==================== decoder_scan_n_flat
==> decoder_scan_n_flat/detail.png <==
The bar under the picture is 10 um long. Window x 16 to 56, y 6 to 46 um. Cells in grey, sequential cells in the stronger grey; small squares are vias.
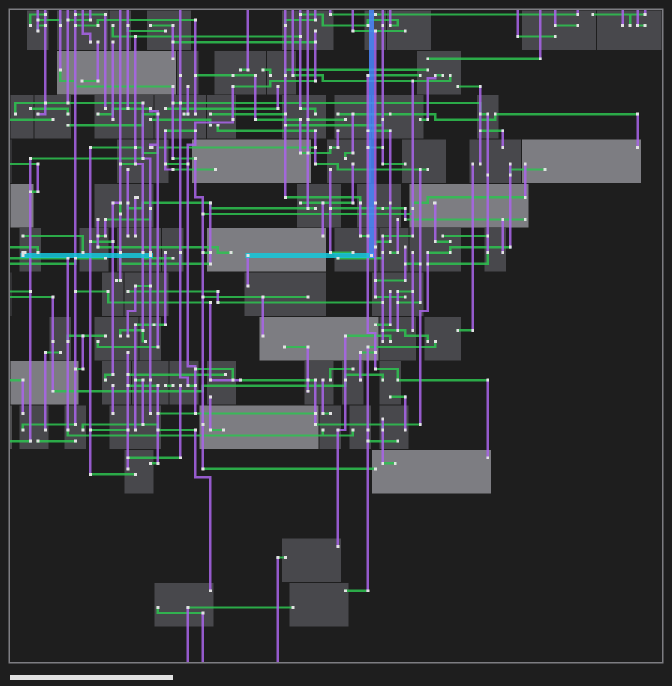

[config.mk]
export PLATFORM = sky130hd
export DESIGN_NAME = decoder_scan_n_flat
export DESIGN_NICKNAME = d
export VERILOG_FILES = /design/src/rtl/decoder_scan_n_if.sv /design/src/rtl/decoder_scan_n.sv /design/src/flat_wrapper.sv
export SDC_FILE = /design/constraint.sdc
export NUM_CORES = 1
export LEC_CHECK = 0
export CAP_MARGIN = 15
export CORE_ASPECT_RATIO = 1.2
export CORE_MARGIN = 2
export CORE_UTILIZATION = 24
export CTS_BUF_LIST = sky130_fd_sc_hd__clkbuf_8
export CTS_CLUSTER_SIZE = 40
export DETAILED_ROUTE_END_ITERATION = 16
export SLEW_MARGIN = 10
export SYNTH_ARGS = -nofsm -noshare
export SYNTH_HDL_FRONTEND = slang
export SYNTH_SLANG_ARGS = --single-unit
export TNS_END_PERCENT = 1
[constraint.sdc]
create_clock -name clk -period 2.05 [get_ports clk]
set_clock_uncertainty 0.05 [all_clocks]
set_input_delay 0.41 -clock clk [delete_from_list [all_inputs] [get_ports clk]]
set_output_delay 0.41 -clock clk [all_outputs]
set_load 0.05 [all_outputs]
[src/rtl/decoder_scan_n_if.sv]
// Bus bundle for decoder_scan_n: mode/address/scan controls in, active-low selects and status out.
interface decoder_scan_n_if #(
  parameter int unsigned ADDR_W  = 2,
  parameter int unsigned DWELL_W = 8
);
  localparam int unsigned NOUT = 1 << ADDR_W;

  logic               Cs;
  logic               mode;
  logic [ADDR_W-1:0]  A;
  logic               start;
  logic               stop;
  logic [DWELL_W-1:0] dwell;
  logic [NOUT-1:0]    Y;
  logic [ADDR_W-1:0]  cur_addr;
  logic               busy;
  logic               wrap;

  modport master (
    output Cs, mode, A, start, stop, dwell,
    input  Y, cur_addr, busy, wrap
  );

  modport slave (
    input  Cs, mode, A, start, stop, dwell,
    output Y, cur_addr, busy, wrap
  );
endinterface

[src/rtl/decoder_scan_n.sv]
// Registered N-to-2^N active-low decoder with chip-select blanking and an autonomous
// scan sequencer that walks the strobe through all outputs with a programmable dwell.
module decoder_scan_n #(
  parameter int unsigned ADDR_W  = 2,
  parameter int unsigned DWELL_W = 8
) (
  input logic             clk,
  input logic             rst,
  decoder_scan_n_if.slave bus
);
  localparam int unsigned NOUT = 1 << ADDR_W;

  typedef enum logic [0:0] {StIdle, StScan} state_e;

  state_e             state_q;
  logic [ADDR_W-1:0]  addr_q;
  logic [ADDR_W-1:0]  addr_inc;
  logic [DWELL_W-1:0] cnt_q;
  logic [DWELL_W-1:0] dwell_q;
  logic [NOUT-1:0]    y_q;
  logic               busy_q;
  logic               wrap_q;

  function automatic logic [NOUT-1:0] onehot_n(input logic [ADDR_W-1:0] a);
    logic [NOUT-1:0] y;
    y    = '1;
    y[a] = 1'b0;
    return y;
  endfunction

  always_comb begin
    addr_inc = addr_q + 1'b1;
  end

  always_ff @(posedge clk) begin
    if (rst) begin
      state_q <= StIdle;
      addr_q  <= '0;
      cnt_q   <= '0;
      dwell_q <= '0;
      y_q     <= '1;
      busy_q  <= 1'b0;
      wrap_q  <= 1'b0;
    end else begin
      wrap_q <= 1'b0;
      unique case (state_q)
        StIdle: begin
          addr_q <= bus.A;
          y_q    <= bus.Cs ? '1 : onehot_n(bus.A);
          // stop overrides a coincident start
          if (bus.start && bus.mode && !bus.stop) begin
            state_q <= StScan;
            cnt_q   <= bus.dwell;
            dwell_q <= bus.dwell;
            busy_q  <= 1'b1;
          end
        end
        StScan: begin
          if (bus.stop || !bus.mode) begin
            state_q <= StIdle;
            busy_q  <= 1'b0;
            addr_q  <= bus.A;
            y_q     <= bus.Cs ? '1 : onehot_n(bus.A);
          end else if (bus.Cs) begin
            // pause: address and dwell count frozen, outputs blanked
            y_q <= '1;
          end else if (cnt_q == '0) begin
            addr_q <= addr_inc;
            cnt_q  <= dwell_q;
            y_q    <= onehot_n(addr_inc);
            wrap_q <= &addr_q;
          end else begin
            cnt_q <= cnt_q - 1'b1;
            y_q   <= onehot_n(addr_q);
          end
        end
        default: state_q <= StIdle;
      endcase
    end
  end

  assign bus.Y        = y_q;
  assign bus.cur_addr = addr_q;
  assign bus.busy     = busy_q;
  assign bus.wrap     = wrap_q;
endmodule

[src/flat_wrapper.sv]
// flat-port wrapper written by rule: the top's interface ports become plain ports
module decoder_scan_n_flat 
#(
  parameter int unsigned ADDR_W  = 2,
  parameter int unsigned DWELL_W = 8
)
  (clk, rst, bus_Cs, bus_mode, bus_A, bus_start, bus_stop, bus_dwell, bus_Y, bus_cur_addr, bus_busy, bus_wrap);
  decoder_scan_n_if #(.ADDR_W(ADDR_W), .DWELL_W(DWELL_W)) bus_i ();
  input logic clk;
  input logic rst;
  input wire logic [$bits(bus_i.Cs)-1:0] bus_Cs;
  input wire logic [$bits(bus_i.mode)-1:0] bus_mode;
  input wire logic [$bits(bus_i.A)-1:0] bus_A;
  input wire logic [$bits(bus_i.start)-1:0] bus_start;
  input wire logic [$bits(bus_i.stop)-1:0] bus_stop;
  input wire logic [$bits(bus_i.dwell)-1:0] bus_dwell;
  output wire logic [$bits(bus_i.Y)-1:0] bus_Y;
  output wire logic [$bits(bus_i.cur_addr)-1:0] bus_cur_addr;
  output wire logic [$bits(bus_i.busy)-1:0] bus_busy;
  output wire logic [$bits(bus_i.wrap)-1:0] bus_wrap;
  assign bus_i.Cs = bus_Cs;
  assign bus_i.mode = bus_mode;
  assign bus_i.A = bus_A;
  assign bus_i.start = bus_start;
  assign bus_i.stop = bus_stop;
  assign bus_i.dwell = bus_dwell;
  assign bus_Y = bus_i.Y;
  assign bus_cur_addr = bus_i.cur_addr;
  assign bus_busy = bus_i.busy;
  assign bus_wrap = bus_i.wrap;
  decoder_scan_n #(.ADDR_W(ADDR_W), .DWELL_W(DWELL_W)) u_core (.clk(clk), .rst(rst), .bus(bus_i));
endmodule
==================== ring_osc_ctrl
--- src/rtl/ring_osc_ctrl.sv ---
// Ring-oscillator frequency measurement controller: enables the ring, lets it
// settle, counts synchronized rising edges over a programmable clk window.
module ring_osc_ctrl #(
  parameter int unsigned GATE_W     = 16,
  parameter int unsigned CNT_W      = 16,
  parameter int unsigned SETTLE_CYC = 8
) (
  input  logic              clk,
  input  logic              rst,
  input  logic              start,
  input  logic              abort,
  input  logic [GATE_W-1:0] gate_len,
  input  logic              osc_in,
  output logic              osc_en,
  output logic              busy,
  output logic              done,
  output logic [CNT_W-1:0]  count,
  output logic              overflow
);

  // Shared phase timer must hold both the settle length and the window length.
  localparam int unsigned TMR_W = (GATE_W > 8) ? GATE_W : 8;

  typedef enum logic [1:0] {
    IDLE    = 2'd0,
    SETTLE  = 2'd1,
    MEASURE = 2'd2,
    DONE    = 2'd3
  } state_t;

  state_t            state_q, state_d;
  logic [TMR_W-1:0]  tmr_q, tmr_d;
  logic [GATE_W-1:0] gate_q, gate_d;
  logic [CNT_W-1:0]  wcnt_q, wcnt_d;
  logic              wovf_q, wovf_d;
  logic [2:0]        sync_q;
  logic              rise;
  logic              osc_en_d;
  logic              done_d;
  logic [CNT_W-1:0]  count_d;
  logic              overflow_d;

  // sync_q[1:0] is the 2-flop synchronizer; sync_q[2] holds its previous value.
  assign rise = sync_q[1] & ~sync_q[2];

  // Next-state, datapath and output decode.
  always_comb begin
    state_d    = state_q;
    tmr_d      = tmr_q;
    gate_d     = gate_q;
    wcnt_d     = wcnt_q;
    wovf_d     = wovf_q;
    osc_en_d   = 1'b0;
    done_d     = 1'b0;
    count_d    = count;
    overflow_d = overflow;

    case (state_q)
      IDLE: begin
        if (start) begin
          wcnt_d = '0;
          wovf_d = 1'b0;
          if (gate_len == '0) begin
            state_d = DONE;
          end else begin
            state_d = SETTLE;
            gate_d  = gate_len;
            tmr_d   = TMR_W'(SETTLE_CYC - 1);
          end
        end
      end
      SETTLE: begin
        if (abort) begin
          state_d = IDLE;
        end else if (tmr_q == '0) begin
          state_d = MEASURE;
          tmr_d   = TMR_W'(gate_q) - TMR_W'(1);
        end else begin
          tmr_d = tmr_q - TMR_W'(1);
        end
      end
      MEASURE: begin
        // Saturate rather than wrap; an edge beyond full scale flags overflow.
        if (rise) begin
          if (wcnt_q == '1) begin
            wovf_d = 1'b1;
          end else begin
            wcnt_d = wcnt_q + CNT_W'(1);
          end
        end
        if (abort) begin
          state_d = IDLE;
        end else if (tmr_q == '0) begin
          state_d = DONE;
        end else begin
          tmr_d = tmr_q - TMR_W'(1);
        end
      end
      DONE: begin
        state_d = IDLE;
      end
      default: begin
        state_d = IDLE;
      end
    endcase

    osc_en_d = (state_d == SETTLE) || (state_d == MEASURE);
    done_d   = (state_d == DONE);
    if (done_d) begin
      count_d    = wcnt_d;
      overflow_d = wovf_d;
    end
  end

  // State register and registered outputs.
  always_ff @(posedge clk) begin
    if (rst) begin
      state_q  <= IDLE;
      tmr_q    <= '0;
      gate_q   <= '0;
      wcnt_q   <= '0;
      wovf_q   <= 1'b0;
      sync_q   <= '0;
      osc_en   <= 1'b0;
      busy     <= 1'b0;
      done     <= 1'b0;
      count    <= '0;
      overflow <= 1'b0;
    end else begin
      state_q  <= state_d;
      tmr_q    <= tmr_d;
      gate_q   <= gate_d;
      wcnt_q   <= wcnt_d;
      wovf_q   <= wovf_d;
      sync_q   <= {sync_q[1:0], osc_in};
      osc_en   <= osc_en_d;
      busy     <= osc_en_d;
      done     <= done_d;
      count    <= count_d;
      overflow <= overflow_d;
    end
  end

endmodule

--- config.mk ---
export PLATFORM = sky130hd
export DESIGN_NAME = ring_osc_ctrl
export DESIGN_NICKNAME = d
export VERILOG_FILES = /design/src/rtl/ring_osc_ctrl.sv
export SDC_FILE = /design/constraint.sdc
export NUM_CORES = 1
export LEC_CHECK = 0
export CORE_MARGIN = 4
export CORE_UTILIZATION = 60
export DETAILED_ROUTE_END_ITERATION = 16
export PLACE_DENSITY = 0.89
export RECOVER_POWER = 100
export SYNTH_ARGS = -nofsm -noshare
export SYNTH_HDL_FRONTEND = slang
export SYNTH_SLANG_ARGS = --single-unit
--- constraint.sdc ---
create_clock -name clk -period 6.9 [get_ports clk]
set_input_delay 1.38 -clock clk [delete_from_list [all_inputs] [get_ports clk]]
set_output_delay 1.38 -clock clk [all_outputs]
set_load 0.02 [all_outputs]
==================== flag_update_ctrl
===== config.mk =====
export PLATFORM = sky130hd
export DESIGN_NAME = flag_update_ctrl
export DESIGN_NICKNAME = d
export VERILOG_FILES = /design/src/rtl/flag_update_ctrl.sv
export SDC_FILE = /design/constraint.sdc
export NUM_CORES = 1
export LEC_CHECK = 0
export ABC_AREA = 1
export ABC_CLOCK_PERIOD_IN_PS = 1440
export CAP_MARGIN = 20
export CELL_PAD_IN_SITES_DETAIL_PLACEMENT = 1
export CELL_PAD_IN_SITES_GLOBAL_PLACEMENT = 1
export CORE_MARGIN = 8
export CORE_UTILIZATION = 25
export CTS_CLUSTER_DIAMETER = 50
export DETAILED_ROUTE_END_ITERATION = 10
export GPL_TIMING_DRIVEN = 0
export PLACE_DENSITY_LB_ADDON = 0.3
export SKIP_LAST_GASP = 1
export SYNTH_ARGS = -nofsm -noshare
export SYNTH_HDL_FRONTEND = slang
export SYNTH_SLANG_ARGS = --single-unit

===== constraint.sdc =====
create_clock -name clk -period 1.44 [get_ports clk]
set_input_delay 0.144 -clock clk [delete_from_list [all_inputs] [get_ports clk]]
set_output_delay 0.144 -clock clk [all_outputs]
set_load 0.01 [all_outputs]

===== src/rtl/flag_update_ctrl.sv =====
// rtl/flag_update_ctrl.sv - 6502 status-flag update controller with INT/BRK push sequencing
module flag_update_ctrl #(
  parameter int I_BIT = 2,
  parameter int B_BIT = 4,
  parameter int U_BIT = 5
) (
  input  logic       clk,
  input  logic       rst,
  input  logic       cmd_valid,
  output logic       cmd_ready,
  input  logic [3:0] cmd,
  input  logic [2:0] cmd_bit,
  input  logic       cmd_val,
  input  logic [7:0] alu_result,
  input  logic       alu_c,
  input  logic       alu_v,
  input  logic [7:0] operand,
  input  logic [7:0] acc,
  input  logic       is_brk,
  input  logic [7:0] flags_q,
  output logic [7:0] flag_ena,
  output logic [7:0] flag_d,
  output logic       push_valid,
  input  logic       push_ready,
  output logic [7:0] push_data,
  output logic       int_done
);

  localparam int N_BIT = 7;
  localparam int V_BIT = 6;
  localparam int Z_BIT = 1;
  localparam int C_BIT = 0;

  localparam logic [3:0] CMD_NZ     = 4'd1;
  localparam logic [3:0] CMD_NZC    = 4'd2;
  localparam logic [3:0] CMD_NVZC   = 4'd3;
  localparam logic [3:0] CMD_BIT    = 4'd4;
  localparam logic [3:0] CMD_SETCLR = 4'd5;
  localparam logic [3:0] CMD_PLP    = 4'd6;
  localparam logic [3:0] CMD_INT    = 4'd7;

  typedef enum logic [1:0] {
    IDLE     = 2'd0,
    INT_WAIT = 2'd1,
    INT_PUSH = 2'd2,
    INT_SETI = 2'd3
  } state_t;

  state_t     state_q, state_d;
  logic [7:0] flag_ena_q, flag_ena_d;
  logic [7:0] flag_d_q, flag_d_d;
  logic       push_valid_q, push_valid_d;
  logic [7:0] push_data_q, push_data_d;
  logic       int_done_q, int_done_d;
  logic       brk_q, brk_d;
  logic       accept;

  assign accept = cmd_valid && (state_q == IDLE);

  // Next-state and next-output computation for flag pulses and the INT sequence.
  always_comb begin
    state_d      = state_q;
    flag_ena_d   = 8'h00;
    flag_d_d     = 8'h00;
    push_valid_d = push_valid_q;
    push_data_d  = push_data_q;
    int_done_d   = 1'b0;
    brk_d        = brk_q;
    unique case (state_q)
      IDLE: begin
        if (accept) begin
          case (cmd)
            CMD_NZ, CMD_NZC, CMD_NVZC: begin
              flag_ena_d[N_BIT] = 1'b1;
              flag_ena_d[Z_BIT] = 1'b1;
              flag_d_d[N_BIT]   = alu_result[7];
              flag_d_d[Z_BIT]   = (alu_result == 8'h00);
              if (cmd != CMD_NZ) begin
                flag_ena_d[C_BIT] = 1'b1;
                flag_d_d[C_BIT]   = alu_c;
              end
              if (cmd == CMD_NVZC) begin
                flag_ena_d[V_BIT] = 1'b1;
                flag_d_d[V_BIT]   = alu_v;
              end
            end
            CMD_BIT: begin
              flag_ena_d[N_BIT] = 1'b1;
              flag_ena_d[V_BIT] = 1'b1;
              flag_ena_d[Z_BIT] = 1'b1;
              flag_d_d[N_BIT]   = operand[7];
              flag_d_d[V_BIT]   = operand[6];
              flag_d_d[Z_BIT]   = ((acc & operand) == 8'h00);
            end
            CMD_SETCLR: begin
              // B and U have no storage in the live register, so writes to them are dropped.
              if ((cmd_bit != 3'(B_BIT)) && (cmd_bit != 3'(U_BIT))) begin
                flag_ena_d[cmd_bit] = 1'b1;
                flag_d_d[cmd_bit]   = cmd_val;
              end
            end
            CMD_PLP: begin
              flag_ena_d        = 8'hFF;
              flag_ena_d[B_BIT] = 1'b0;
              flag_d_d          = operand;
              flag_d_d[U_BIT]   = 1'b1;
            end
            CMD_INT: begin
              state_d = INT_WAIT;
              brk_d   = is_brk;
            end
            default: begin
            end
          endcase
        end
      end
      INT_WAIT: begin
        // Any flag write accepted just before INT has landed in flags_q by now.
        push_data_d        = flags_q;
        push_data_d[U_BIT] = 1'b1;
        push_data_d[B_BIT] = brk_q;
        push_valid_d       = 1'b1;
        state_d            = INT_PUSH;
      end
      INT_PUSH: begin
        if (push_ready) begin
          push_valid_d      = 1'b0;
          flag_ena_d[I_BIT] = 1'b1;
          flag_d_d[I_BIT]   = 1'b1;
          int_done_d        = 1'b1;
          state_d           = INT_SETI;
        end
      end
      INT_SETI: begin
        state_d = IDLE;
      end
      default: begin
        state_d = IDLE;
      end
    endcase
  end

  // State and registered outputs; reset aborts any INT sequence without writing I.
  always_ff @(posedge clk) begin
    if (rst) begin
      state_q      <= IDLE;
      flag_ena_q   <= 8'h00;
      flag_d_q     <= 8'h00;
      push_valid_q <= 1'b0;
      push_data_q  <= 8'h00;
      int_done_q   <= 1'b0;
      brk_q        <= 1'b0;
    end else begin
      state_q      <= state_d;
      flag_ena_q   <= flag_ena_d;
      flag_d_q     <= flag_d_d;
      push_valid_q <= push_valid_d;
      push_data_q  <= push_data_d;
      int_done_q   <= int_done_d;
      brk_q        <= brk_d;
    end
  end

  assign cmd_ready  = (state_q == IDLE);
  assign flag_ena   = flag_ena_q;
  assign flag_d     = flag_d_q;
  assign push_valid = push_valid_q;
  assign push_data  = push_data_q;
  assign int_done   = int_done_q;

endmodule


==> decoder_scan_n_flat/congestion.png <==
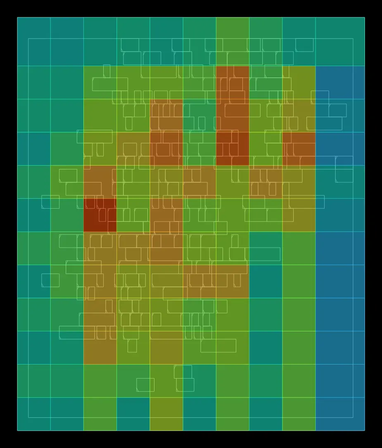
Util after Layout: 33.2%
wire per inst: 12.7 um
met3 GRT Util: 1.41%
GR Util met1: 13.7%

==> decoder_scan_n_flat/layer_met1.png <==
The bar under the picture is 20 um long. Supply wires on this layer in grey.
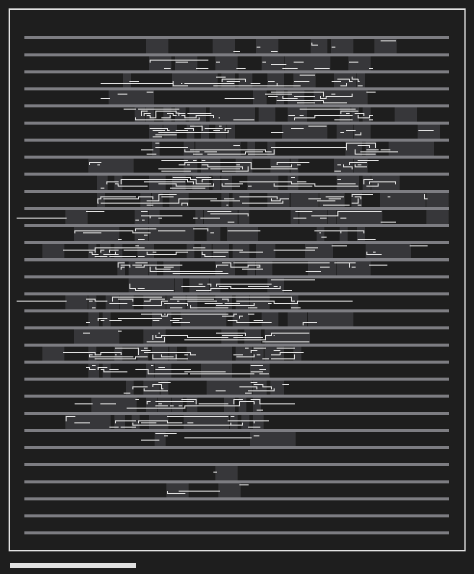
main direction: horizontal
share of all routed wire: 43%
longest straight run: 18.9 um
wire length on this layer: 1440 um
nets with wire on the layer: 200
total vias in the final route: 1295
DRT Wirelength: 3.34 mm

## Picture notes: decoder_scan_n_flat/detail.png
legend:
  metal 4:
    colour: blue
  metal 2:
    colour: purple
  metal 3:
    colour: cyan
  metal 1:
    colour: green
most frequent: dfxtp_1 (9), nand2_1 (8), nor2_1 (6)
cells with their middle in the window: 72
netlist names of flops here include: u_core.cnt_q (6), u_core.dwell_q (3)
sequential cells in the window: 9

==> results.cfg, decoder_scan_n_flat <==
; generated from flow reports
[clocking]
cts_setup_buffers = 0
root_buffer = clkbuf_8

[final_layout]
nNonClkInverters = 7
clock_buffers = 3
n_all_buffers = 37
sh_seq_area_pct = 28.2
antenna_cells = 0
drive_gt1_share_pct = 12.9

[route]
drc_errors = 0

[critical_path]
startpoint = u_core.bus.cur_addr[1]

[min_path]
hp-class = reg2reg
hold_end = u_core.dwell_q[0]

[run_status]
status = completed

[die]
dieArea_sq_um = 6220

[yosys]
ys_warn_count = 0

[sta]
hold_slack_ns = 0.412

[power_and_ir_drop]
power_frac_comb_pct = 24.8
irDropWorstVdd_mv = 0.211

[global_routing]
grt_pass1_wl_mm = 5.67
antenna_found_initial = 0

[placement]
dp_cells = 259
io_buffer_count = 23
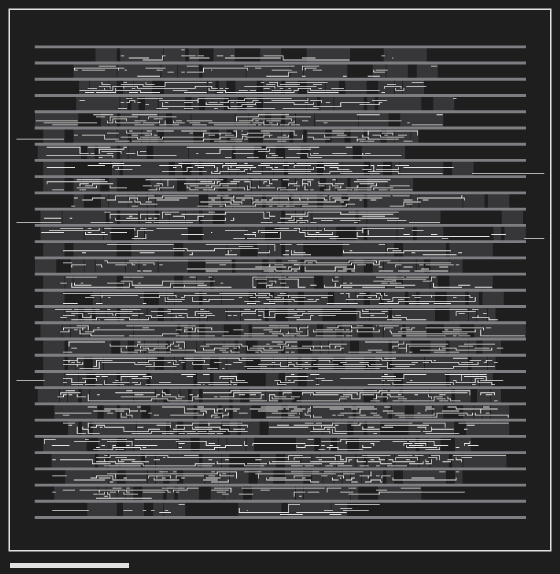
(ring_osc_ctrl/layer_met1.png)
The bar under the picture is 20 um long. Supply wires on this layer in grey.
share of all routed wire: 44%
wire length on this layer: 4510 um
main direction: horizontal
nets with wire on the layer: 522
DRT Wirelength: 10.3 mm
GR Util met1: 34.8%
total vias in the final route: 3952

==> results.cfg, ring_osc_ctrl <==
; generated from flow reports
[run_status]
status = complete, but fails checks
violations = capacitance limit, slew limit

[power_and_ir_drop]
powerClk_mw = 0.353
pg_comb_mw = 0.562
swShare_pct = 38.5
total_power_mw = 1.42

[placement]
dp_hpwl_mm = 7.45
io_buffer_count = 40
place_congestion = 0.928

[die]
dieArea_sq_um = 8190
rows = 29
fp.dieW_um = 90.5

[final_layout]
nNonClkInverters = 14
final_cell_mix = nand2_1, dfxtp_1, nor2_1, a21oi_1, dlygate4sd3_1
sh_comb_area_pct = 52.0
flop_area_sq_um = 1460
comb.multi_input.count = 395
design_area_sq_um = 4630
final_util_pct = 71.3

[global_routing]
grt_overflow_total = 0
antenna_found_initial = 0

[min_path]
min-delay-start = sync_q[0]

[yosys]
ys_sh_adder_pct = 2.45
ys_top_cells_by_count = nand2_1, dfxtp_1, nor2_1
ys_cells = 511
xor_share_pct = 4.51

[critical_path]
required_ns = 7.14
worstPathMaxFanout = 30
r2r_end = count[12]
worst_r2r_path_depth = 9
timing.rr.start = state_q[0]

[sta]
drv_slew = 62
finalWorstPathRequiredPeriod_ns = 4.61
timing.final.ws_setup_ns = 2.29
hold_slack_ns = 0.444
relSlewSlack_pct = -66.3
max_freq_mhz = 217

[job]
cap_violations = 1

[clocking]
cts_tree = done
root_buffer = clkbuf_8

[route]
dr.pass1.iters = 5
wl_met1_mm = 4.51
==> flag_update_ctrl/layer_met1.png <==
The bar under the picture is 20 um long. Supply wires on this layer in grey.
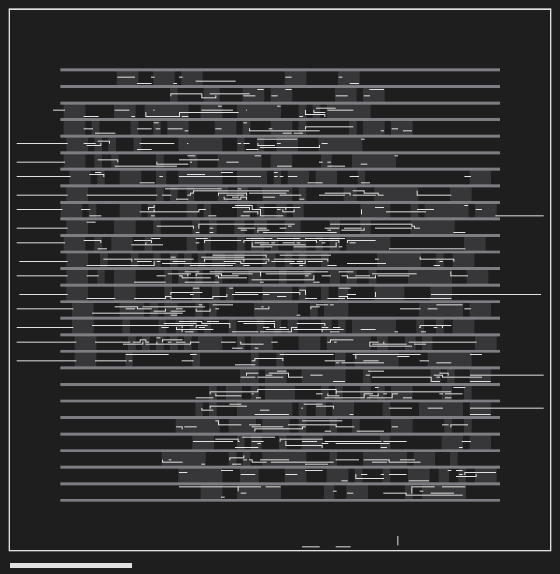
longest straight run: 19.3 um
main direction: horizontal
nets with wire on the layer: 280
GR Util met1: 12.0%
DRT Wirelength: 4.40 mm
total vias in the final route: 1479

==> results.cfg, flag_update_ctrl <==
; generated from flow reports
[route]
dr.first_iter.drc_count = 38
dr.pass1.iters = 4
ant_nets = 0

[critical_path]
required_ns = 1.30
crit_chain = inv_1 > ha_4 > dlygate4sd2_1
crit_cells = 3
worst_r2r_path_depth = 8
r2r_slack_ns = 0.10
worstPathMaxFanout = 5

[yosys]
mux_area_share_pct = 0
logic_family = simple AND/OR/NAND/NOR gates
synthFlopType = dfxtp_1
compound_area_share_pct = 9.74
netlist_area_sq_um = 1320
ys_ff = 29
ys_top_cells_by_count = nor2_1, nand2_1, dfxtp_1
ys_seq_share_pct = 43.9
syn_avg_cell_area_sq_um = 6.89
synth.net_count = 242

[die]
core-area_sq_um = 5110
rows = 26
num_io_pins = 74

[final_layout]
syn_to_final_growth_pct = 68.3
flops = 29
layout_top_cell = clkdlybuf4s50_1
n_all_buffers = 74
fillers = 670
comb.multi_input.count = 138
finalNonFillerCells = 341
clk_share_pct = 3.88
drive_gt1_share_pct = 8.49
nonClkBufAreaFrac_pct = 32.6
final_cell_mix = clkdlybuf4s50_1, nor2_1, nand2_1, dfxtp_1, inv_1

[clocking]
cts_tree = done
path_clk_slew_ns = 0.06
cts_buffer_depth = 2
cts_setup_buffers = 0

[global_routing]
met3_usage_pct = 3.34
grt_use_total_pct = 11.6
grt_max_degree = 11

[min_path]
min-delay-start = brk_q
min_delay_path_depth = 2
hp-class = reg2reg

[placement]
io_buffer_count = 71
dp_hpwl_mm = 3.76

[sta]
fin_tns_setup_ns = 0
setup_violations = 0

[power_and_ir_drop]
power_leader = registers
seq_power_share_pct = 37.8

[run_status]
status = completed

==> layout pictures side by side <==
Signal wires on met2.
The bar under the picture is 20 um long.
panel A
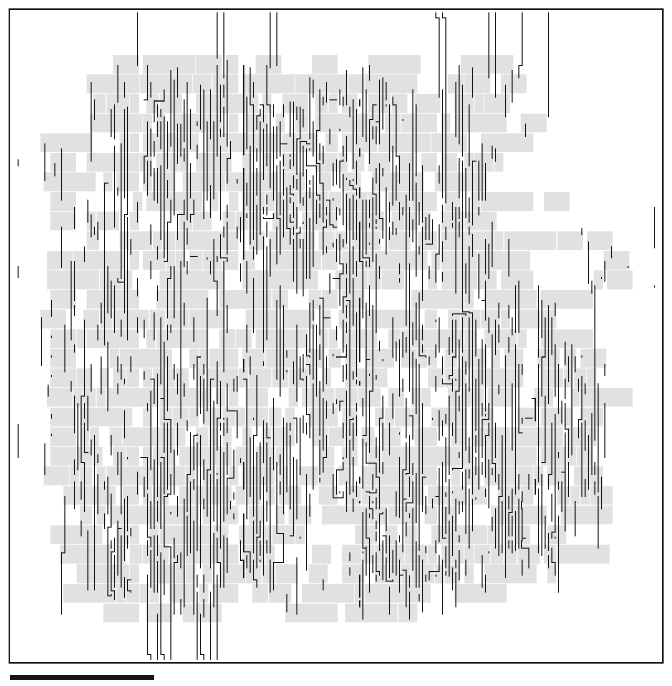
panel B
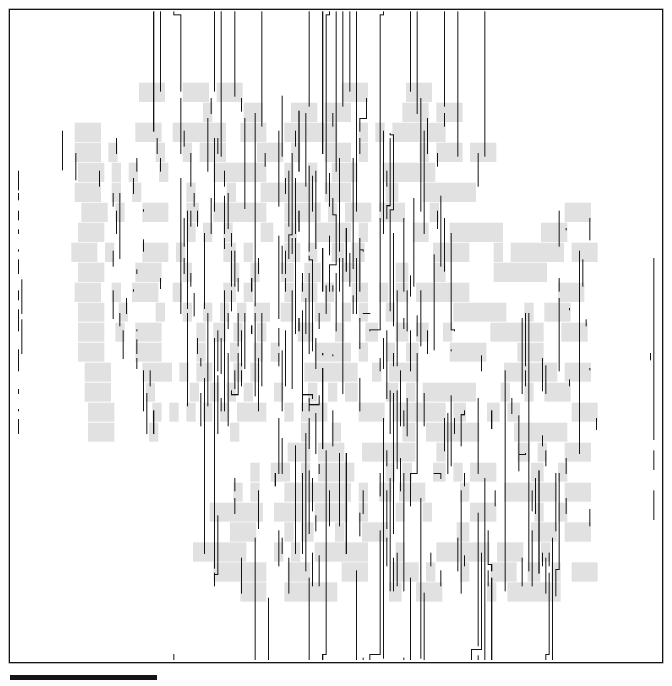
panel C
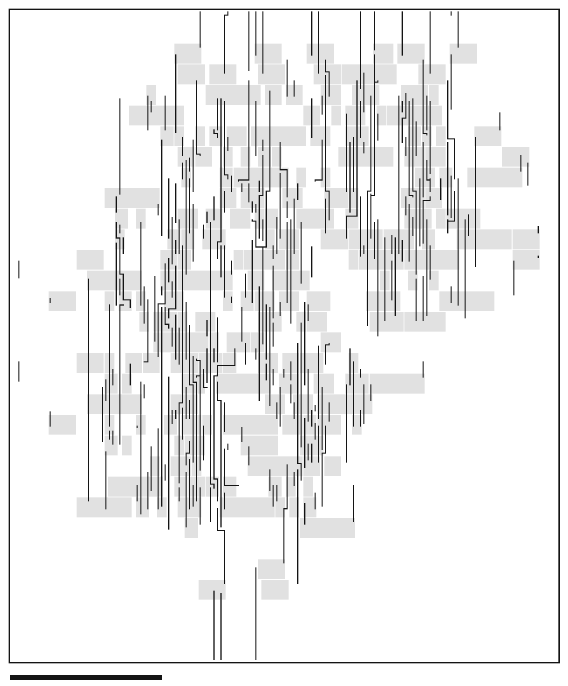
Of these, smallest die: panel C
ring_osc_ctrl -> panel A
flag_update_ctrl -> panel B
decoder_scan_n_flat -> panel C

Key to panel C:
share of all routed wire: 54%
wire length on this layer: 1790 um
main direction: vertical
nets with wire on the layer: 179
longest straight run: 34.5 um


==================== sid_env_sched
==> sid_env_sched/sizes.png <==
The bar under the picture is 20 um long.
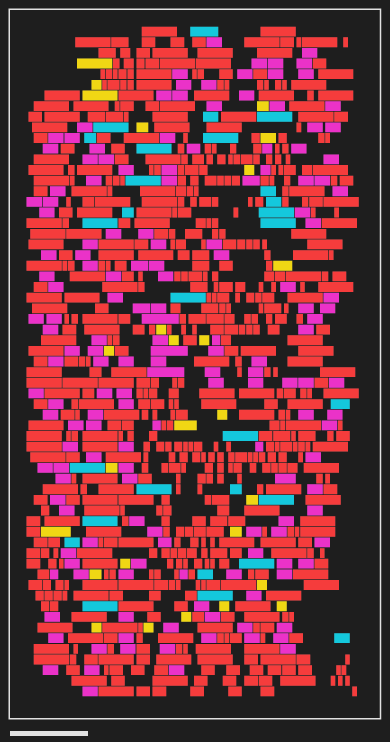

[src/rtl/sid_env_pkg.sv]
// rtl/sid_env_pkg.sv - shared stage encoding, voice state type and rate tables for the SID envelope scheduler
package sid_env_pkg;

  // Register block stride between consecutive voices on the bus
  localparam int VOICE_STRIDE = 7;

  // One-hot-ish stage encoding; any other value is treated as illegal
  localparam logic [2:0] STG_ATT     = 3'd1;
  localparam logic [2:0] STG_DEC_SUS = 3'd2;
  localparam logic [2:0] STG_REL     = 3'd4;

  typedef struct packed {
    logic [2:0]  stage;
    logic [7:0]  env;
    logic [14:0] cnt;
    logic [4:0]  div;
  } voice_state_t;

  typedef enum logic [1:0] {SEQ_IDLE, SEQ_V0, SEQ_V1, SEQ_V2} seq_state_t;

  // Rate counter reload value for each of the 16 ADSR rate codes
  function automatic logic [14:0] cnt_max(input logic [3:0] rate);
    case (rate)
      4'd0:    cnt_max = 15'd8;
      4'd1:    cnt_max = 15'd31;
      4'd2:    cnt_max = 15'd62;
      4'd3:    cnt_max = 15'd94;
      4'd4:    cnt_max = 15'd148;
      4'd5:    cnt_max = 15'd219;
      4'd6:    cnt_max = 15'd266;
      4'd7:    cnt_max = 15'd312;
      4'd8:    cnt_max = 15'd391;
      4'd9:    cnt_max = 15'd976;
      4'd10:   cnt_max = 15'd1953;
      4'd11:   cnt_max = 15'd3125;
      4'd12:   cnt_max = 15'd3906;
      4'd13:   cnt_max = 15'd11719;
      4'd14:   cnt_max = 15'd19531;
      default: cnt_max = 15'd31250;
    endcase
  endfunction

  // Exponential divider reload: lower envelope levels step more slowly
  function automatic logic [4:0] div_max(input logic [7:0] env);
    if (env >= 8'h5E)      div_max = 5'd1;
    else if (env >= 8'h37) div_max = 5'd2;
    else if (env >= 8'h1B) div_max = 5'd4;
    else if (env >= 8'h0F) div_max = 5'd8;
    else if (env >= 8'h07) div_max = 5'd16;
    else if (env >= 8'h01) div_max = 5'd30;
    else                   div_max = 5'd1;
  endfunction

endpackage

[src/rtl/sid_env_step.sv]
// rtl/sid_env_step.sv - combinational one-voice envelope step (state + ADSR + gate -> next state)
module sid_env_step
  import sid_env_pkg::*;
(
  input  voice_state_t i_cur,
  input  logic [3:0]   i_att,
  input  logic [3:0]   i_dec,
  input  logic [3:0]   i_sus,
  input  logic [3:0]   i_rel,
  input  logic         i_gate,
  output voice_state_t o_next
);

  logic [3:0] w_rate;
  logic       w_rate_tick;
  logic       w_div_tick;

  // Advance rate counter and divider, then apply the stage rules
  always_comb begin
    o_next      = i_cur;
    w_rate      = i_rel;
    w_rate_tick = 1'b0;
    w_div_tick  = 1'b0;

    case (i_cur.stage)
      STG_ATT:     w_rate = i_att;
      STG_DEC_SUS: w_rate = i_dec;
      default:     w_rate = i_rel;
    endcase

    if (i_cur.cnt == 15'd0) begin
      w_rate_tick = 1'b1;
      o_next.cnt  = cnt_max(w_rate);
    end else begin
      o_next.cnt  = i_cur.cnt - 15'd1;
    end

    if (w_rate_tick) begin
      if (i_cur.div == 5'd0) begin
        w_div_tick = 1'b1;
        o_next.div = div_max(i_cur.env);
      end else begin
        o_next.div = i_cur.div - 5'd1;
      end
    end

    case (i_cur.stage)
      STG_REL: begin
        if (i_gate) o_next.stage = STG_ATT;
        else if (w_div_tick && i_cur.env != 8'h00) o_next.env = i_cur.env - 8'd1;
      end
      STG_ATT: begin
        if (!i_gate) o_next.stage = STG_REL;
        else if (i_cur.env == 8'hFF) o_next.stage = STG_DEC_SUS;
        else if (w_rate_tick) o_next.env = i_cur.env + 8'd1;
      end
      STG_DEC_SUS: begin
        if (!i_gate) o_next.stage = STG_REL;
        else if (w_div_tick && i_cur.env != {i_sus, i_sus} && i_cur.env != 8'h00)
          o_next.env = i_cur.env - 8'd1;
      end
      default: begin
        // Recover from a corrupted stage without touching level or counters
        o_next       = i_cur;
        o_next.stage = STG_REL;
      end
    endcase
  end

endmodule

[src/rtl/sid_env_sched.sv]
// rtl/sid_env_sched.sv - three-voice envelope scheduler sharing one step datapath; SID_ENV_SCHED_READBACK_EN enables ENV2 readback on DOUT
module sid_env_sched
  import sid_env_pkg::*;
#(
  parameter int BASE_ADDR = 0
) (
  input  logic       CLK,
  input  logic       RSTn,
  input  logic       CLKen,
  input  logic       WR,
  input  logic [4:0] ADDR,
  input  logic [7:0] DATA,
  input  logic       RD,
  output logic [7:0] ENV0,
  output logic [7:0] ENV1,
  output logic [7:0] ENV2,
  output logic [7:0] DOUT,
  output logic       BUSY,
  output logic       DONE,
  output logic       OVERRUN
);

  voice_state_t r_voice [3];
  logic [3:0]   r_att   [3];
  logic [3:0]   r_dec   [3];
  logic [3:0]   r_sus   [3];
  logic [3:0]   r_rel   [3];
  logic [2:0]   r_gate;

  seq_state_t   r_state;
  logic         r_pending;
  logic         r_busy;
  logic         r_done;
  logic         r_overrun;

  logic [2:0]   w_hit_gate;
  logic [2:0]   w_hit_ad;
  logic [2:0]   w_hit_sr;
  logic [1:0]   w_idx;
  voice_state_t w_cur;
  voice_state_t w_next;
  logic [3:0]   w_att;
  logic [3:0]   w_dec;
  logic [3:0]   w_sus;
  logic [3:0]   w_rel;
  logic         w_gate;

  // Decode bus writes into per-voice register hits
  always_comb begin
    w_hit_gate = '0;
    w_hit_ad   = '0;
    w_hit_sr   = '0;
    for (int v = 0; v < 3; v++) begin
      w_hit_gate[v] = WR && (int'(ADDR) == BASE_ADDR + v * VOICE_STRIDE + 4);
      w_hit_ad[v]   = WR && (int'(ADDR) == BASE_ADDR + v * VOICE_STRIDE + 5);
      w_hit_sr[v]   = WR && (int'(ADDR) == BASE_ADDR + v * VOICE_STRIDE + 6);
    end
  end

  // Route the voice owning the current slot into the shared step
  always_comb begin
    w_idx = 2'd0;
    case (r_state)
      SEQ_V1:  w_idx = 2'd1;
      SEQ_V2:  w_idx = 2'd2;
      default: w_idx = 2'd0;
    endcase
    w_cur  = r_voice[0];
    w_att  = r_att[0];
    w_dec  = r_dec[0];
    w_sus  = r_sus[0];
    w_rel  = r_rel[0];
    w_gate = r_gate[0];
    for (int v = 1; v < 3; v++) begin
      if (w_idx == 2'(v)) begin
        w_cur  = r_voice[v];
        w_att  = r_att[v];
        w_dec  = r_dec[v];
        w_sus  = r_sus[v];
        w_rel  = r_rel[v];
        w_gate = r_gate[v];
      end
    end
  end

  sid_env_step u_step (
    .i_cur  (w_cur),
    .i_att  (w_att),
    .i_dec  (w_dec),
    .i_sus  (w_sus),
    .i_rel  (w_rel),
    .i_gate (w_gate),
    .o_next (w_next)
  );

  // ADSR and gate register file; the step sees the pre-write value on a colliding edge
  always_ff @(posedge CLK or negedge RSTn) begin
    if (!RSTn) begin
      r_gate <= '0;
      for (int v = 0; v < 3; v++) begin
        r_att[v] <= 4'd0;
        r_dec[v] <= 4'd0;
        r_sus[v] <= 4'd0;
        r_rel[v] <= 4'd0;
      end
    end else begin
      for (int v = 0; v < 3; v++) begin
        if (w_hit_gate[v]) r_gate[v] <= DATA[0];
        if (w_hit_ad[v]) begin
          r_att[v] <= DATA[7:4];
          r_dec[v] <= DATA[3:0];
        end
        if (w_hit_sr[v]) begin
          r_sus[v] <= DATA[7:4];
          r_rel[v] <= DATA[3:0];
        end
      end
    end
  end

  // Voice state storage: the active voice is rewritten on the edge leaving its slot
  always_ff @(posedge CLK or negedge RSTn) begin
    if (!RSTn) begin
      for (int v = 0; v < 3; v++)
        r_voice[v] <= '{stage: STG_REL, env: 8'd0, cnt: 15'd0, div: 5'd0};
    end else begin
      for (int v = 0; v < 3; v++)
        if (r_state != SEQ_IDLE && w_idx == 2'(v)) r_voice[v] <= w_next;
    end
  end

  // Sweep sequencer with a one-deep tick queue and sticky overrun flag
  always_ff @(posedge CLK or negedge RSTn) begin
    if (!RSTn) begin
      r_state   <= SEQ_IDLE;
      r_pending <= 1'b0;
      r_busy    <= 1'b0;
      r_done    <= 1'b0;
      r_overrun <= 1'b0;
    end else begin
      r_done <= 1'b0;
      case (r_state)
        SEQ_IDLE: begin
          if (CLKen) begin
            r_state <= SEQ_V0;
            r_busy  <= 1'b1;
          end
        end
        SEQ_V0: r_state <= SEQ_V1;
        SEQ_V1: r_state <= SEQ_V2;
        SEQ_V2: begin
          r_done <= 1'b1;
          // A tick landing on the last slot is swept straight away rather than parked
          if (r_pending || CLKen) begin
            r_state   <= SEQ_V0;
            r_pending <= 1'b0;
          end else begin
            r_state <= SEQ_IDLE;
            r_busy  <= 1'b0;
          end
          if (r_pending && CLKen) r_overrun <= 1'b1;
        end
        default: begin
          r_state <= SEQ_IDLE;
          r_busy  <= 1'b0;
        end
      endcase
      if (CLKen && (r_state == SEQ_V0 || r_state == SEQ_V1)) begin
        if (!r_pending) r_pending <= 1'b1;
        else            r_overrun <= 1'b1;
      end
    end
  end

  assign ENV0    = r_voice[0].env;
  assign ENV1    = r_voice[1].env;
  assign ENV2    = r_voice[2].env;
  assign BUSY    = r_busy;
  assign DONE    = r_done;
  assign OVERRUN = r_overrun;

`ifdef SID_ENV_SCHED_READBACK_EN
  logic [7:0] r_dout;

  // Register ENV2 onto the read port when its readback address is read
  always_ff @(posedge CLK or negedge RSTn) begin
    if (!RSTn) r_dout <= 8'd0;
    else if (RD && int'(ADDR) == BASE_ADDR + 28) r_dout <= r_voice[2].env;
    else r_dout <= 8'd0;
  end

  assign DOUT = r_dout;
`else
  logic w_unused_rd;
  assign w_unused_rd = RD;
  assign DOUT        = 8'd0;
`endif

endmodule

[config.mk]
export PLATFORM = sky130hd
export DESIGN_NAME = sid_env_sched
export DESIGN_NICKNAME = d
export VERILOG_FILES = /design/src/rtl/sid_env_pkg.sv /design/src/rtl/sid_env_step.sv /design/src/rtl/sid_env_sched.sv
export SDC_FILE = /design/constraint.sdc
export NUM_CORES = 1
export LEC_CHECK = 0
export CORE_ASPECT_RATIO = 2
export CORE_MARGIN = 4
export CORE_UTILIZATION = 58
export CTS_CLUSTER_SIZE = 12
export DETAILED_ROUTE_END_ITERATION = 16
export PLACE_DENSITY_LB_ADDON = 0.25
export SLEW_MARGIN = 40
export SYNTH_ARGS = -nofsm -noshare
export SYNTH_HDL_FRONTEND = slang
export SYNTH_HIERARCHICAL = 1
export SYNTH_SLANG_ARGS = --single-unit
[constraint.sdc]
create_clock -name CLK -period 8.2 [get_ports CLK]
set_clock_uncertainty 0.05 [all_clocks]
set_input_delay 2.46 -clock CLK [delete_from_list [all_inputs] [get_ports CLK]]
set_output_delay 2.46 -clock CLK [all_outputs]
set_load 0.01 [all_outputs]
==================== anomaly_detect_mc
`src/rtl/anomaly_detect_pkg.sv`:
```
// Shared types and node-word layout helpers for the multi-channel isolation-tree anomaly detector.
package anomaly_detect_pkg;

   localparam int CNT_W = 16;

   typedef enum logic [1:0] {
      IDLE,
      WALK,
      DONE
   } eng_state_t;

   // Node word, MSB first: {is_leaf, threshold[DATA_W], left[AW], right[AW]}
   function automatic int node_w(input int data_w, input int aw);
      return 1 + data_w + 2 * aw;
   endfunction

   function automatic int right_off();
      return 0;
   endfunction

   function automatic int left_off(input int aw);
      return aw;
   endfunction

   function automatic int thr_off(input int aw);
      return 2 * aw;
   endfunction

   function automatic int leaf_off(input int data_w, input int aw);
      return 2 * aw + data_w;
   endfunction

endpackage

```
`src/rtl/ad_sync_fifo.sv`:
```
// Single-clock FIFO with extra-bit wrap pointers; push ignored when full, pop ignored when empty.
module ad_sync_fifo #(
   parameter int  WIDTH = 8,
   parameter int  DEPTH = 16,
   localparam int AW    = $clog2(DEPTH)
) (
   input  logic             clk,
   input  logic             reset,
   input  logic             push,
   input  logic             pop,
   input  logic [WIDTH-1:0] wr_data,
   output logic [WIDTH-1:0] rd_data,
   output logic             full,
   output logic             empty
);

   logic [WIDTH-1:0] mem [DEPTH];
   logic [AW:0]      wr_ptr;
   logic [AW:0]      rd_ptr;

   assign empty   = (wr_ptr == rd_ptr);
   assign full    = (wr_ptr[AW] != rd_ptr[AW]) && (wr_ptr[AW-1:0] == rd_ptr[AW-1:0]);
   assign rd_data = mem[rd_ptr[AW-1:0]];

   // NOTE: sequential state uses non-blocking assignments so every register samples pre-edge values.
   always_ff @(posedge clk or posedge reset) begin
      if (reset) begin
         wr_ptr <= '0;
         rd_ptr <= '0;
      end else begin
         if (push && !full)
            wr_ptr <= wr_ptr + 1'b1;
         if (pop && !empty)
            rd_ptr <= rd_ptr + 1'b1;
      end
   end

   // NOTE: storage arrays are not reset; only the pointers define which entries are valid.
   always_ff @(posedge clk) begin
      if (push && !full)
         mem[wr_ptr[AW-1:0]] <= wr_data;
   end

endmodule

```
`src/rtl/anomaly_detect_mc.sv`:
```
// Multi-channel isolation-tree anomaly detector: FIFO-buffered samples walk a loadable node store.
// Optional per-channel anomaly counters with output cnt_flat when ANOMALY_DETECT_MC_CNT_EN is defined.
module anomaly_detect_mc
   import anomaly_detect_pkg::*;
#(
   parameter int  DATA_W     = 8,
   parameter int  NUM_CH     = 4,
   parameter int  FIFO_DEPTH = 16,
   parameter int  TREE_NODES = 32,
   parameter int  MAX_DEPTH  = 15,
   localparam int AW         = $clog2(TREE_NODES),
   localparam int CW         = $clog2(NUM_CH),
   localparam int PW         = $clog2(MAX_DEPTH + 1),
   localparam int NODE_W     = node_w(DATA_W, AW)
) (
   input  logic              clk,
   input  logic              reset,
   input  logic              in_valid,
   output logic              in_ready,
   input  logic [DATA_W-1:0] in_data,
   input  logic [CW-1:0]     in_ch,
   input  logic              tree_wr_en,
   input  logic [AW-1:0]     tree_wr_addr,
   input  logic [NODE_W-1:0] tree_wr_data,
   input  logic [PW-1:0]     anomaly_thresh,
   output logic              res_valid,
   input  logic              res_ready,
   output logic [CW-1:0]     res_ch,
   output logic [PW-1:0]     res_path,
   output logic              res_anomaly,
   output logic              busy
`ifdef ANOMALY_DETECT_MC_CNT_EN
   ,
   output logic [NUM_CH*CNT_W-1:0] cnt_flat
`endif
);

   localparam int FW     = CW + DATA_W;
   localparam int LEAF_B = leaf_off(DATA_W, AW);
   localparam int THR_B  = thr_off(AW);
   localparam int LEFT_B = left_off(AW);
   localparam int RGHT_B = right_off();

   logic              fifo_full;
   logic              fifo_empty;
   logic              push;
   logic              pop;
   logic [FW-1:0]     fifo_rd;

   eng_state_t        state;
   logic [AW-1:0]     node_ptr;
   logic [PW-1:0]     path;
   logic [PW-1:0]     thr_q;
   logic [DATA_W-1:0] data_q;
   logic [CW-1:0]     ch_q;

   logic [NODE_W-1:0] tree_mem [TREE_NODES];
   logic [NODE_W-1:0] node;
   logic              node_leaf;
   logic [DATA_W-1:0] node_thr;
   logic [AW-1:0]     node_l;
   logic [AW-1:0]     node_r;

   assign in_ready = !fifo_full;
   assign push     = in_valid && in_ready;
   assign pop      = (state == IDLE) && !fifo_empty;
   assign busy     = !fifo_empty || (state != IDLE);

   assign node      = tree_mem[node_ptr];
   assign node_leaf = node[LEAF_B];
   assign node_thr  = node[THR_B +: DATA_W];
   assign node_l    = node[LEFT_B +: AW];
   assign node_r    = node[RGHT_B +: AW];

   ad_sync_fifo #(
      .WIDTH (FW),
      .DEPTH (FIFO_DEPTH)
   ) u_fifo (
      .clk     (clk),
      .reset   (reset),
      .push    (push),
      .pop     (pop),
      .wr_data ({in_ch, in_data}),
      .rd_data (fifo_rd),
      .full    (fifo_full),
      .empty   (fifo_empty)
   );

   // The node store survives reset; loads are only honoured while nothing is queued or walking.
   always_ff @(posedge clk) begin
      if (tree_wr_en && !busy)
         tree_mem[tree_wr_addr] <= tree_wr_data;
   end

   always_ff @(posedge clk or posedge reset) begin
      if (reset) begin
         state       <= IDLE;
         node_ptr    <= '0;
         path        <= '0;
         thr_q       <= '0;
         data_q      <= '0;
         ch_q        <= '0;
         res_valid   <= 1'b0;
         res_ch      <= '0;
         res_path    <= '0;
         res_anomaly <= 1'b0;
      end else begin
         case (state)
            IDLE: begin
               if (pop) begin
                  {ch_q, data_q} <= fifo_rd;
                  node_ptr       <= '0;
                  path           <= '0;
                  thr_q          <= anomaly_thresh;
                  state          <= WALK;
               end
            end
            WALK: begin
               // A non-leaf at the depth cap ends the walk with the capped length.
               if (node_leaf || (path == PW'(MAX_DEPTH))) begin
                  state       <= DONE;
                  res_valid   <= 1'b1;
                  res_ch      <= ch_q;
                  res_path    <= path;
                  res_anomaly <= (path < thr_q);
               end else begin
                  node_ptr <= (data_q < node_thr) ? node_l : node_r;
                  path     <= path + 1'b1;
               end
            end
            DONE: begin
               if (res_ready) begin
                  res_valid <= 1'b0;
                  state     <= IDLE;
               end
            end
            default: state <= IDLE;
         endcase
      end
   end

`ifdef ANOMALY_DETECT_MC_CNT_EN
   logic [CNT_W-1:0] cnt [NUM_CH];

   always_ff @(posedge clk or posedge reset) begin
      if (reset) begin
         for (int i = 0; i < NUM_CH; i++)
            cnt[i] <= '0;
      end else if (res_valid && res_ready && res_anomaly) begin
         for (int i = 0; i < NUM_CH; i++)
            if ((res_ch == CW'(i)) && (cnt[i] != '1))
               cnt[i] <= cnt[i] + 1'b1;
      end
   end

   for (genvar g = 0; g < NUM_CH; g++) begin : g_cnt
      assign cnt_flat[g*CNT_W +: CNT_W] = cnt[g];
   end
`endif

endmodule
```
`config.mk`:
```
export PLATFORM = sky130hd
export DESIGN_NAME = anomaly_detect_mc
export DESIGN_NICKNAME = d
export VERILOG_FILES = /design/src/rtl/anomaly_detect_pkg.sv /design/src/rtl/ad_sync_fifo.sv /design/src/rtl/anomaly_detect_mc.sv
export SDC_FILE = /design/constraint.sdc
export NUM_CORES = 1
export LEC_CHECK = 0
export ABC_AREA = 1
export CAP_MARGIN = 25
export CORE_MARGIN = 5
export CORE_UTILIZATION = 25
export CTS_CLUSTER_DIAMETER = 100
export DETAILED_ROUTE_END_ITERATION = 7
export MAX_ROUTING_LAYER = met4
export PLACE_DENSITY = 0.42
export REMOVE_ABC_BUFFERS = 1
export SLEW_MARGIN = 20
export SYNTH_ARGS = -nofsm -noshare
export SYNTH_HDL_FRONTEND = slang
export SYNTH_SLANG_ARGS = --single-unit
```
`constraint.sdc`:
```
create_clock -name clk -period 8.45 [get_ports clk]
set_input_delay 1.69 -clock clk [delete_from_list [all_inputs] [get_ports clk]]
set_output_delay 1.69 -clock clk [all_outputs]
set_load 0.01 [all_outputs]
```

==> screenshots <==
M1 wires.
shot_01.png
The bar under the picture is 100 um long. Supply wires on this layer in grey.
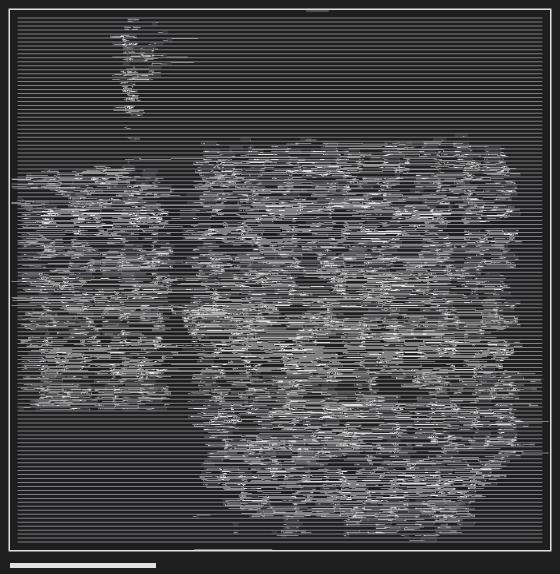
shot_02.png
The bar under the picture is 20 um long. Supply wires on this layer in grey.
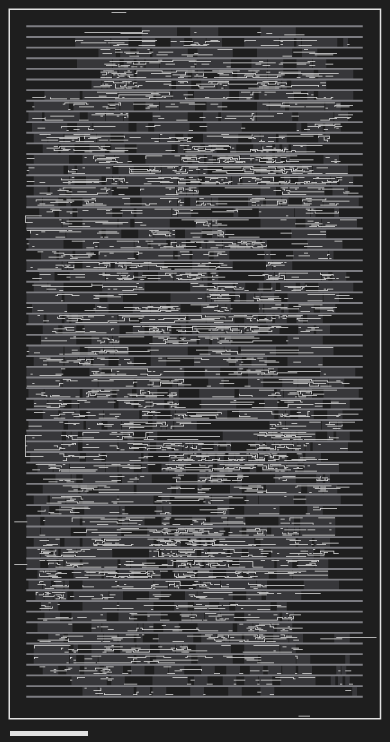
sid_env_sched is shot_02.png.
anomaly_detect_mc is shot_01.png.
Of these, largest die: shot_01.png

==> anomaly_detect_mc/layer_met2.png <==
The bar under the picture is 100 um long.
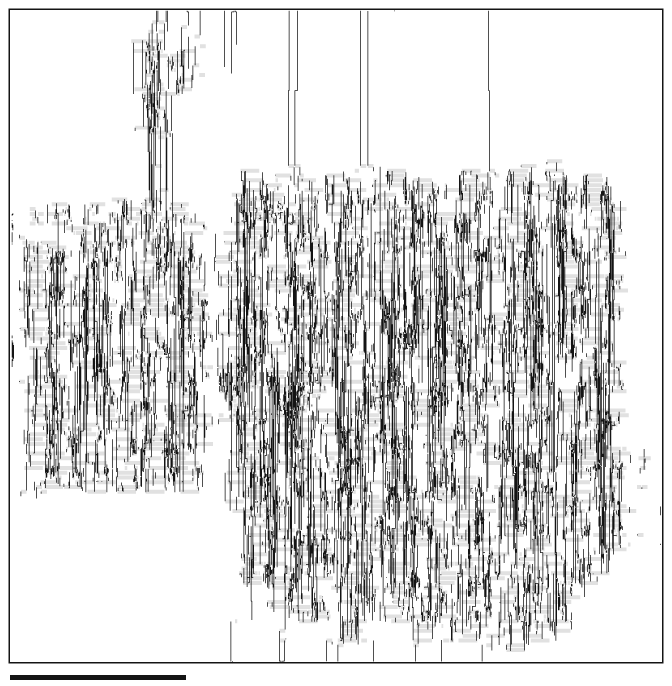
main direction: vertical
longest straight run: 130 um
wire length on this layer: 44.9 mm
share of all routed wire: 47%
nets with wire on the layer: 2000
total vias in the final route: 20500
M2 GR Usage: 22.7%
DRT Wirelength: 96.5 mm

==> results.cfg, anomaly_detect_mc <==
; generated from flow reports
[power_and_ir_drop]
seq_power_mw = 4.74
power_leader = registers
powerClk_mw = 4.01
pg_comb_mw = 2.71
power_density_nw_per_um2 = 302

[critical_path]
worst_r2r_path_depth = 16
critical-path-top-delay-family = AND-OR/OR-AND gates
startpoint = node_ptr[0]
worstPathMaxFanout = 78
required_ns = 9.05
crit_end = node_ptr[2]
worst_path_most_repeated_cell = nor2_1
cp_num_buf_inv = 2
timing.rr.start = node_ptr[0]

[yosys]
ys_sh_adder_pct = 0.618
syn_inst = 2458
ys_warn_count = 0
synth.most_common_cell = edfxtp_1
ys_ff = 811
xor_share_pct = 0.324
yosys-top-cells-area = edfxtp_1, nor2_1, o21ai_0, nand2_1, dfrtp_1
top_cell_area_share_pct = 71.2
ys_cells = 2458
syn_avg_cell_area_sq_um = 13.2
compound_area_share_pct = 11.5
ys_seq_share_pct = 74.5
ys_top_cells_by_count = edfxtp_1, nor2_1, nand2_1
edf_count = 768

[route]
dr.pass1.iters = 5
dr.max_layer_used = met4
ant_nets = 0
wl_per_cell_um = 22.2
met3_length_mm = 4.95

[final_layout]
mi_logic_area_sq_um = 7310
n_all_buffers = 129
design_area_sq_um = 38000
drive_gt1_share_pct = 10.6
final_util_pct = 29.4
layout_top_cell = edfxtp_1

[die]
nWellTaps = 1742
core-area_sq_um = 129000
rows = 132
num_io_pins = 53

[clocking]
post_cts_resized = 0
clock_latency_ns = 0.68
root_buffer = clkbuf_16
cts_buffers = 94
clock_sinks = 811

[job]
cap_violations = 0

[sta]
setup_violations = 0
fin_tns_setup_ns = 0
hold_violations = 0
fin_crit_sh_pct = 59.1
relSlewSlack_pct = 32.0
rsz0062_at_grt = no
hold_slack_ns = 0.478

[run_status]
status = completed

[global_routing]
met3_usage_pct = 2.06
grt_pass1_vias = 20600
antenna_found_initial = 1

[placement]
io_buffer_count = 52

[min_path]
hp-class = reg2reg
min-delay-start = thr_q[0]
==> sid_env_sched/detail.png <==
The bar under the picture is 10 um long. Window x 27 to 67, y 34 to 74 um. Cells in grey, sequential cells in the stronger grey; small squares are vias.
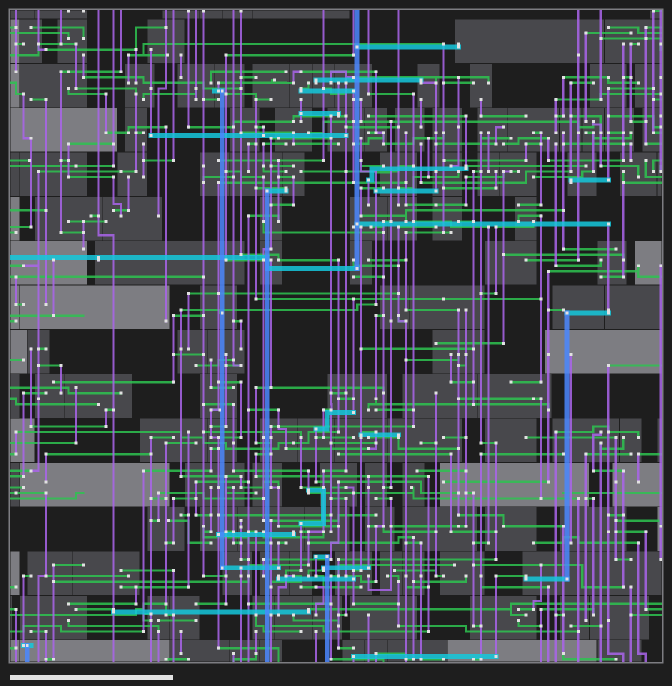
legend:
  metal 1:
    colour: green
  metal 2:
    colour: purple
  metal 3:
    colour: cyan
  metal 4:
    colour: blue
netlist names of flops here include: r_voice (3), ENV1 (2), ENV2 (2)
most frequent: nor2_1 (13), nand2_1 (12), mux2_2 (10)
sequential cells in the window: 8
cells with their middle in the window: 125

## Picture notes: sid_env_sched/sizes.png
legend:
  _0 and _1 cells:
    colour: red
    cells: 619
  _2 cells:
    colour: magenta
    cells: 163
  _3 and _4 cells:
    colour: yellow
    cells: 26
  _6 and larger:
    colour: cyan
    cells: 28

==> results.cfg, sid_env_sched <==
; generated from flow reports
[run_status]
status = completed

[clocking]
path_clk_slew_ns = 0.06
cts_hold_buffers = 0
htree_levels = 4
cts_buffer_depth = 2

[placement]
io_buffer_count = 43

[min_path]
min_delay_path_depth = 1

[final_layout]
antenna_cells = 0
largest_class = combinational gates
drive_gt1_share_pct = 26.0
sh_seq_area_pct = 38.8
largest_reg_flops = 69

[route]
wl_met1_mm = 7.21
dr.max_layer_used = met4
drc_errors = 0
vias = 6226

[power_and_ir_drop]
p_leak_nw = 4.17
p_sw_mw = 1.65
seq_power_mw = 1.08
pg_comb_mw = 2.09
power_frac_comb_pct = 53.5

[critical_path]
required_ns = 8.52
critical-path-top-delay-family = AND-OR/OR-AND gates
end_kind = flop
crit_end = r_voice[6]

[yosys]
ys_top_cells_by_count = dfrtp_1, mux2_2, nand2_1
ys_cells = 814
logic_family = multiplexers
mux_area_share_pct = 25.8

[job]
warning_count = 43

[global_routing]
antenna_found_initial = 0

==================== mc_sequencer
### src/rtl/mc_sequencer.sv
// mc_sequencer: multi-cycle control sequencer for the RV64 integer core.
// Steps each instruction through FETCH, IWAIT, DECODE, EXEC, [MEM, MWAIT,] WB.
// It drives the instruction and data bus handshakes and turns the decoder's raw
// strobes into single-cycle enables. A bus that does not respond within TO_MAX
// wait cycles sends the sequencer to an absorbing ERR state.
//
// Ports:
//   clk, rst_n                 core clock (rising edge), async active-low reset
//   run                        low: no new fetch; the instruction in flight completes
//   ibus_req/gnt/rvalid        instruction bus handshake
//   dbus_req/we/gnt/rvalid     data bus handshake (dbus_we valid while dbus_req=1)
//   dec_rf_w/dm_r/dm_w         raw decoder strobes
//   ir_we, pc_we, rf_we, ld_we single-cycle enables for IR, PC, register file, MDR
//   retire                     one pulse per completed instruction
//   err                        sticky bus-timeout error
//   state_o                    current state encoding, for debug
//
// Optional feature, enabled by defining MC_SEQ_PERF_EN:
//   cyc_cnt  64-bit count of cycles spent outside ERR
//   ret_cnt  64-bit count of retired instructions
module mc_sequencer #(
  parameter int unsigned TO_W   = 8,
  parameter int unsigned TO_MAX = 200
) (
  input  logic        clk,
  input  logic        rst_n,
  input  logic        run,
  output logic        ibus_req,
  input  logic        ibus_gnt,
  input  logic        ibus_rvalid,
  output logic        dbus_req,
  output logic        dbus_we,
  input  logic        dbus_gnt,
  input  logic        dbus_rvalid,
  input  logic        dec_rf_w,
  input  logic        dec_dm_r,
  input  logic        dec_dm_w,
  output logic        ir_we,
  output logic        pc_we,
  output logic        rf_we,
  output logic        ld_we,
  output logic        retire,
  output logic        err,
`ifdef MC_SEQ_PERF_EN
  output logic [63:0] cyc_cnt,
  output logic [63:0] ret_cnt,
`endif
  output logic [2:0]  state_o
);

  localparam logic [2:0] StFetch  = 3'd0;
  localparam logic [2:0] StIwait  = 3'd1;
  localparam logic [2:0] StDecode = 3'd2;
  localparam logic [2:0] StExec   = 3'd3;
  localparam logic [2:0] StMem    = 3'd4;
  localparam logic [2:0] StMwait  = 3'd5;
  localparam logic [2:0] StWb     = 3'd6;
  localparam logic [2:0] StErr    = 3'd7;

  // The counter holds the number of wait cycles already elapsed; when it holds
  // TO_MAX-1 the current cycle is the last one allowed.
  localparam logic [TO_W-1:0] ToLast = TO_W'(TO_MAX - 1);

  logic [2:0]      state_q, state_d;
  logic [TO_W-1:0] cnt_q, cnt_d;
  logic            store_q, store_d;
  logic            load_q, load_d;
  logic [TO_W-1:0] cnt_inc;

  // Saturating increment.
  assign cnt_inc = (cnt_q == {TO_W{1'b1}}) ? cnt_q : cnt_q + 1'b1;

  always_comb begin
    state_d  = state_q;
    cnt_d    = '0;
    store_d  = store_q;
    load_d   = load_q;
    ibus_req = 1'b0;
    dbus_req = 1'b0;
    dbus_we  = 1'b0;
    ir_we    = 1'b0;
    pc_we    = 1'b0;
    rf_we    = 1'b0;
    ld_we    = 1'b0;
    retire   = 1'b0;
    err      = 1'b0;
    case (state_q)
      StFetch: begin
        // Qualified by rst_n so the request is low while reset is held.
        ibus_req = run & rst_n;
        if (run && ibus_gnt) state_d = StIwait;
      end
      StIwait: begin
        if (ibus_rvalid) begin
          ir_we   = 1'b1;
          state_d = StDecode;
        end else if (cnt_q == ToLast) begin
          state_d = StErr;
        end else begin
          cnt_d = cnt_inc;
        end
      end
      StDecode: state_d = StExec;
      StExec: begin
        // Both strobes set is treated as a store.
        store_d = dec_dm_w;
        load_d  = dec_dm_r & ~dec_dm_w;
        state_d = (dec_dm_r || dec_dm_w) ? StMem : StWb;
      end
      StMem: begin
        dbus_req = 1'b1;
        dbus_we  = store_q;
        if (dbus_gnt) state_d = StMwait;
      end
      StMwait: begin
        if (dbus_rvalid) begin
          ld_we   = load_q;
          state_d = StWb;
        end else if (cnt_q == ToLast) begin
          state_d = StErr;
        end else begin
          cnt_d = cnt_inc;
        end
      end
      StWb: begin
        rf_we   = dec_rf_w & ~store_q;
        pc_we   = 1'b1;
        retire  = 1'b1;
        state_d = StFetch;
      end
      StErr: err = 1'b1;
      default: state_d = StErr;
    endcase
  end

  always_ff @(posedge clk or negedge rst_n) begin
    if (!rst_n) begin
      state_q <= StFetch;
      cnt_q   <= '0;
      store_q <= 1'b0;
      load_q  <= 1'b0;
    end else begin
      state_q <= state_d;
      cnt_q   <= cnt_d;
      store_q <= store_d;
      load_q  <= load_d;
    end
  end

  assign state_o = state_q;

`ifdef MC_SEQ_PERF_EN
  always_ff @(posedge clk or negedge rst_n) begin
    if (!rst_n) begin
      cyc_cnt <= '0;
      ret_cnt <= '0;
    end else begin
      if (state_q != StErr) cyc_cnt <= cyc_cnt + 64'd1;
      if (retire)           ret_cnt <= ret_cnt + 64'd1;
    end
  end
`endif

endmodule
### config.mk
export PLATFORM = sky130hd
export DESIGN_NAME = mc_sequencer
export DESIGN_NICKNAME = d
export VERILOG_FILES = /design/src/rtl/mc_sequencer.sv
export SDC_FILE = /design/constraint.sdc
export NUM_CORES = 1
export LEC_CHECK = 0
export ABC_CLOCK_PERIOD_IN_PS = 1800
export CAP_MARGIN = 20
export CORE_ASPECT_RATIO = 0.75
export CORE_MARGIN = 3
export CORE_UTILIZATION = 42
export DETAILED_ROUTE_END_ITERATION = 6
export GPL_ROUTABILITY_DRIVEN = 0
export PLACE_DENSITY = 0.83
export SYNTH_ARGS = -nofsm -noshare
export SYNTH_HDL_FRONTEND = slang
export SYNTH_SLANG_ARGS = --single-unit
### constraint.sdc
create_clock -name clk -period 1.8 [get_ports clk]
set_clock_uncertainty 0.2 [all_clocks]
set_input_delay 0.18 -clock clk [delete_from_list [all_inputs] [get_ports clk]]
set_output_delay 0.18 -clock clk [all_outputs]
set_load 0.005 [all_outputs]
==================== inject_scheduler_flat
===== src/rtl/inject_scheduler_if.sv =====
// Handshake bundle between the injection scheduler and its dataout buffers.
// The scheduler takes the slave side; the environment takes the master side.
interface inject_if #(
  parameter int NUM_BUF = 4
);
  localparam int SW = $clog2(NUM_BUF);

  logic               start;
  logic               abort;
  logic               stall;
  logic [NUM_BUF-1:0] buf_valid;
  logic [NUM_BUF-1:0] enable;
  logic [SW-1:0]      cur_sel;
  logic               busy;
  logic               all_done;
  logic [15:0]        flit_count;

  modport slave (
    input  start, abort, stall, buf_valid,
    output enable, cur_sel, busy, all_done, flit_count
  );

  modport master (
    output start, abort, stall, buf_valid,
    input  enable, cur_sel, busy, all_done, flit_count
  );
endinterface


===== src/rtl/inject_scheduler.sv =====
// Round-robin time-slice scheduler granting enable to one dataout buffer per turn.
// Define INJECT_SCHED_STATS_EN to build the saturating flit_count statistics counter.
module inject_scheduler #(
  parameter int NUM_BUF = 4,
  parameter int DEPTH   = 30,
  parameter int SLICE   = 8,
  parameter int GAP     = 2
) (
  input  logic   clk,
  input  logic   rst,
  inject_if.slave bus
);
  localparam int SW = $clog2(NUM_BUF);
  localparam int CW = ($clog2(DEPTH + 1) > 5) ? $clog2(DEPTH + 1) : 5;

  typedef enum logic [1:0] {ST_IDLE, ST_RUN, ST_GAP, ST_DONE} state_t;

  state_t             state_reg, state_next;
  logic [4:0]         slice_reg;
  logic [3:0]         gap_reg;
  logic [SW-1:0]      sel_reg, sel_next;
  logic               any_open;
  logic [NUM_BUF-1:0] done_reg, done_next;
  logic [NUM_BUF-1:0] enable;

  // Per-buffer word counters; they keep counting after enable drops because
  // buffer output trails its enable by one cycle.
  generate
    for (genvar gi = 0; gi < NUM_BUF; gi++) begin : g_buf
      logic [CW-1:0] cnt_reg;
      logic          done_bit_reg;

      assign done_reg[gi]  = done_bit_reg;
      assign done_next[gi] = done_bit_reg |
                             (bus.buf_valid[gi] && (cnt_reg == CW'(DEPTH - 1)));

      always_ff @(posedge clk or posedge rst) begin
        if (rst) begin
          cnt_reg      <= '0;
          done_bit_reg <= 1'b0;
        end else if (bus.buf_valid[gi] && !done_bit_reg) begin
          cnt_reg <= cnt_reg + 1'b1;
          if (cnt_reg == CW'(DEPTH - 1))
            done_bit_reg <= 1'b1;
        end
      end
    end
  endgenerate

  // Next unfinished buffer after the current one; the look-ahead done bits
  // keep a buffer finishing on the last gap cycle from getting another turn.
  always_comb begin
    logic [SW-1:0] cand;
    sel_next = sel_reg;
    any_open = 1'b0;
    cand     = '0;
    for (int k = NUM_BUF; k >= 1; k--) begin
      cand = SW'((int'(sel_reg) + k) % NUM_BUF);
      if (!done_next[cand]) begin
        sel_next = cand;
        any_open = 1'b1;
      end
    end
  end

  always_ff @(posedge clk or posedge rst) begin
    if (rst) state_reg <= ST_IDLE;
    else     state_reg <= state_next;
  end

  always_comb begin
    state_next = state_reg;
    case (state_reg)
      ST_IDLE: begin
        if (&done_reg)
          state_next = ST_DONE;
        else if (bus.start && !bus.abort)
          state_next = ST_RUN;
      end
      ST_RUN: begin
        if (bus.abort)
          state_next = ST_IDLE;
        else if (!bus.stall && (slice_reg == 5'(SLICE - 1)))
          state_next = ST_GAP;
      end
      ST_GAP: begin
        if (bus.abort)
          state_next = ST_IDLE;
        else if (gap_reg == 4'(GAP - 1))
          state_next = any_open ? ST_RUN : ST_DONE;
      end
      ST_DONE:  state_next = ST_DONE;
      default:  state_next = ST_IDLE;
    endcase
  end

  always_comb begin
    enable = '0;
    if ((state_reg == ST_RUN) && !bus.stall)
      enable[sel_reg] = 1'b1;
  end

  assign bus.enable   = enable;
  assign bus.cur_sel  = sel_reg;
  assign bus.busy     = (state_reg == ST_RUN) || (state_reg == ST_GAP);
  assign bus.all_done = (state_reg == ST_DONE);

  // Slice counter restarts on every entry to RUN, including resume after abort.
  always_ff @(posedge clk or posedge rst) begin
    if (rst) begin
      slice_reg <= '0;
      gap_reg   <= '0;
      sel_reg   <= '0;
    end else begin
      if ((state_reg != ST_RUN) || (state_next != ST_RUN))
        slice_reg <= '0;
      else if (!bus.stall)
        slice_reg <= slice_reg + 5'd1;

      if ((state_reg == ST_GAP) && (state_next == ST_GAP))
        gap_reg <= gap_reg + 4'd1;
      else
        gap_reg <= '0;

      if ((state_reg == ST_GAP) && (state_next == ST_RUN))
        sel_reg <= sel_next;
    end
  end

`ifdef INJECT_SCHED_STATS_EN
  logic [15:0] flit_reg, flit_next;
  logic [16:0] flit_sum;

  always_comb begin
    flit_sum = {1'b0, flit_reg};
    for (int i = 0; i < NUM_BUF; i++)
      flit_sum = flit_sum + {16'd0, bus.buf_valid[i]};
    flit_next = flit_sum[16] ? 16'hFFFF : flit_sum[15:0];
  end

  always_ff @(posedge clk or posedge rst) begin
    if (rst) flit_reg <= '0;
    else     flit_reg <= flit_next;
  end

  assign bus.flit_count = flit_reg;
`else
  assign bus.flit_count = '0;
`endif

endmodule


===== src/flat_wrapper.sv =====
// flat-port wrapper written by rule: the top's interface ports become plain ports
module inject_scheduler_flat 
#(
  parameter int NUM_BUF = 4,
  parameter int DEPTH   = 30,
  parameter int SLICE   = 8,
  parameter int GAP     = 2
)
  (clk, rst, bus_start, bus_abort, bus_stall, bus_buf_valid, bus_enable, bus_cur_sel, bus_busy, bus_all_done, bus_flit_count);
  inject_if #(.NUM_BUF(NUM_BUF)) bus_i ();
  input  logic clk;
  input  logic rst;
  input wire logic [$bits(bus_i.start)-1:0] bus_start;
  input wire logic [$bits(bus_i.abort)-1:0] bus_abort;
  input wire logic [$bits(bus_i.stall)-1:0] bus_stall;
  input wire logic [$bits(bus_i.buf_valid)-1:0] bus_buf_valid;
  output wire logic [$bits(bus_i.enable)-1:0] bus_enable;
  output wire logic [$bits(bus_i.cur_sel)-1:0] bus_cur_sel;
  output wire logic [$bits(bus_i.busy)-1:0] bus_busy;
  output wire logic [$bits(bus_i.all_done)-1:0] bus_all_done;
  output wire logic [$bits(bus_i.flit_count)-1:0] bus_flit_count;
  assign bus_i.start = bus_start;
  assign bus_i.abort = bus_abort;
  assign bus_i.stall = bus_stall;
  assign bus_i.buf_valid = bus_buf_valid;
  assign bus_enable = bus_i.enable;
  assign bus_cur_sel = bus_i.cur_sel;
  assign bus_busy = bus_i.busy;
  assign bus_all_done = bus_i.all_done;
  assign bus_flit_count = bus_i.flit_count;
  inject_scheduler #(.NUM_BUF(NUM_BUF), .DEPTH(DEPTH), .SLICE(SLICE), .GAP(GAP)) u_core (.clk(clk), .rst(rst), .bus(bus_i));
endmodule

===== config.mk =====
export PLATFORM = sky130hd
export DESIGN_NAME = inject_scheduler_flat
export DESIGN_NICKNAME = d
export VERILOG_FILES = /design/src/rtl/inject_scheduler_if.sv /design/src/rtl/inject_scheduler.sv /design/src/flat_wrapper.sv
export SDC_FILE = /design/constraint.sdc
export NUM_CORES = 1
export LEC_CHECK = 0
export ABC_AREA = 1
export CAP_MARGIN = 20
export CORE_UTILIZATION = 40
export CTS_BUF_LIST = sky130_fd_sc_hd__clkbuf_4
export DETAILED_ROUTE_END_ITERATION = 10
export HOLD_SLACK_MARGIN = 0.1
export PLACE_DENSITY = 0.63
export SYNTH_ARGS = -nofsm -noshare
export SYNTH_HDL_FRONTEND = slang
export SYNTH_SLANG_ARGS = --single-unit

===== constraint.sdc =====
create_clock -name clk -period 3.1 [get_ports clk]
set_input_delay 0.31 -clock clk [delete_from_list [all_inputs] [get_ports clk]]
set_output_delay 0.31 -clock clk [all_outputs]
set_load 0.01 [all_outputs]

==================== frog_bus_responder
==> src/rtl/frog_pkg.sv <==
// Shared definitions for the frog 4-bit CPU bus: opcode nibbles, responder
// states and default bus widths.
package frog_pkg;

    localparam int FROG_AW = 6;
    localparam int FROG_DW = 4;

    localparam logic [3:0] OP_NGA = 4'h0;
    localparam logic [3:0] OP_ADD = 4'h1;
    localparam logic [3:0] OP_SUB = 4'h2;
    localparam logic [3:0] OP_AND = 4'h3;
    localparam logic [3:0] OP_ORR = 4'h4;
    localparam logic [3:0] OP_XOR = 4'h5;
    localparam logic [3:0] OP_SHL = 4'h6;
    localparam logic [3:0] OP_SHR = 4'h7;
    localparam logic [3:0] OP_NOP = 4'h8;
    localparam logic [3:0] OP_LDA = 4'h9;
    localparam logic [3:0] OP_LDB = 4'hA;
    localparam logic [3:0] OP_LDI = 4'hB;
    localparam logic [3:0] OP_JMP = 4'hC;
    localparam logic [3:0] OP_JPZ = 4'hD;
    localparam logic [3:0] OP_STA = 4'hE;
    localparam logic [3:0] OP_STB = 4'hF;

    typedef enum logic [1:0] {
        HOLD = 2'd0,
        LOAD = 2'd1,
        RUN  = 2'd2
    } resp_state_t;

endpackage

==> src/rtl/frog_mem_array.sv <==
// 2**AW x DW storage with one synchronous write port, one asynchronous read
// port, and a synchronous fill of every word while rst_p is high.
module frog_mem_array
    import frog_pkg::*;
#(
    parameter int              AW       = FROG_AW,
    parameter int              DW       = FROG_DW,
    parameter logic [DW-1:0]   FILL_VAL = OP_NOP
) (
    input  logic          clk,
    input  logic          rst_p,
    input  logic          we,
    input  logic [AW-1:0] waddr,
    input  logic [DW-1:0] wdata,
    input  logic [AW-1:0] raddr,
    output logic [DW-1:0] rdata
);

    logic [DW-1:0] mem [2**AW];

    // Reset fill takes priority so an interrupted load never leaves stale code.
    always_ff @(posedge clk) begin
        if (rst_p) begin
            for (int i = 0; i < 2**AW; i++) begin
                mem[i] <= FILL_VAL;
            end
        end else if (we) begin
            mem[waddr] <= wdata;
        end
    end

    assign rdata = mem[raddr];

endmodule

==> src/rtl/frog_bus_responder.sv <==
// Memory-side responder for the frog CPU bus with a nibble-stream program loader.
// Optional CPU write protection of the low region: define FROG_RESP_WRITE_PROTECT_EN.
module frog_bus_responder
    import frog_pkg::*;
#(
    parameter int            AW          = FROG_AW,
    parameter int            DW          = FROG_DW,
    parameter int            HOLD_CYCLES = 4,
    parameter logic [DW-1:0] FILL_VAL    = OP_NOP
`ifdef FROG_RESP_WRITE_PROTECT_EN
    ,
    parameter logic [AW-1:0] PROT_TOP    = AW'('h1F)
`endif
) (
    input  logic          clk,
    input  logic          rst_p,
    input  logic [AW-1:0] bus_daout,
    input  logic          bus_wcyc,
    output logic [DW-1:0] bus_data,
    output logic          cpu_rst_p,
    input  logic          ld_start,
    input  logic          ld_valid,
    input  logic [DW-1:0] ld_nibble,
    output logic          ld_ready,
    output logic          ld_done
`ifdef FROG_RESP_WRITE_PROTECT_EN
    ,
    output logic          wp_hit
`endif
);

    localparam int            HC_W      = $clog2(HOLD_CYCLES + 1);
    localparam logic [HC_W-1:0] HOLD_LAST = HC_W'(HOLD_CYCLES - 1);
    localparam logic [AW-1:0] PTR_LAST  = '1;

    resp_state_t   state;
    logic [HC_W-1:0] hold_cnt;
    logic [AW-1:0] ptr;
    logic [AW-1:0] addr_q;

    logic          cpu_drop;
    logic          mem_we;
    logic [AW-1:0] mem_waddr;
    logic [DW-1:0] mem_wdata;
    logic [DW-1:0] mem_rdata;

`ifdef FROG_RESP_WRITE_PROTECT_EN
    assign cpu_drop = (addr_q <= PROT_TOP);

    always_ff @(posedge clk) begin
        if (rst_p) begin
            wp_hit <= 1'b0;
        end else begin
            wp_hit <= (state == RUN) && bus_wcyc && cpu_drop;
        end
    end
`else
    assign cpu_drop = 1'b0;
`endif

    // Write cycles carry data only, so their target is the last read-cycle address.
    always_ff @(posedge clk) begin
        if (rst_p) begin
            addr_q <= '0;
        end else if (!bus_wcyc) begin
            addr_q <= bus_daout;
        end
    end

    always_ff @(posedge clk) begin
        if (rst_p) begin
            state     <= HOLD;
            hold_cnt  <= '0;
            ptr       <= '0;
            cpu_rst_p <= 1'b1;
            ld_ready  <= 1'b0;
            ld_done   <= 1'b0;
        end else begin
            ld_done <= 1'b0;
            case (state)
                HOLD: begin
                    cpu_rst_p <= 1'b1;
                    if (ld_start) begin
                        state    <= LOAD;
                        hold_cnt <= '0;
                        ptr      <= '0;
                        ld_ready <= 1'b1;
                    end else if (hold_cnt == HOLD_LAST) begin
                        state    <= RUN;
                        hold_cnt <= '0;
                    end else begin
                        hold_cnt <= hold_cnt + 1'b1;
                    end
                end
                // Release lags entry by one cycle, giving the core a full HOLD_CYCLES+1 reset.
                RUN: begin
                    if (ld_start) begin
                        state     <= LOAD;
                        ptr       <= '0;
                        cpu_rst_p <= 1'b1;
                        ld_ready  <= 1'b1;
                    end else begin
                        cpu_rst_p <= 1'b0;
                    end
                end
                LOAD: begin
                    cpu_rst_p <= 1'b1;
                    if (ld_start) begin
                        ptr <= ld_valid ? AW'(1) : '0;
                    end else if (ld_valid) begin
                        ptr <= ptr + 1'b1;
                        if (ptr == PTR_LAST) begin
                            state    <= HOLD;
                            hold_cnt <= '0;
                            ld_ready <= 1'b0;
                            ld_done  <= 1'b1;
                        end
                    end
                end
                default: begin
                    state     <= HOLD;
                    cpu_rst_p <= 1'b1;
                    ld_ready  <= 1'b0;
                end
            endcase
        end
    end

    always_comb begin
        mem_we    = 1'b0;
        mem_waddr = addr_q;
        mem_wdata = bus_daout[DW-1:0];
        if (state == LOAD) begin
            if (ld_valid) begin
                mem_we    = 1'b1;
                mem_waddr = ld_start ? '0 : ptr;
                mem_wdata = ld_nibble;
            end
        end else if ((state == RUN) && bus_wcyc && !cpu_drop) begin
            mem_we = 1'b1;
        end
    end

    frog_mem_array #(
        .AW       (AW),
        .DW       (DW),
        .FILL_VAL (FILL_VAL)
    ) u_mem (
        .clk   (clk),
        .rst_p (rst_p),
        .we    (mem_we),
        .waddr (mem_waddr),
        .wdata (mem_wdata),
        .raddr (bus_daout),
        .rdata (mem_rdata)
    );

    assign bus_data = ((state == RUN) && !bus_wcyc) ? mem_rdata : FILL_VAL;

endmodule

==> config.mk <==
export PLATFORM = sky130hd
export DESIGN_NAME = frog_bus_responder
export DESIGN_NICKNAME = d
export VERILOG_FILES = /design/src/rtl/frog_pkg.sv /design/src/rtl/frog_mem_array.sv /design/src/rtl/frog_bus_responder.sv
export SDC_FILE = /design/constraint.sdc
export NUM_CORES = 1
export LEC_CHECK = 0
export CORE_MARGIN = 1
export CORE_UTILIZATION = 30
export DETAILED_ROUTE_END_ITERATION = 8
export GPL_TIMING_DRIVEN = 0
export PLACE_DENSITY = 0.49
export SLEW_MARGIN = 15
export SYNTH_ARGS = -nofsm -noshare
export SYNTH_HDL_FRONTEND = slang
export SYNTH_SLANG_ARGS = --single-unit
==> constraint.sdc <==
create_clock -name clk -period 3.4 [get_ports clk]
set_input_delay 0.68 -clock clk [delete_from_list [all_inputs] [get_ports clk]]
set_output_delay 0.68 -clock clk [all_outputs]
set_load 0.1 [all_outputs]
==================== instr_encoder
## src/rtl/instr_encoder_pkg.sv

```systemverilog
// Shared types and constants for the MIPS32 instruction encoder.
// Main opcodes mirror the main_opcode encoding; funct codes cover the SPECIAL group.
package instr_encoder_pkg;

  localparam int unsigned OP_W    = 6;
  localparam int unsigned REG_W   = 5;
  localparam int unsigned IMM_W   = 26;
  localparam int unsigned INSTR_W = 32;
  localparam int unsigned CNT_W   = 16;
  localparam int unsigned OPC_W   = 6;
  localparam int unsigned FUNCT_W = 6;

  typedef enum logic [OP_W-1:0] {
    OP_ADD,  OP_ADDU, OP_SUB,   OP_SUBU, OP_AND,  OP_OR,   OP_XOR,  OP_SLT,
    OP_SLTU, OP_SLL,  OP_SRL,   OP_SRA,  OP_ADDI, OP_ADDIU, OP_SLTI, OP_SLTIU,
    OP_ANDI, OP_ORI,  OP_XORI,  OP_LUI,  OP_BEQ,  OP_BNE,  OP_BLEZ, OP_BGTZ,
    OP_LB,   OP_LH,   OP_LW,    OP_LBU,  OP_LHU,  OP_SB,   OP_SH,   OP_SW,
    OP_J,    OP_JAL
  } encode_op_t;

  // Main opcode field values
  localparam logic [OPC_W-1:0] OPC_SPECIAL = 6'h00;
  localparam logic [OPC_W-1:0] OPC_J       = 6'h02;
  localparam logic [OPC_W-1:0] OPC_JAL     = 6'h03;
  localparam logic [OPC_W-1:0] OPC_BEQ     = 6'h04;
  localparam logic [OPC_W-1:0] OPC_BNE     = 6'h05;
  localparam logic [OPC_W-1:0] OPC_BLEZ    = 6'h06;
  localparam logic [OPC_W-1:0] OPC_BGTZ    = 6'h07;
  localparam logic [OPC_W-1:0] OPC_ADDI    = 6'h08;
  localparam logic [OPC_W-1:0] OPC_ADDIU   = 6'h09;
  localparam logic [OPC_W-1:0] OPC_SLTI    = 6'h0A;
  localparam logic [OPC_W-1:0] OPC_SLTIU   = 6'h0B;
  localparam logic [OPC_W-1:0] OPC_ANDI    = 6'h0C;
  localparam logic [OPC_W-1:0] OPC_ORI     = 6'h0D;
  localparam logic [OPC_W-1:0] OPC_XORI    = 6'h0E;
  localparam logic [OPC_W-1:0] OPC_LUI     = 6'h0F;
  localparam logic [OPC_W-1:0] OPC_LB      = 6'h20;
  localparam logic [OPC_W-1:0] OPC_LH      = 6'h21;
  localparam logic [OPC_W-1:0] OPC_LW      = 6'h23;
  localparam logic [OPC_W-1:0] OPC_LBU     = 6'h24;
  localparam logic [OPC_W-1:0] OPC_LHU     = 6'h25;
  localparam logic [OPC_W-1:0] OPC_SB      = 6'h28;
  localparam logic [OPC_W-1:0] OPC_SH      = 6'h29;
  localparam logic [OPC_W-1:0] OPC_SW      = 6'h2B;

  // SPECIAL-group funct values
  localparam logic [FUNCT_W-1:0] FN_SLL  = 6'h00;
  localparam logic [FUNCT_W-1:0] FN_SRL  = 6'h02;
  localparam logic [FUNCT_W-1:0] FN_SRA  = 6'h03;
  localparam logic [FUNCT_W-1:0] FN_ADD  = 6'h20;
  localparam logic [FUNCT_W-1:0] FN_ADDU = 6'h21;
  localparam logic [FUNCT_W-1:0] FN_SUB  = 6'h22;
  localparam logic [FUNCT_W-1:0] FN_SUBU = 6'h23;
  localparam logic [FUNCT_W-1:0] FN_AND  = 6'h24;
  localparam logic [FUNCT_W-1:0] FN_OR   = 6'h25;
  localparam logic [FUNCT_W-1:0] FN_XOR  = 6'h26;
  localparam logic [FUNCT_W-1:0] FN_SLT  = 6'h2A;
  localparam logic [FUNCT_W-1:0] FN_SLTU = 6'h2B;

  typedef enum logic [1:0] {FMT_R, FMT_I, FMT_J} enc_fmt_t;

  typedef enum logic {ST_NORMAL, ST_SLOT} enc_state_t;

  typedef struct packed {
    logic [REG_W-1:0] rs;
    logic [REG_W-1:0] rt;
    logic [REG_W-1:0] rd;
    logic [REG_W-1:0] shamt;
    logic [IMM_W-1:0] imm;
  } enc_fields_t;

  // Ops that transfer control and therefore take a delay slot
  function automatic logic is_branch_jump(input encode_op_t op);
    return (op == OP_BEQ) || (op == OP_BNE) || (op == OP_BLEZ) ||
           (op == OP_BGTZ) || (op == OP_J) || (op == OP_JAL);
  endfunction

endpackage

```

## src/rtl/encode_fields.sv

```systemverilog
// Combinational field packer: operation plus operand fields to a MIPS32 word,
// with forced-zero fields applied and flags for supported / branch-class ops.
module encode_fields
  import instr_encoder_pkg::*;
(
  input  encode_op_t         i_op,
  input  enc_fields_t        i_fields,
  output logic [INSTR_W-1:0] o_word_c,
  output logic               o_supported_c,
  output logic               o_is_branch_c
);

  enc_fmt_t             w_fmt;
  logic [OPC_W-1:0]     w_opcode;
  logic [FUNCT_W-1:0]   w_funct;
  logic [REG_W-1:0]     w_rs;
  logic [REG_W-1:0]     w_rt;
  logic [REG_W-1:0]     w_shamt;
  logic                 w_shift;

  // Decode op into format, opcode/funct and field overrides
  always_comb begin
    w_fmt         = FMT_R;
    w_opcode      = OPC_SPECIAL;
    w_funct       = '0;
    w_shift       = 1'b0;
    w_rs          = i_fields.rs;
    w_rt          = i_fields.rt;
    o_supported_c = 1'b1;
    case (i_op)
      OP_ADD:   w_funct = FN_ADD;
      OP_ADDU:  w_funct = FN_ADDU;
      OP_SUB:   w_funct = FN_SUB;
      OP_SUBU:  w_funct = FN_SUBU;
      OP_AND:   w_funct = FN_AND;
      OP_OR:    w_funct = FN_OR;
      OP_XOR:   w_funct = FN_XOR;
      OP_SLT:   w_funct = FN_SLT;
      OP_SLTU:  w_funct = FN_SLTU;
      OP_SLL:   begin w_funct = FN_SLL; w_shift = 1'b1; end
      OP_SRL:   begin w_funct = FN_SRL; w_shift = 1'b1; end
      OP_SRA:   begin w_funct = FN_SRA; w_shift = 1'b1; end
      OP_ADDI:  begin w_fmt = FMT_I; w_opcode = OPC_ADDI;  end
      OP_ADDIU: begin w_fmt = FMT_I; w_opcode = OPC_ADDIU; end
      OP_SLTI:  begin w_fmt = FMT_I; w_opcode = OPC_SLTI;  end
      OP_SLTIU: begin w_fmt = FMT_I; w_opcode = OPC_SLTIU; end
      OP_ANDI:  begin w_fmt = FMT_I; w_opcode = OPC_ANDI;  end
      OP_ORI:   begin w_fmt = FMT_I; w_opcode = OPC_ORI;   end
      OP_XORI:  begin w_fmt = FMT_I; w_opcode = OPC_XORI;  end
      OP_LUI:   begin w_fmt = FMT_I; w_opcode = OPC_LUI;  w_rs = '0; end
      OP_BEQ:   begin w_fmt = FMT_I; w_opcode = OPC_BEQ;   end
      OP_BNE:   begin w_fmt = FMT_I; w_opcode = OPC_BNE;   end
      OP_BLEZ:  begin w_fmt = FMT_I; w_opcode = OPC_BLEZ; w_rt = '0; end
      OP_BGTZ:  begin w_fmt = FMT_I; w_opcode = OPC_BGTZ; w_rt = '0; end
      OP_LB:    begin w_fmt = FMT_I; w_opcode = OPC_LB;    end
      OP_LH:    begin w_fmt = FMT_I; w_opcode = OPC_LH;    end
      OP_LW:    begin w_fmt = FMT_I; w_opcode = OPC_LW;    end
      OP_LBU:   begin w_fmt = FMT_I; w_opcode = OPC_LBU;   end
      OP_LHU:   begin w_fmt = FMT_I; w_opcode = OPC_LHU;   end
      OP_SB:    begin w_fmt = FMT_I; w_opcode = OPC_SB;    end
      OP_SH:    begin w_fmt = FMT_I; w_opcode = OPC_SH;    end
      OP_SW:    begin w_fmt = FMT_I; w_opcode = OPC_SW;    end
      OP_J:     begin w_fmt = FMT_J; w_opcode = OPC_J;     end
      OP_JAL:   begin w_fmt = FMT_J; w_opcode = OPC_JAL;   end
      default:  o_supported_c = 1'b0;
    endcase
    // Shifts take their operand from rt and ignore rs; other R-types ignore shamt
    w_shamt = w_shift ? i_fields.shamt : '0;
    if (w_shift) w_rs = '0;
  end

  // Assemble the word in the selected format
  always_comb begin
    o_word_c = '0;
    case (w_fmt)
      FMT_R:   o_word_c = {OPC_SPECIAL, w_rs, w_rt, i_fields.rd, w_shamt, w_funct};
      FMT_I:   o_word_c = {w_opcode, w_rs, w_rt, i_fields.imm[15:0]};
      FMT_J:   o_word_c = {w_opcode, i_fields.imm};
      default: o_word_c = '0;
    endcase
  end

  assign o_is_branch_c = o_supported_c && is_branch_jump(i_op);

endmodule

```

## src/rtl/instr_encoder.sv

```systemverilog
// Request/response wrapper around encode_fields: registered output word,
// optional automatic delay-slot NOP, sticky bad-op flag and handshake counter.
module instr_encoder
  import instr_encoder_pkg::*;
#(
  parameter bit AUTO_DELAY_SLOT = 1'b1
) (
  input  logic               clk,
  input  logic               rst_n,
  input  logic               req_valid,
  output logic               req_ready,
  input  encode_op_t         req_op,
  input  logic [REG_W-1:0]   req_rs,
  input  logic [REG_W-1:0]   req_rt,
  input  logic [REG_W-1:0]   req_rd,
  input  logic [REG_W-1:0]   req_shamt,
  input  logic [IMM_W-1:0]   req_imm,
  output logic               instr_valid,
  input  logic               instr_ready,
  output logic [INSTR_W-1:0] instr,
  output logic               bad_op,
  input  logic               clear_err,
  output logic [CNT_W-1:0]   word_count
);

  enc_state_t          r_state;
  enc_state_t          w_state_nxt;
  logic [INSTR_W-1:0]  r_instr;
  logic [INSTR_W-1:0]  w_instr_nxt;
  logic                r_instr_valid;
  logic                w_instr_valid_nxt;
  logic                r_bad_op;
  logic                w_bad_op_nxt;
  logic [CNT_W-1:0]    r_word_count;
  logic [CNT_W-1:0]    w_word_count_nxt;

  enc_fields_t         w_fields;
  logic [INSTR_W-1:0]  w_word;
  logic                w_supported;
  logic                w_is_branch;
  logic                w_out_free;
  logic                w_out_hs;
  logic                w_accept;

  assign w_fields = '{rs: req_rs, rt: req_rt, rd: req_rd, shamt: req_shamt, imm: req_imm};

  encode_fields u_encode_fields (
    .i_op          (req_op),
    .i_fields      (w_fields),
    .o_word_c      (w_word),
    .o_supported_c (w_supported),
    .o_is_branch_c (w_is_branch)
  );

  // Output register can take a new word when empty or being drained this cycle
  assign w_out_free = !r_instr_valid || instr_ready;
  assign w_out_hs   = r_instr_valid && instr_ready;
  assign req_ready  = rst_n && (r_state == ST_NORMAL) && w_out_free;
  assign w_accept   = req_valid && req_ready;

  always_ff @(posedge clk or negedge rst_n) begin
    if (!rst_n) begin
      r_state       <= ST_NORMAL;
      r_instr       <= '0;
      r_instr_valid <= 1'b0;
      r_bad_op      <= 1'b0;
      r_word_count  <= '0;
    end else begin
      r_state       <= w_state_nxt;
      r_instr       <= w_instr_nxt;
      r_instr_valid <= w_instr_valid_nxt;
      r_bad_op      <= w_bad_op_nxt;
      r_word_count  <= w_word_count_nxt;
    end
  end

  always_comb begin
    w_state_nxt       = r_state;
    w_instr_nxt       = r_instr;
    w_instr_valid_nxt = r_instr_valid && !instr_ready;
    w_bad_op_nxt      = r_bad_op && !clear_err;
    w_word_count_nxt  = r_word_count + CNT_W'(w_out_hs);
    case (r_state)
      ST_NORMAL: begin
        if (w_accept) begin
          if (w_supported) begin
            w_instr_nxt       = w_word;
            w_instr_valid_nxt = 1'b1;
            if (AUTO_DELAY_SLOT && w_is_branch) w_state_nxt = ST_SLOT;
          end else begin
            // A bad accept overrides a same-cycle clear
            w_bad_op_nxt = 1'b1;
          end
        end
      end
      ST_SLOT: begin
        if (w_out_free) begin
          w_instr_nxt       = '0;
          w_instr_valid_nxt = 1'b1;
          w_state_nxt       = ST_NORMAL;
        end
      end
      default: w_state_nxt = ST_NORMAL;
    endcase
  end

  assign instr       = r_instr;
  assign instr_valid = r_instr_valid;
  assign bad_op      = r_bad_op;
  assign word_count  = r_word_count;

endmodule

```

## config.mk

```make
export PLATFORM = sky130hd
export DESIGN_NAME = instr_encoder
export DESIGN_NICKNAME = d
export VERILOG_FILES = /design/src/rtl/instr_encoder_pkg.sv /design/src/rtl/encode_fields.sv /design/src/rtl/instr_encoder.sv
export SDC_FILE = /design/constraint.sdc
export NUM_CORES = 1
export LEC_CHECK = 0
export ABC_CLOCK_PERIOD_IN_PS = 1700
export CORE_ASPECT_RATIO = 0.8
export CORE_MARGIN = 4
export CORE_UTILIZATION = 25
export CTS_BUF_LIST = sky130_fd_sc_hd__clkbuf_4
export DETAILED_ROUTE_END_ITERATION = 16
export GPL_ROUTABILITY_DRIVEN = 0
export GPL_TIMING_DRIVEN = 0
export SLEW_MARGIN = 5
export SYNTH_ARGS = -nofsm -noshare
export SYNTH_HDL_FRONTEND = slang
export SYNTH_HIERARCHICAL = 1
export SYNTH_SLANG_ARGS = --single-unit
export TNS_END_PERCENT = 10
```

## constraint.sdc

```tcl
create_clock -name clk -period 1.7 [get_ports clk]
set_clock_uncertainty 0.05 [all_clocks]
set_input_delay 0.17 -clock clk [delete_from_list [all_inputs] [get_ports clk]]
set_output_delay 0.17 -clock clk [all_outputs]
set_load 0.02 [all_outputs]
```


==> notes/layouts.md <==
Pictures saved along the way, in no particular order.

Layout detail.
(a)
The bar under the picture is 10 um long. Window x 43 to 83, y 11 to 51 um. Cells in grey, sequential cells in the stronger grey; small squares are vias.
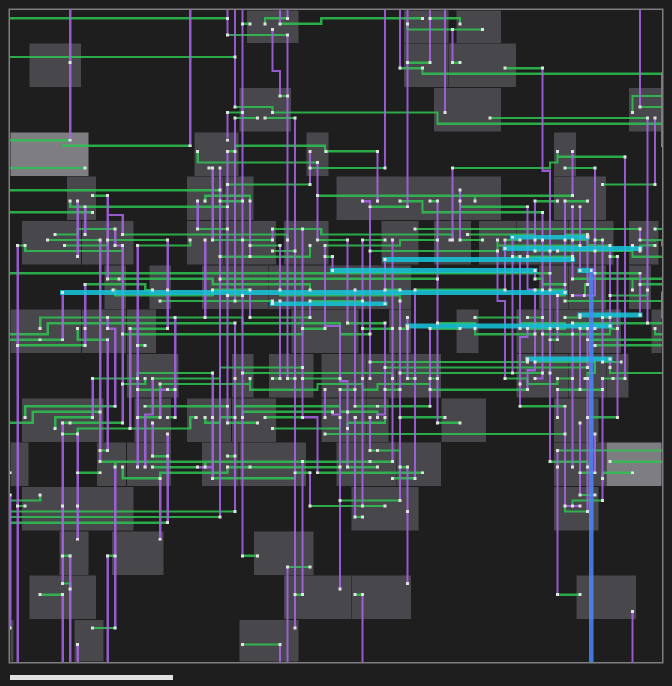
(b)
The bar under the picture is 10 um long. Window x 19 to 59, y 3 to 43 um. Cells in grey, sequential cells in the stronger grey; small squares are vias.
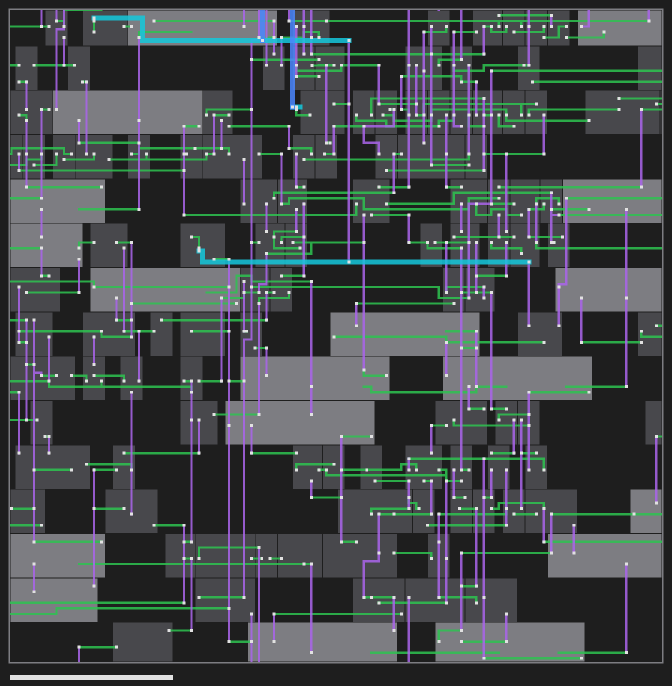
(c)
The bar under the picture is 10 um long. Window x 86 to 126, y 43 to 83 um. Cells in grey, sequential cells in the stronger grey; small squares are vias.
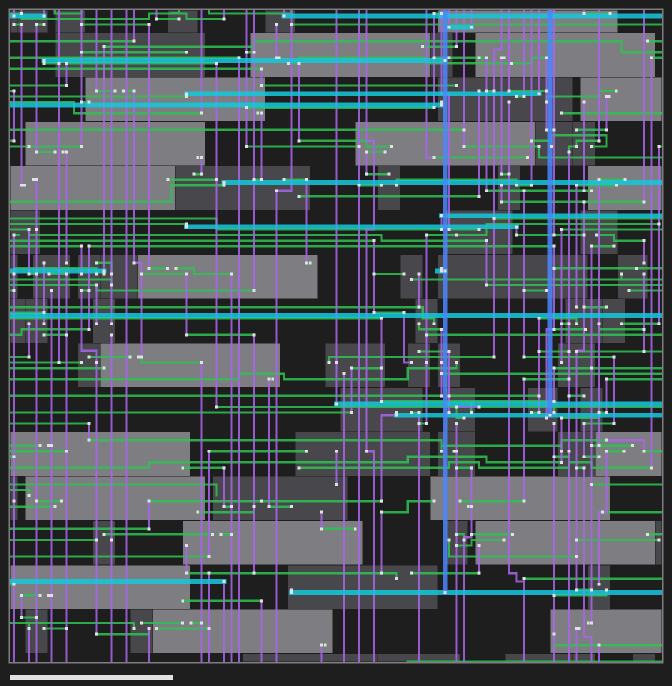
(c): frog_bus_responder
(b): inject_scheduler_flat
(a): instr_encoder

Key to (a):
legend:
  metal 4:
    colour: blue
  metal 1:
    colour: green
  metal 2:
    colour: purple
  metal 3:
    colour: cyan
netlist names of flops here include: instr (1)
cells with their middle in the window: 80
sequential cells in the window: 1
most frequent: buf_4 (7), buf_6 (7)

==> instr_encoder/layer_met1.png <==
The bar under the picture is 50 um long. Supply wires on this layer in grey.
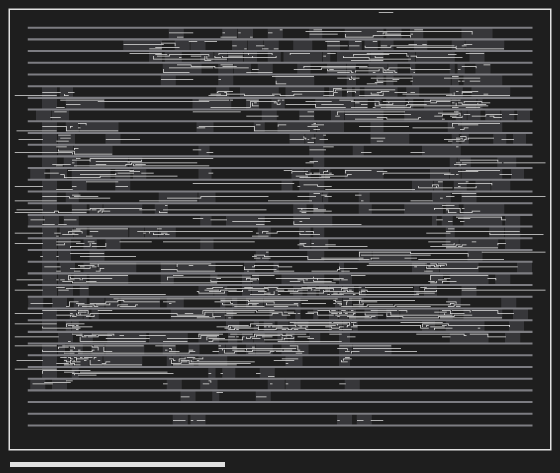
longest straight run: 52.0 um
wire length on this layer: 4140 um
nets with wire on the layer: 372
main direction: horizontal
share of all routed wire: 48%

==> results.cfg, instr_encoder <==
; generated from flow reports
[route]
met3_length_um = 652
dr.first_iter.drc_count = 123
dr.max_layer_used = met4
drc_errors = 0
route.met2.wl_mm = 3.73
vias = 2468
ant_nets = 0

[final_layout]
flop_area_sq_um = 1280
sh_comb_area_pct = 33.8
largest_reg_flops = 32
syn_to_final_growth_pct = 55.4
nNonClkInverters = 4
clock_buffers = 5
antenna_cells = 0
finalNonFillerCells = 517
final_util_pct = 39.6

[critical_path]
crit_end = instr[24]
cp_num_buf_inv = 2
crit_chain = clkdlybuf4s50_1 > buf_4 > or4b_4 > nand2_1 > o21ai_0 > a22o_1
r2r_slack_ns = 0.11
timing.rr.start = instr_valid
startpoint = req_op[5]
worstSetupPathType = in2reg

[yosys]
synth_cell_types = 50
syn_avg_cell_area_sq_um = 11.1
ys_sh_adder_pct = 1.36
synth.most_common_cell = dfrtp_1
postSynth.asyncResetShare_pct = 100
mux_area_share_pct = 2.45
ys_warn_count = 6
logic_family = AND-OR/OR-AND gates
top_cell_area_share_pct = 46.2

[job]
cap_violations = 0

[placement]
placed_area_sq_um = 4060
io_buffer_count = 105
place_ws_ns = -0.987

[clocking]
post_cts_resized = 40
clock_latency_ns = 0.37
cts_buffers = 5
root_buffer = clkbuf_4
htree_levels = 2

[power_and_ir_drop]
seq_power_share_pct = 46.2
pg_comb_mw = 1.24
p_leak_nw = 1.97

[sta]
timing.final.ws_setup_ns = 0.0392
hold_violations = 0

[die]
num_io_pins = 108
fp.dieW_um = 126

[run_status]
status = completed

[global_routing]
grt_use_total_pct = 13.3
grt-busiest-layer = met2
met3_usage_pct = 4.86
antenna_found_initial = 0
grt_pass1_vias = 2557
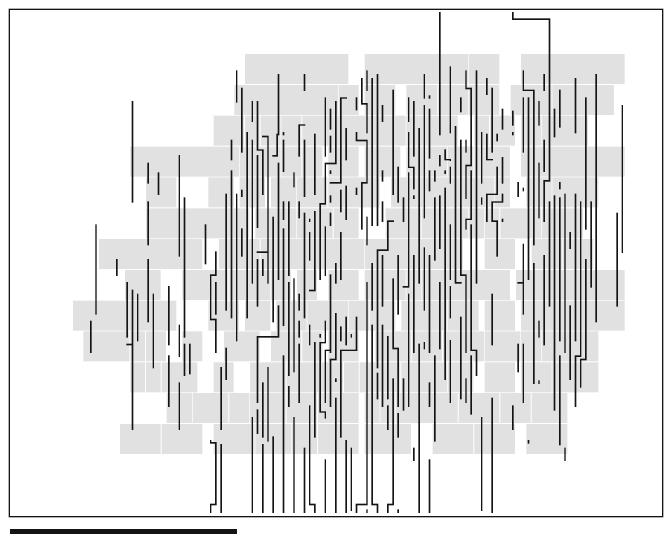
(mc_sequencer/layer_met2.png)
The bar under the picture is 20 um long.
longest straight run: 21.8 um
share of all routed wire: 48%
nets with wire on the layer: 131
wire length on this layer: 1390 um
main direction: vertical

==> results.cfg, mc_sequencer <==
; generated from flow reports
[yosys]
synthFlopType = dfrtp_1
synth.net_count = 99
ys_warn_count = 0
postSynth.asyncResetShare_pct = 100
compound_area_share_pct = 15.5
netlist_area_sq_um = 837
top_area_cell = dfrtp_1
yosys-top-cells-area = dfrtp_1, nor3_2, nor2_1, and4_1, a21oi_1
ys_area_sq_um = 837

[power_and_ir_drop]
seq_power_mw = 0.446
seq_power_share_pct = 26.4
power_frac_comb_pct = 62.7
irDropWorstVdd_mv = 1.12
p_leak_nw = 0.599
power_leader = combinational cells

[sta]
relSlewSlack_pct = 68.2
finalWorstPathRequiredPeriod_ns = 1.88
hold_slack_ns = 0.0981
timing.final.ws_setup_ns = -0.0774
hold_violations = 0
setup_violations = 8

[final_layout]
comb.multi_input.count = 66
nNonClkInverters = 3
finalNonFillerCells = 152
fin_nets = 142
layout_top_cell = buf_4
largest_class = combinational gates
regMostFlops = cnt_q
drive_gt1_share_pct = 40.8
sh_comb_area_pct = 41.1
nonClkBufAreaFrac_pct = 28.9
design_area_sq_um = 1320
flops = 13
fillers = 115
mi_logic_area_sq_um = 542

[die]
floorplan.core_util_pct = 46.4
rows = 13
die_y_um = 44.7
nWellTaps = 22
num_io_pins = 22

[global_routing]
grt_overflow_total = 0
met3_usage_pct = 6.12
antenna_found_initial = 0
grtUsageMet2_pct = 35.8
grt_use_total_pct = 21.2
grt-busiest-layer = met2

[critical_path]
crit_cells = 5
worst_path_most_repeated_cell = buf_6
worstSetupPathType = reg2reg
startpoint_type = flop
critical-path-top-delay-family = flip-flops
cp_num_buf_inv = 2
startpoint = state_o[2]
crit_chain = buf_6 > buf_6 > mux2_4 > a2111o_4 > nor3b_2

[route]
ant_nets = 0
route.met2.wl_mm = 1.39
dr.first_iter.drc_count = 58
routed_wirelength_mm = 2.89
dr.max_layer_used = met4

[run_status]
status = complete, but fails checks
violations = setup timing

[clocking]
clock_latency_ns = 0.28
cts_hold_buffers = 0
htree_levels = 1

[placement]
dp_hpwl_mm = 1.75
place_ws_ns = -0.106
==> frog_bus_responder/congestion.png <==
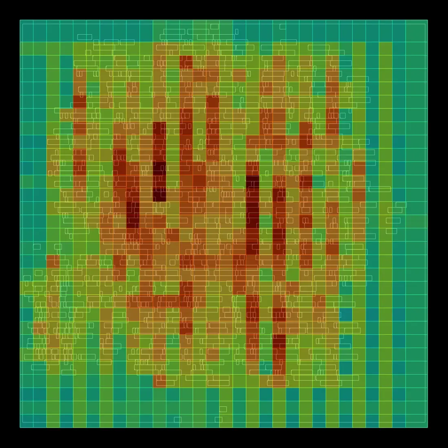
GR Util met1: 24.6%
GRT Max-Usage Layer: met2

==> results.cfg, frog_bus_responder <==
; generated from flow reports
[critical_path]
crit_chain = buf_12 > buf_12 > buf_12 > buf_12 > buf_4 > mux4_2 > mux4_2 > nand3_1 > nand2_2 > a31o_4 > buf_12
startpoint = bus_daout[0]
crit_end = bus_data[0]
worst_path_most_repeated_cell = buf_12
timing.rr.start = state[0]
cp.arrival_ns = 2.86

[die]
die_y_um = 212
floorplan.core_util_pct = 30.5

[yosys]
synthFlopType = edfxtp_1
mux_area_share_pct = 15.7
synth.net_count = 994
postSynth.asyncResetShare_pct = 0
ys_top_cells_by_count = edfxtp_1, nor2_1, mux4_2
ys_warn_count = 0

[final_layout]
flop_area_sq_um = 8090
layout_top_cell = edfxtp_1
nonClkBufAreaFrac_pct = 6.41
final_cell_mix = edfxtp_1, nor2_1, mux4_2, nand3_1, nand2b_1
comb.multi_input.count = 616
regMostFlops = u_mem.mem
design_area_sq_um = 15600
antenna_cells = 0
clk_share_pct = 6.25
n_all_buffers = 118

[placement]
place_congestion = 0.832
io_buffer_count = 15
dp_hpwl_mm = 28.4

[route]
wl_met1_mm = 17.5
via_per_inst = 5.11
vias = 8470
met3_length_mm = 2.41

[sta]
setup_violations = 4
timing.final.ws_setup_ns = -0.145
fin_crit_sh_pct = 104

[run_status]
status = complete, but fails checks
violations = setup timing

[power_and_ir_drop]
power_frac_comb_pct = 9.2

[clocking]
post_cts_resized = 96
cts_buffer_depth = 3

[global_routing]
grt_overflow_total = 0
grt_pass1_vias = 8814
==> inject_scheduler_flat/sizes.png <==
The bar under the picture is 20 um long.
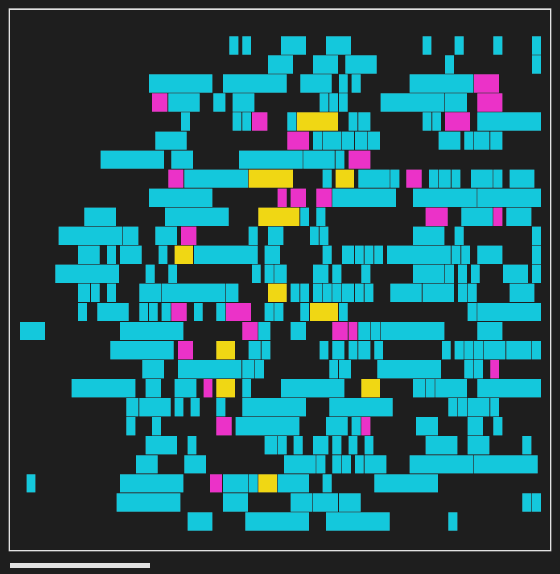
legend:
  _2 cells:
    colour: magenta
    cells: 26
  _0 and _1 cells:
    colour: cyan
    cells: 244
  _3 and _4 cells:
    colour: yellow
    cells: 11

==> inject_scheduler_flat/layer_met1.png <==
The bar under the picture is 20 um long. Supply wires on this layer in grey.
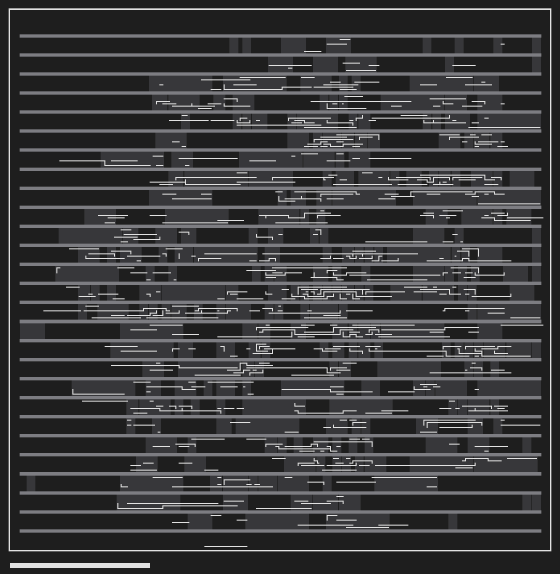
share of all routed wire: 48%
wire length on this layer: 1690 um

==> results.cfg, inject_scheduler_flat <==
; generated from flow reports
[sta]
hold_violations = 0
max_freq_mhz = 429
fin_crit_sh_pct = 75.2
finalWorstPathRequiredPeriod_ns = 2.33
timing.final.ws_setup_ns = 0.769

[critical_path]
end_kind = output port
worst_path_most_repeated_cell = inv_1
startpoint = u_core.state_reg[1]
r2r_slack_ns = 1.26
r2r_end = u_core.slice_reg[2]
cp_num_buf_inv = 4

[final_layout]
largest_reg_flops = 20
layout_top_cell = nand2_1
flop_area_sq_um = 926
drive_gt1_share_pct = 13.2
design_area_sq_um = 2500
sh_seq_area_pct = 37.1

[yosys]
xor_share_pct = 8.14
ys_area_sq_um = 2260
synth-simple-area-share_pct = 22.7
logic_family = simple AND/OR/NAND/NOR gates
yosys-top-cells-area = dfrtp_1, ha_1, nand2_1, inv_1, buf_4
synth.most_common_cell = nand2_1
edf_count = 0
netlist_area_sq_um = 2260
compound_area_share_pct = 5.43

[route]
route.met2.wl_mm = 1.69
drc_errors = 0
dr.first_iter.drc_count = 88
vias = 1591
via_per_inst = 4.53

[power_and_ir_drop]
powerClk_mw = 0.241
seq_power_share_pct = 44.7
power_leader = registers
clock_power_share_pct = 17.6
irDropWorstVdd_mv = 0.186
p_sw_mw = 0.524
swShare_pct = 38.2

[job]
cap_violations = 0

[die]
num_io_pins = 33

[global_routing]
grt_overflow_total = 0
met3_usage_pct = 4.29
antenna_found_initial = 0

[run_status]
status = completed

[clocking]
cts_buffer_depth = 2


## Gallery

Signal wires on met2.
Plate I
The bar under the picture is 20 um long.
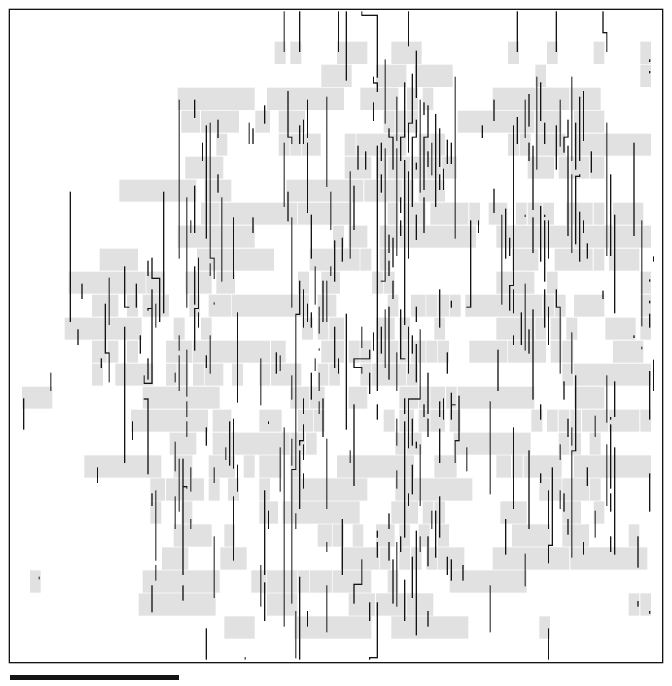
Plate II
The bar under the picture is 50 um long.
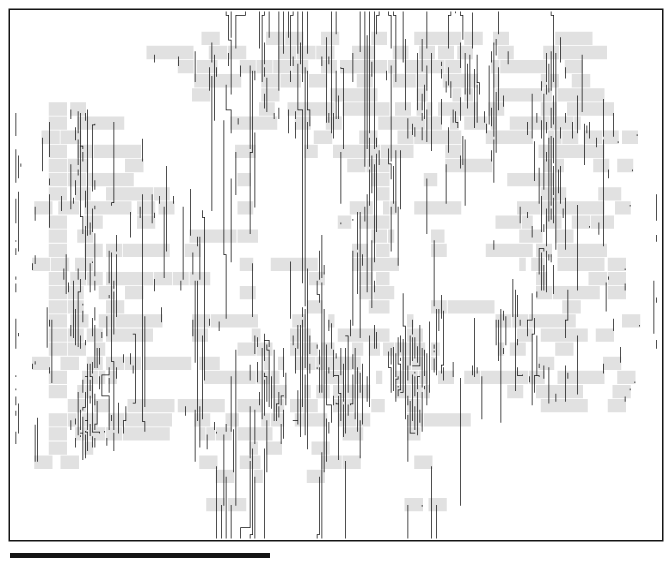
Plate III
The bar under the picture is 50 um long.
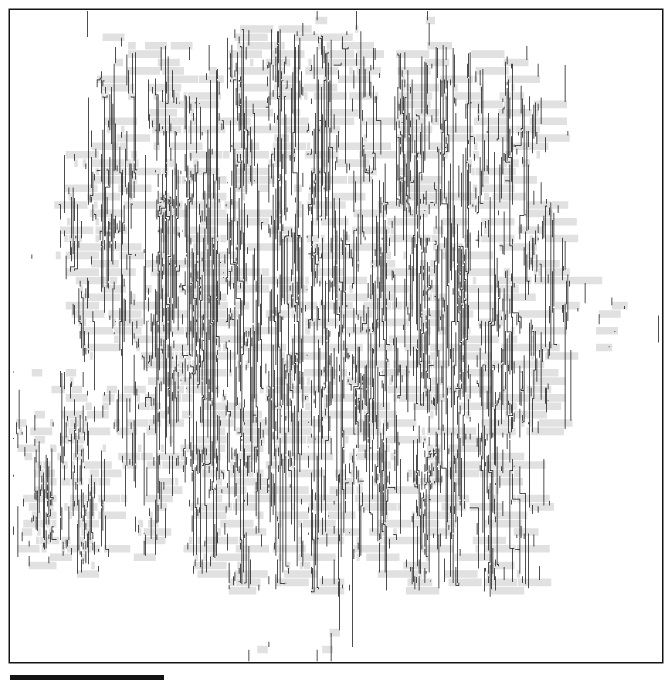
Plate IV
The bar under the picture is 20 um long.
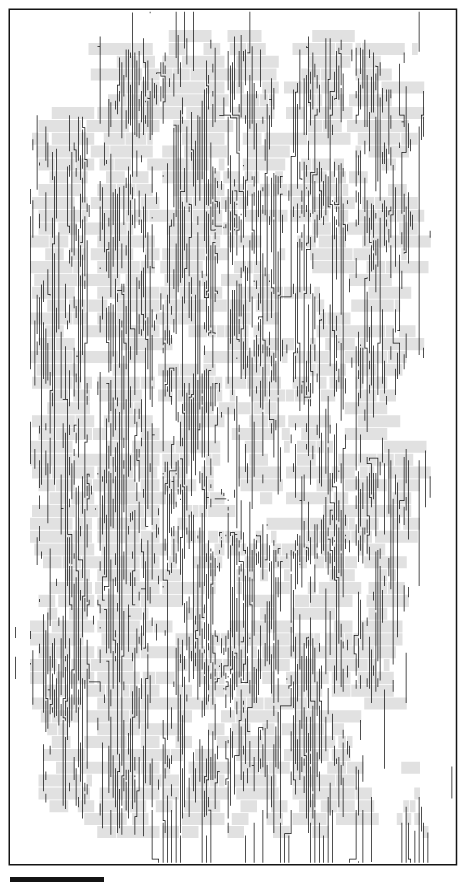
frog_bus_responder is Plate III.
instr_encoder is Plate II.
inject_scheduler_flat is Plate I.
sid_env_sched is Plate IV.


==> screenshots <==
Track usage over the die.
picture 1
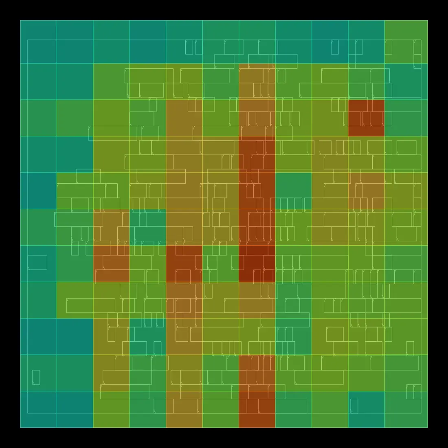
picture 2
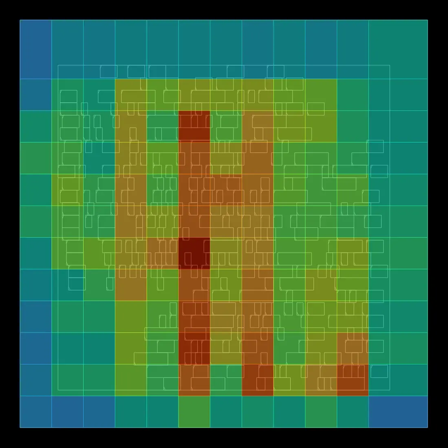
picture 3
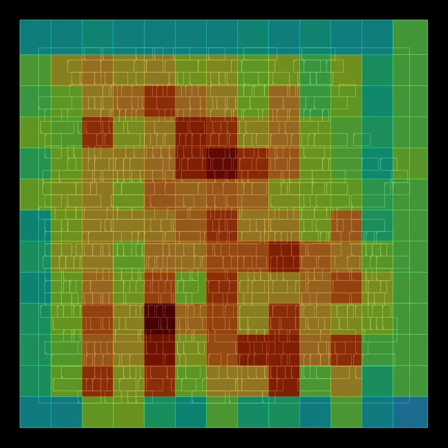
picture 4
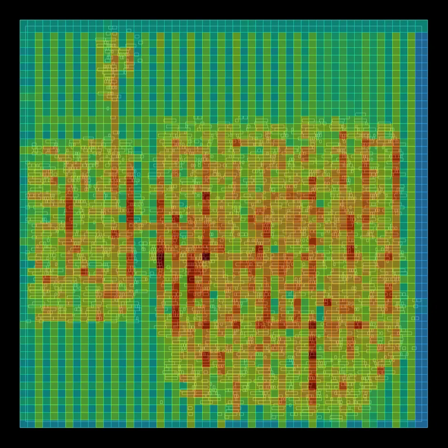
picture 5
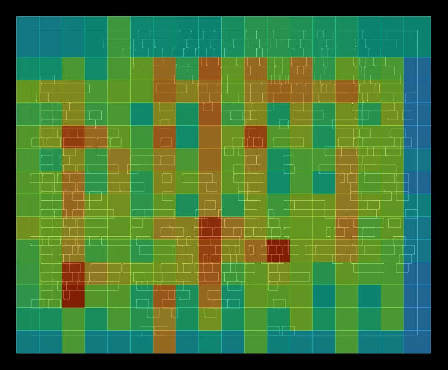
picture 6
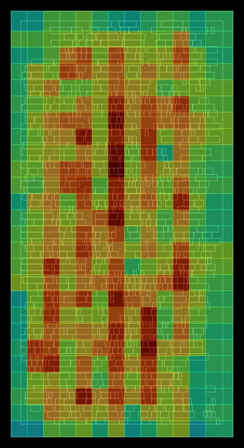
- lowest utilization: picture 4
- least wire per cell: picture 1
- flag_update_ctrl = picture 2
- instr_encoder = picture 5
- anomaly_detect_mc = picture 4
- sid_env_sched = picture 6
- inject_scheduler_flat = picture 1
- ring_osc_ctrl = picture 3

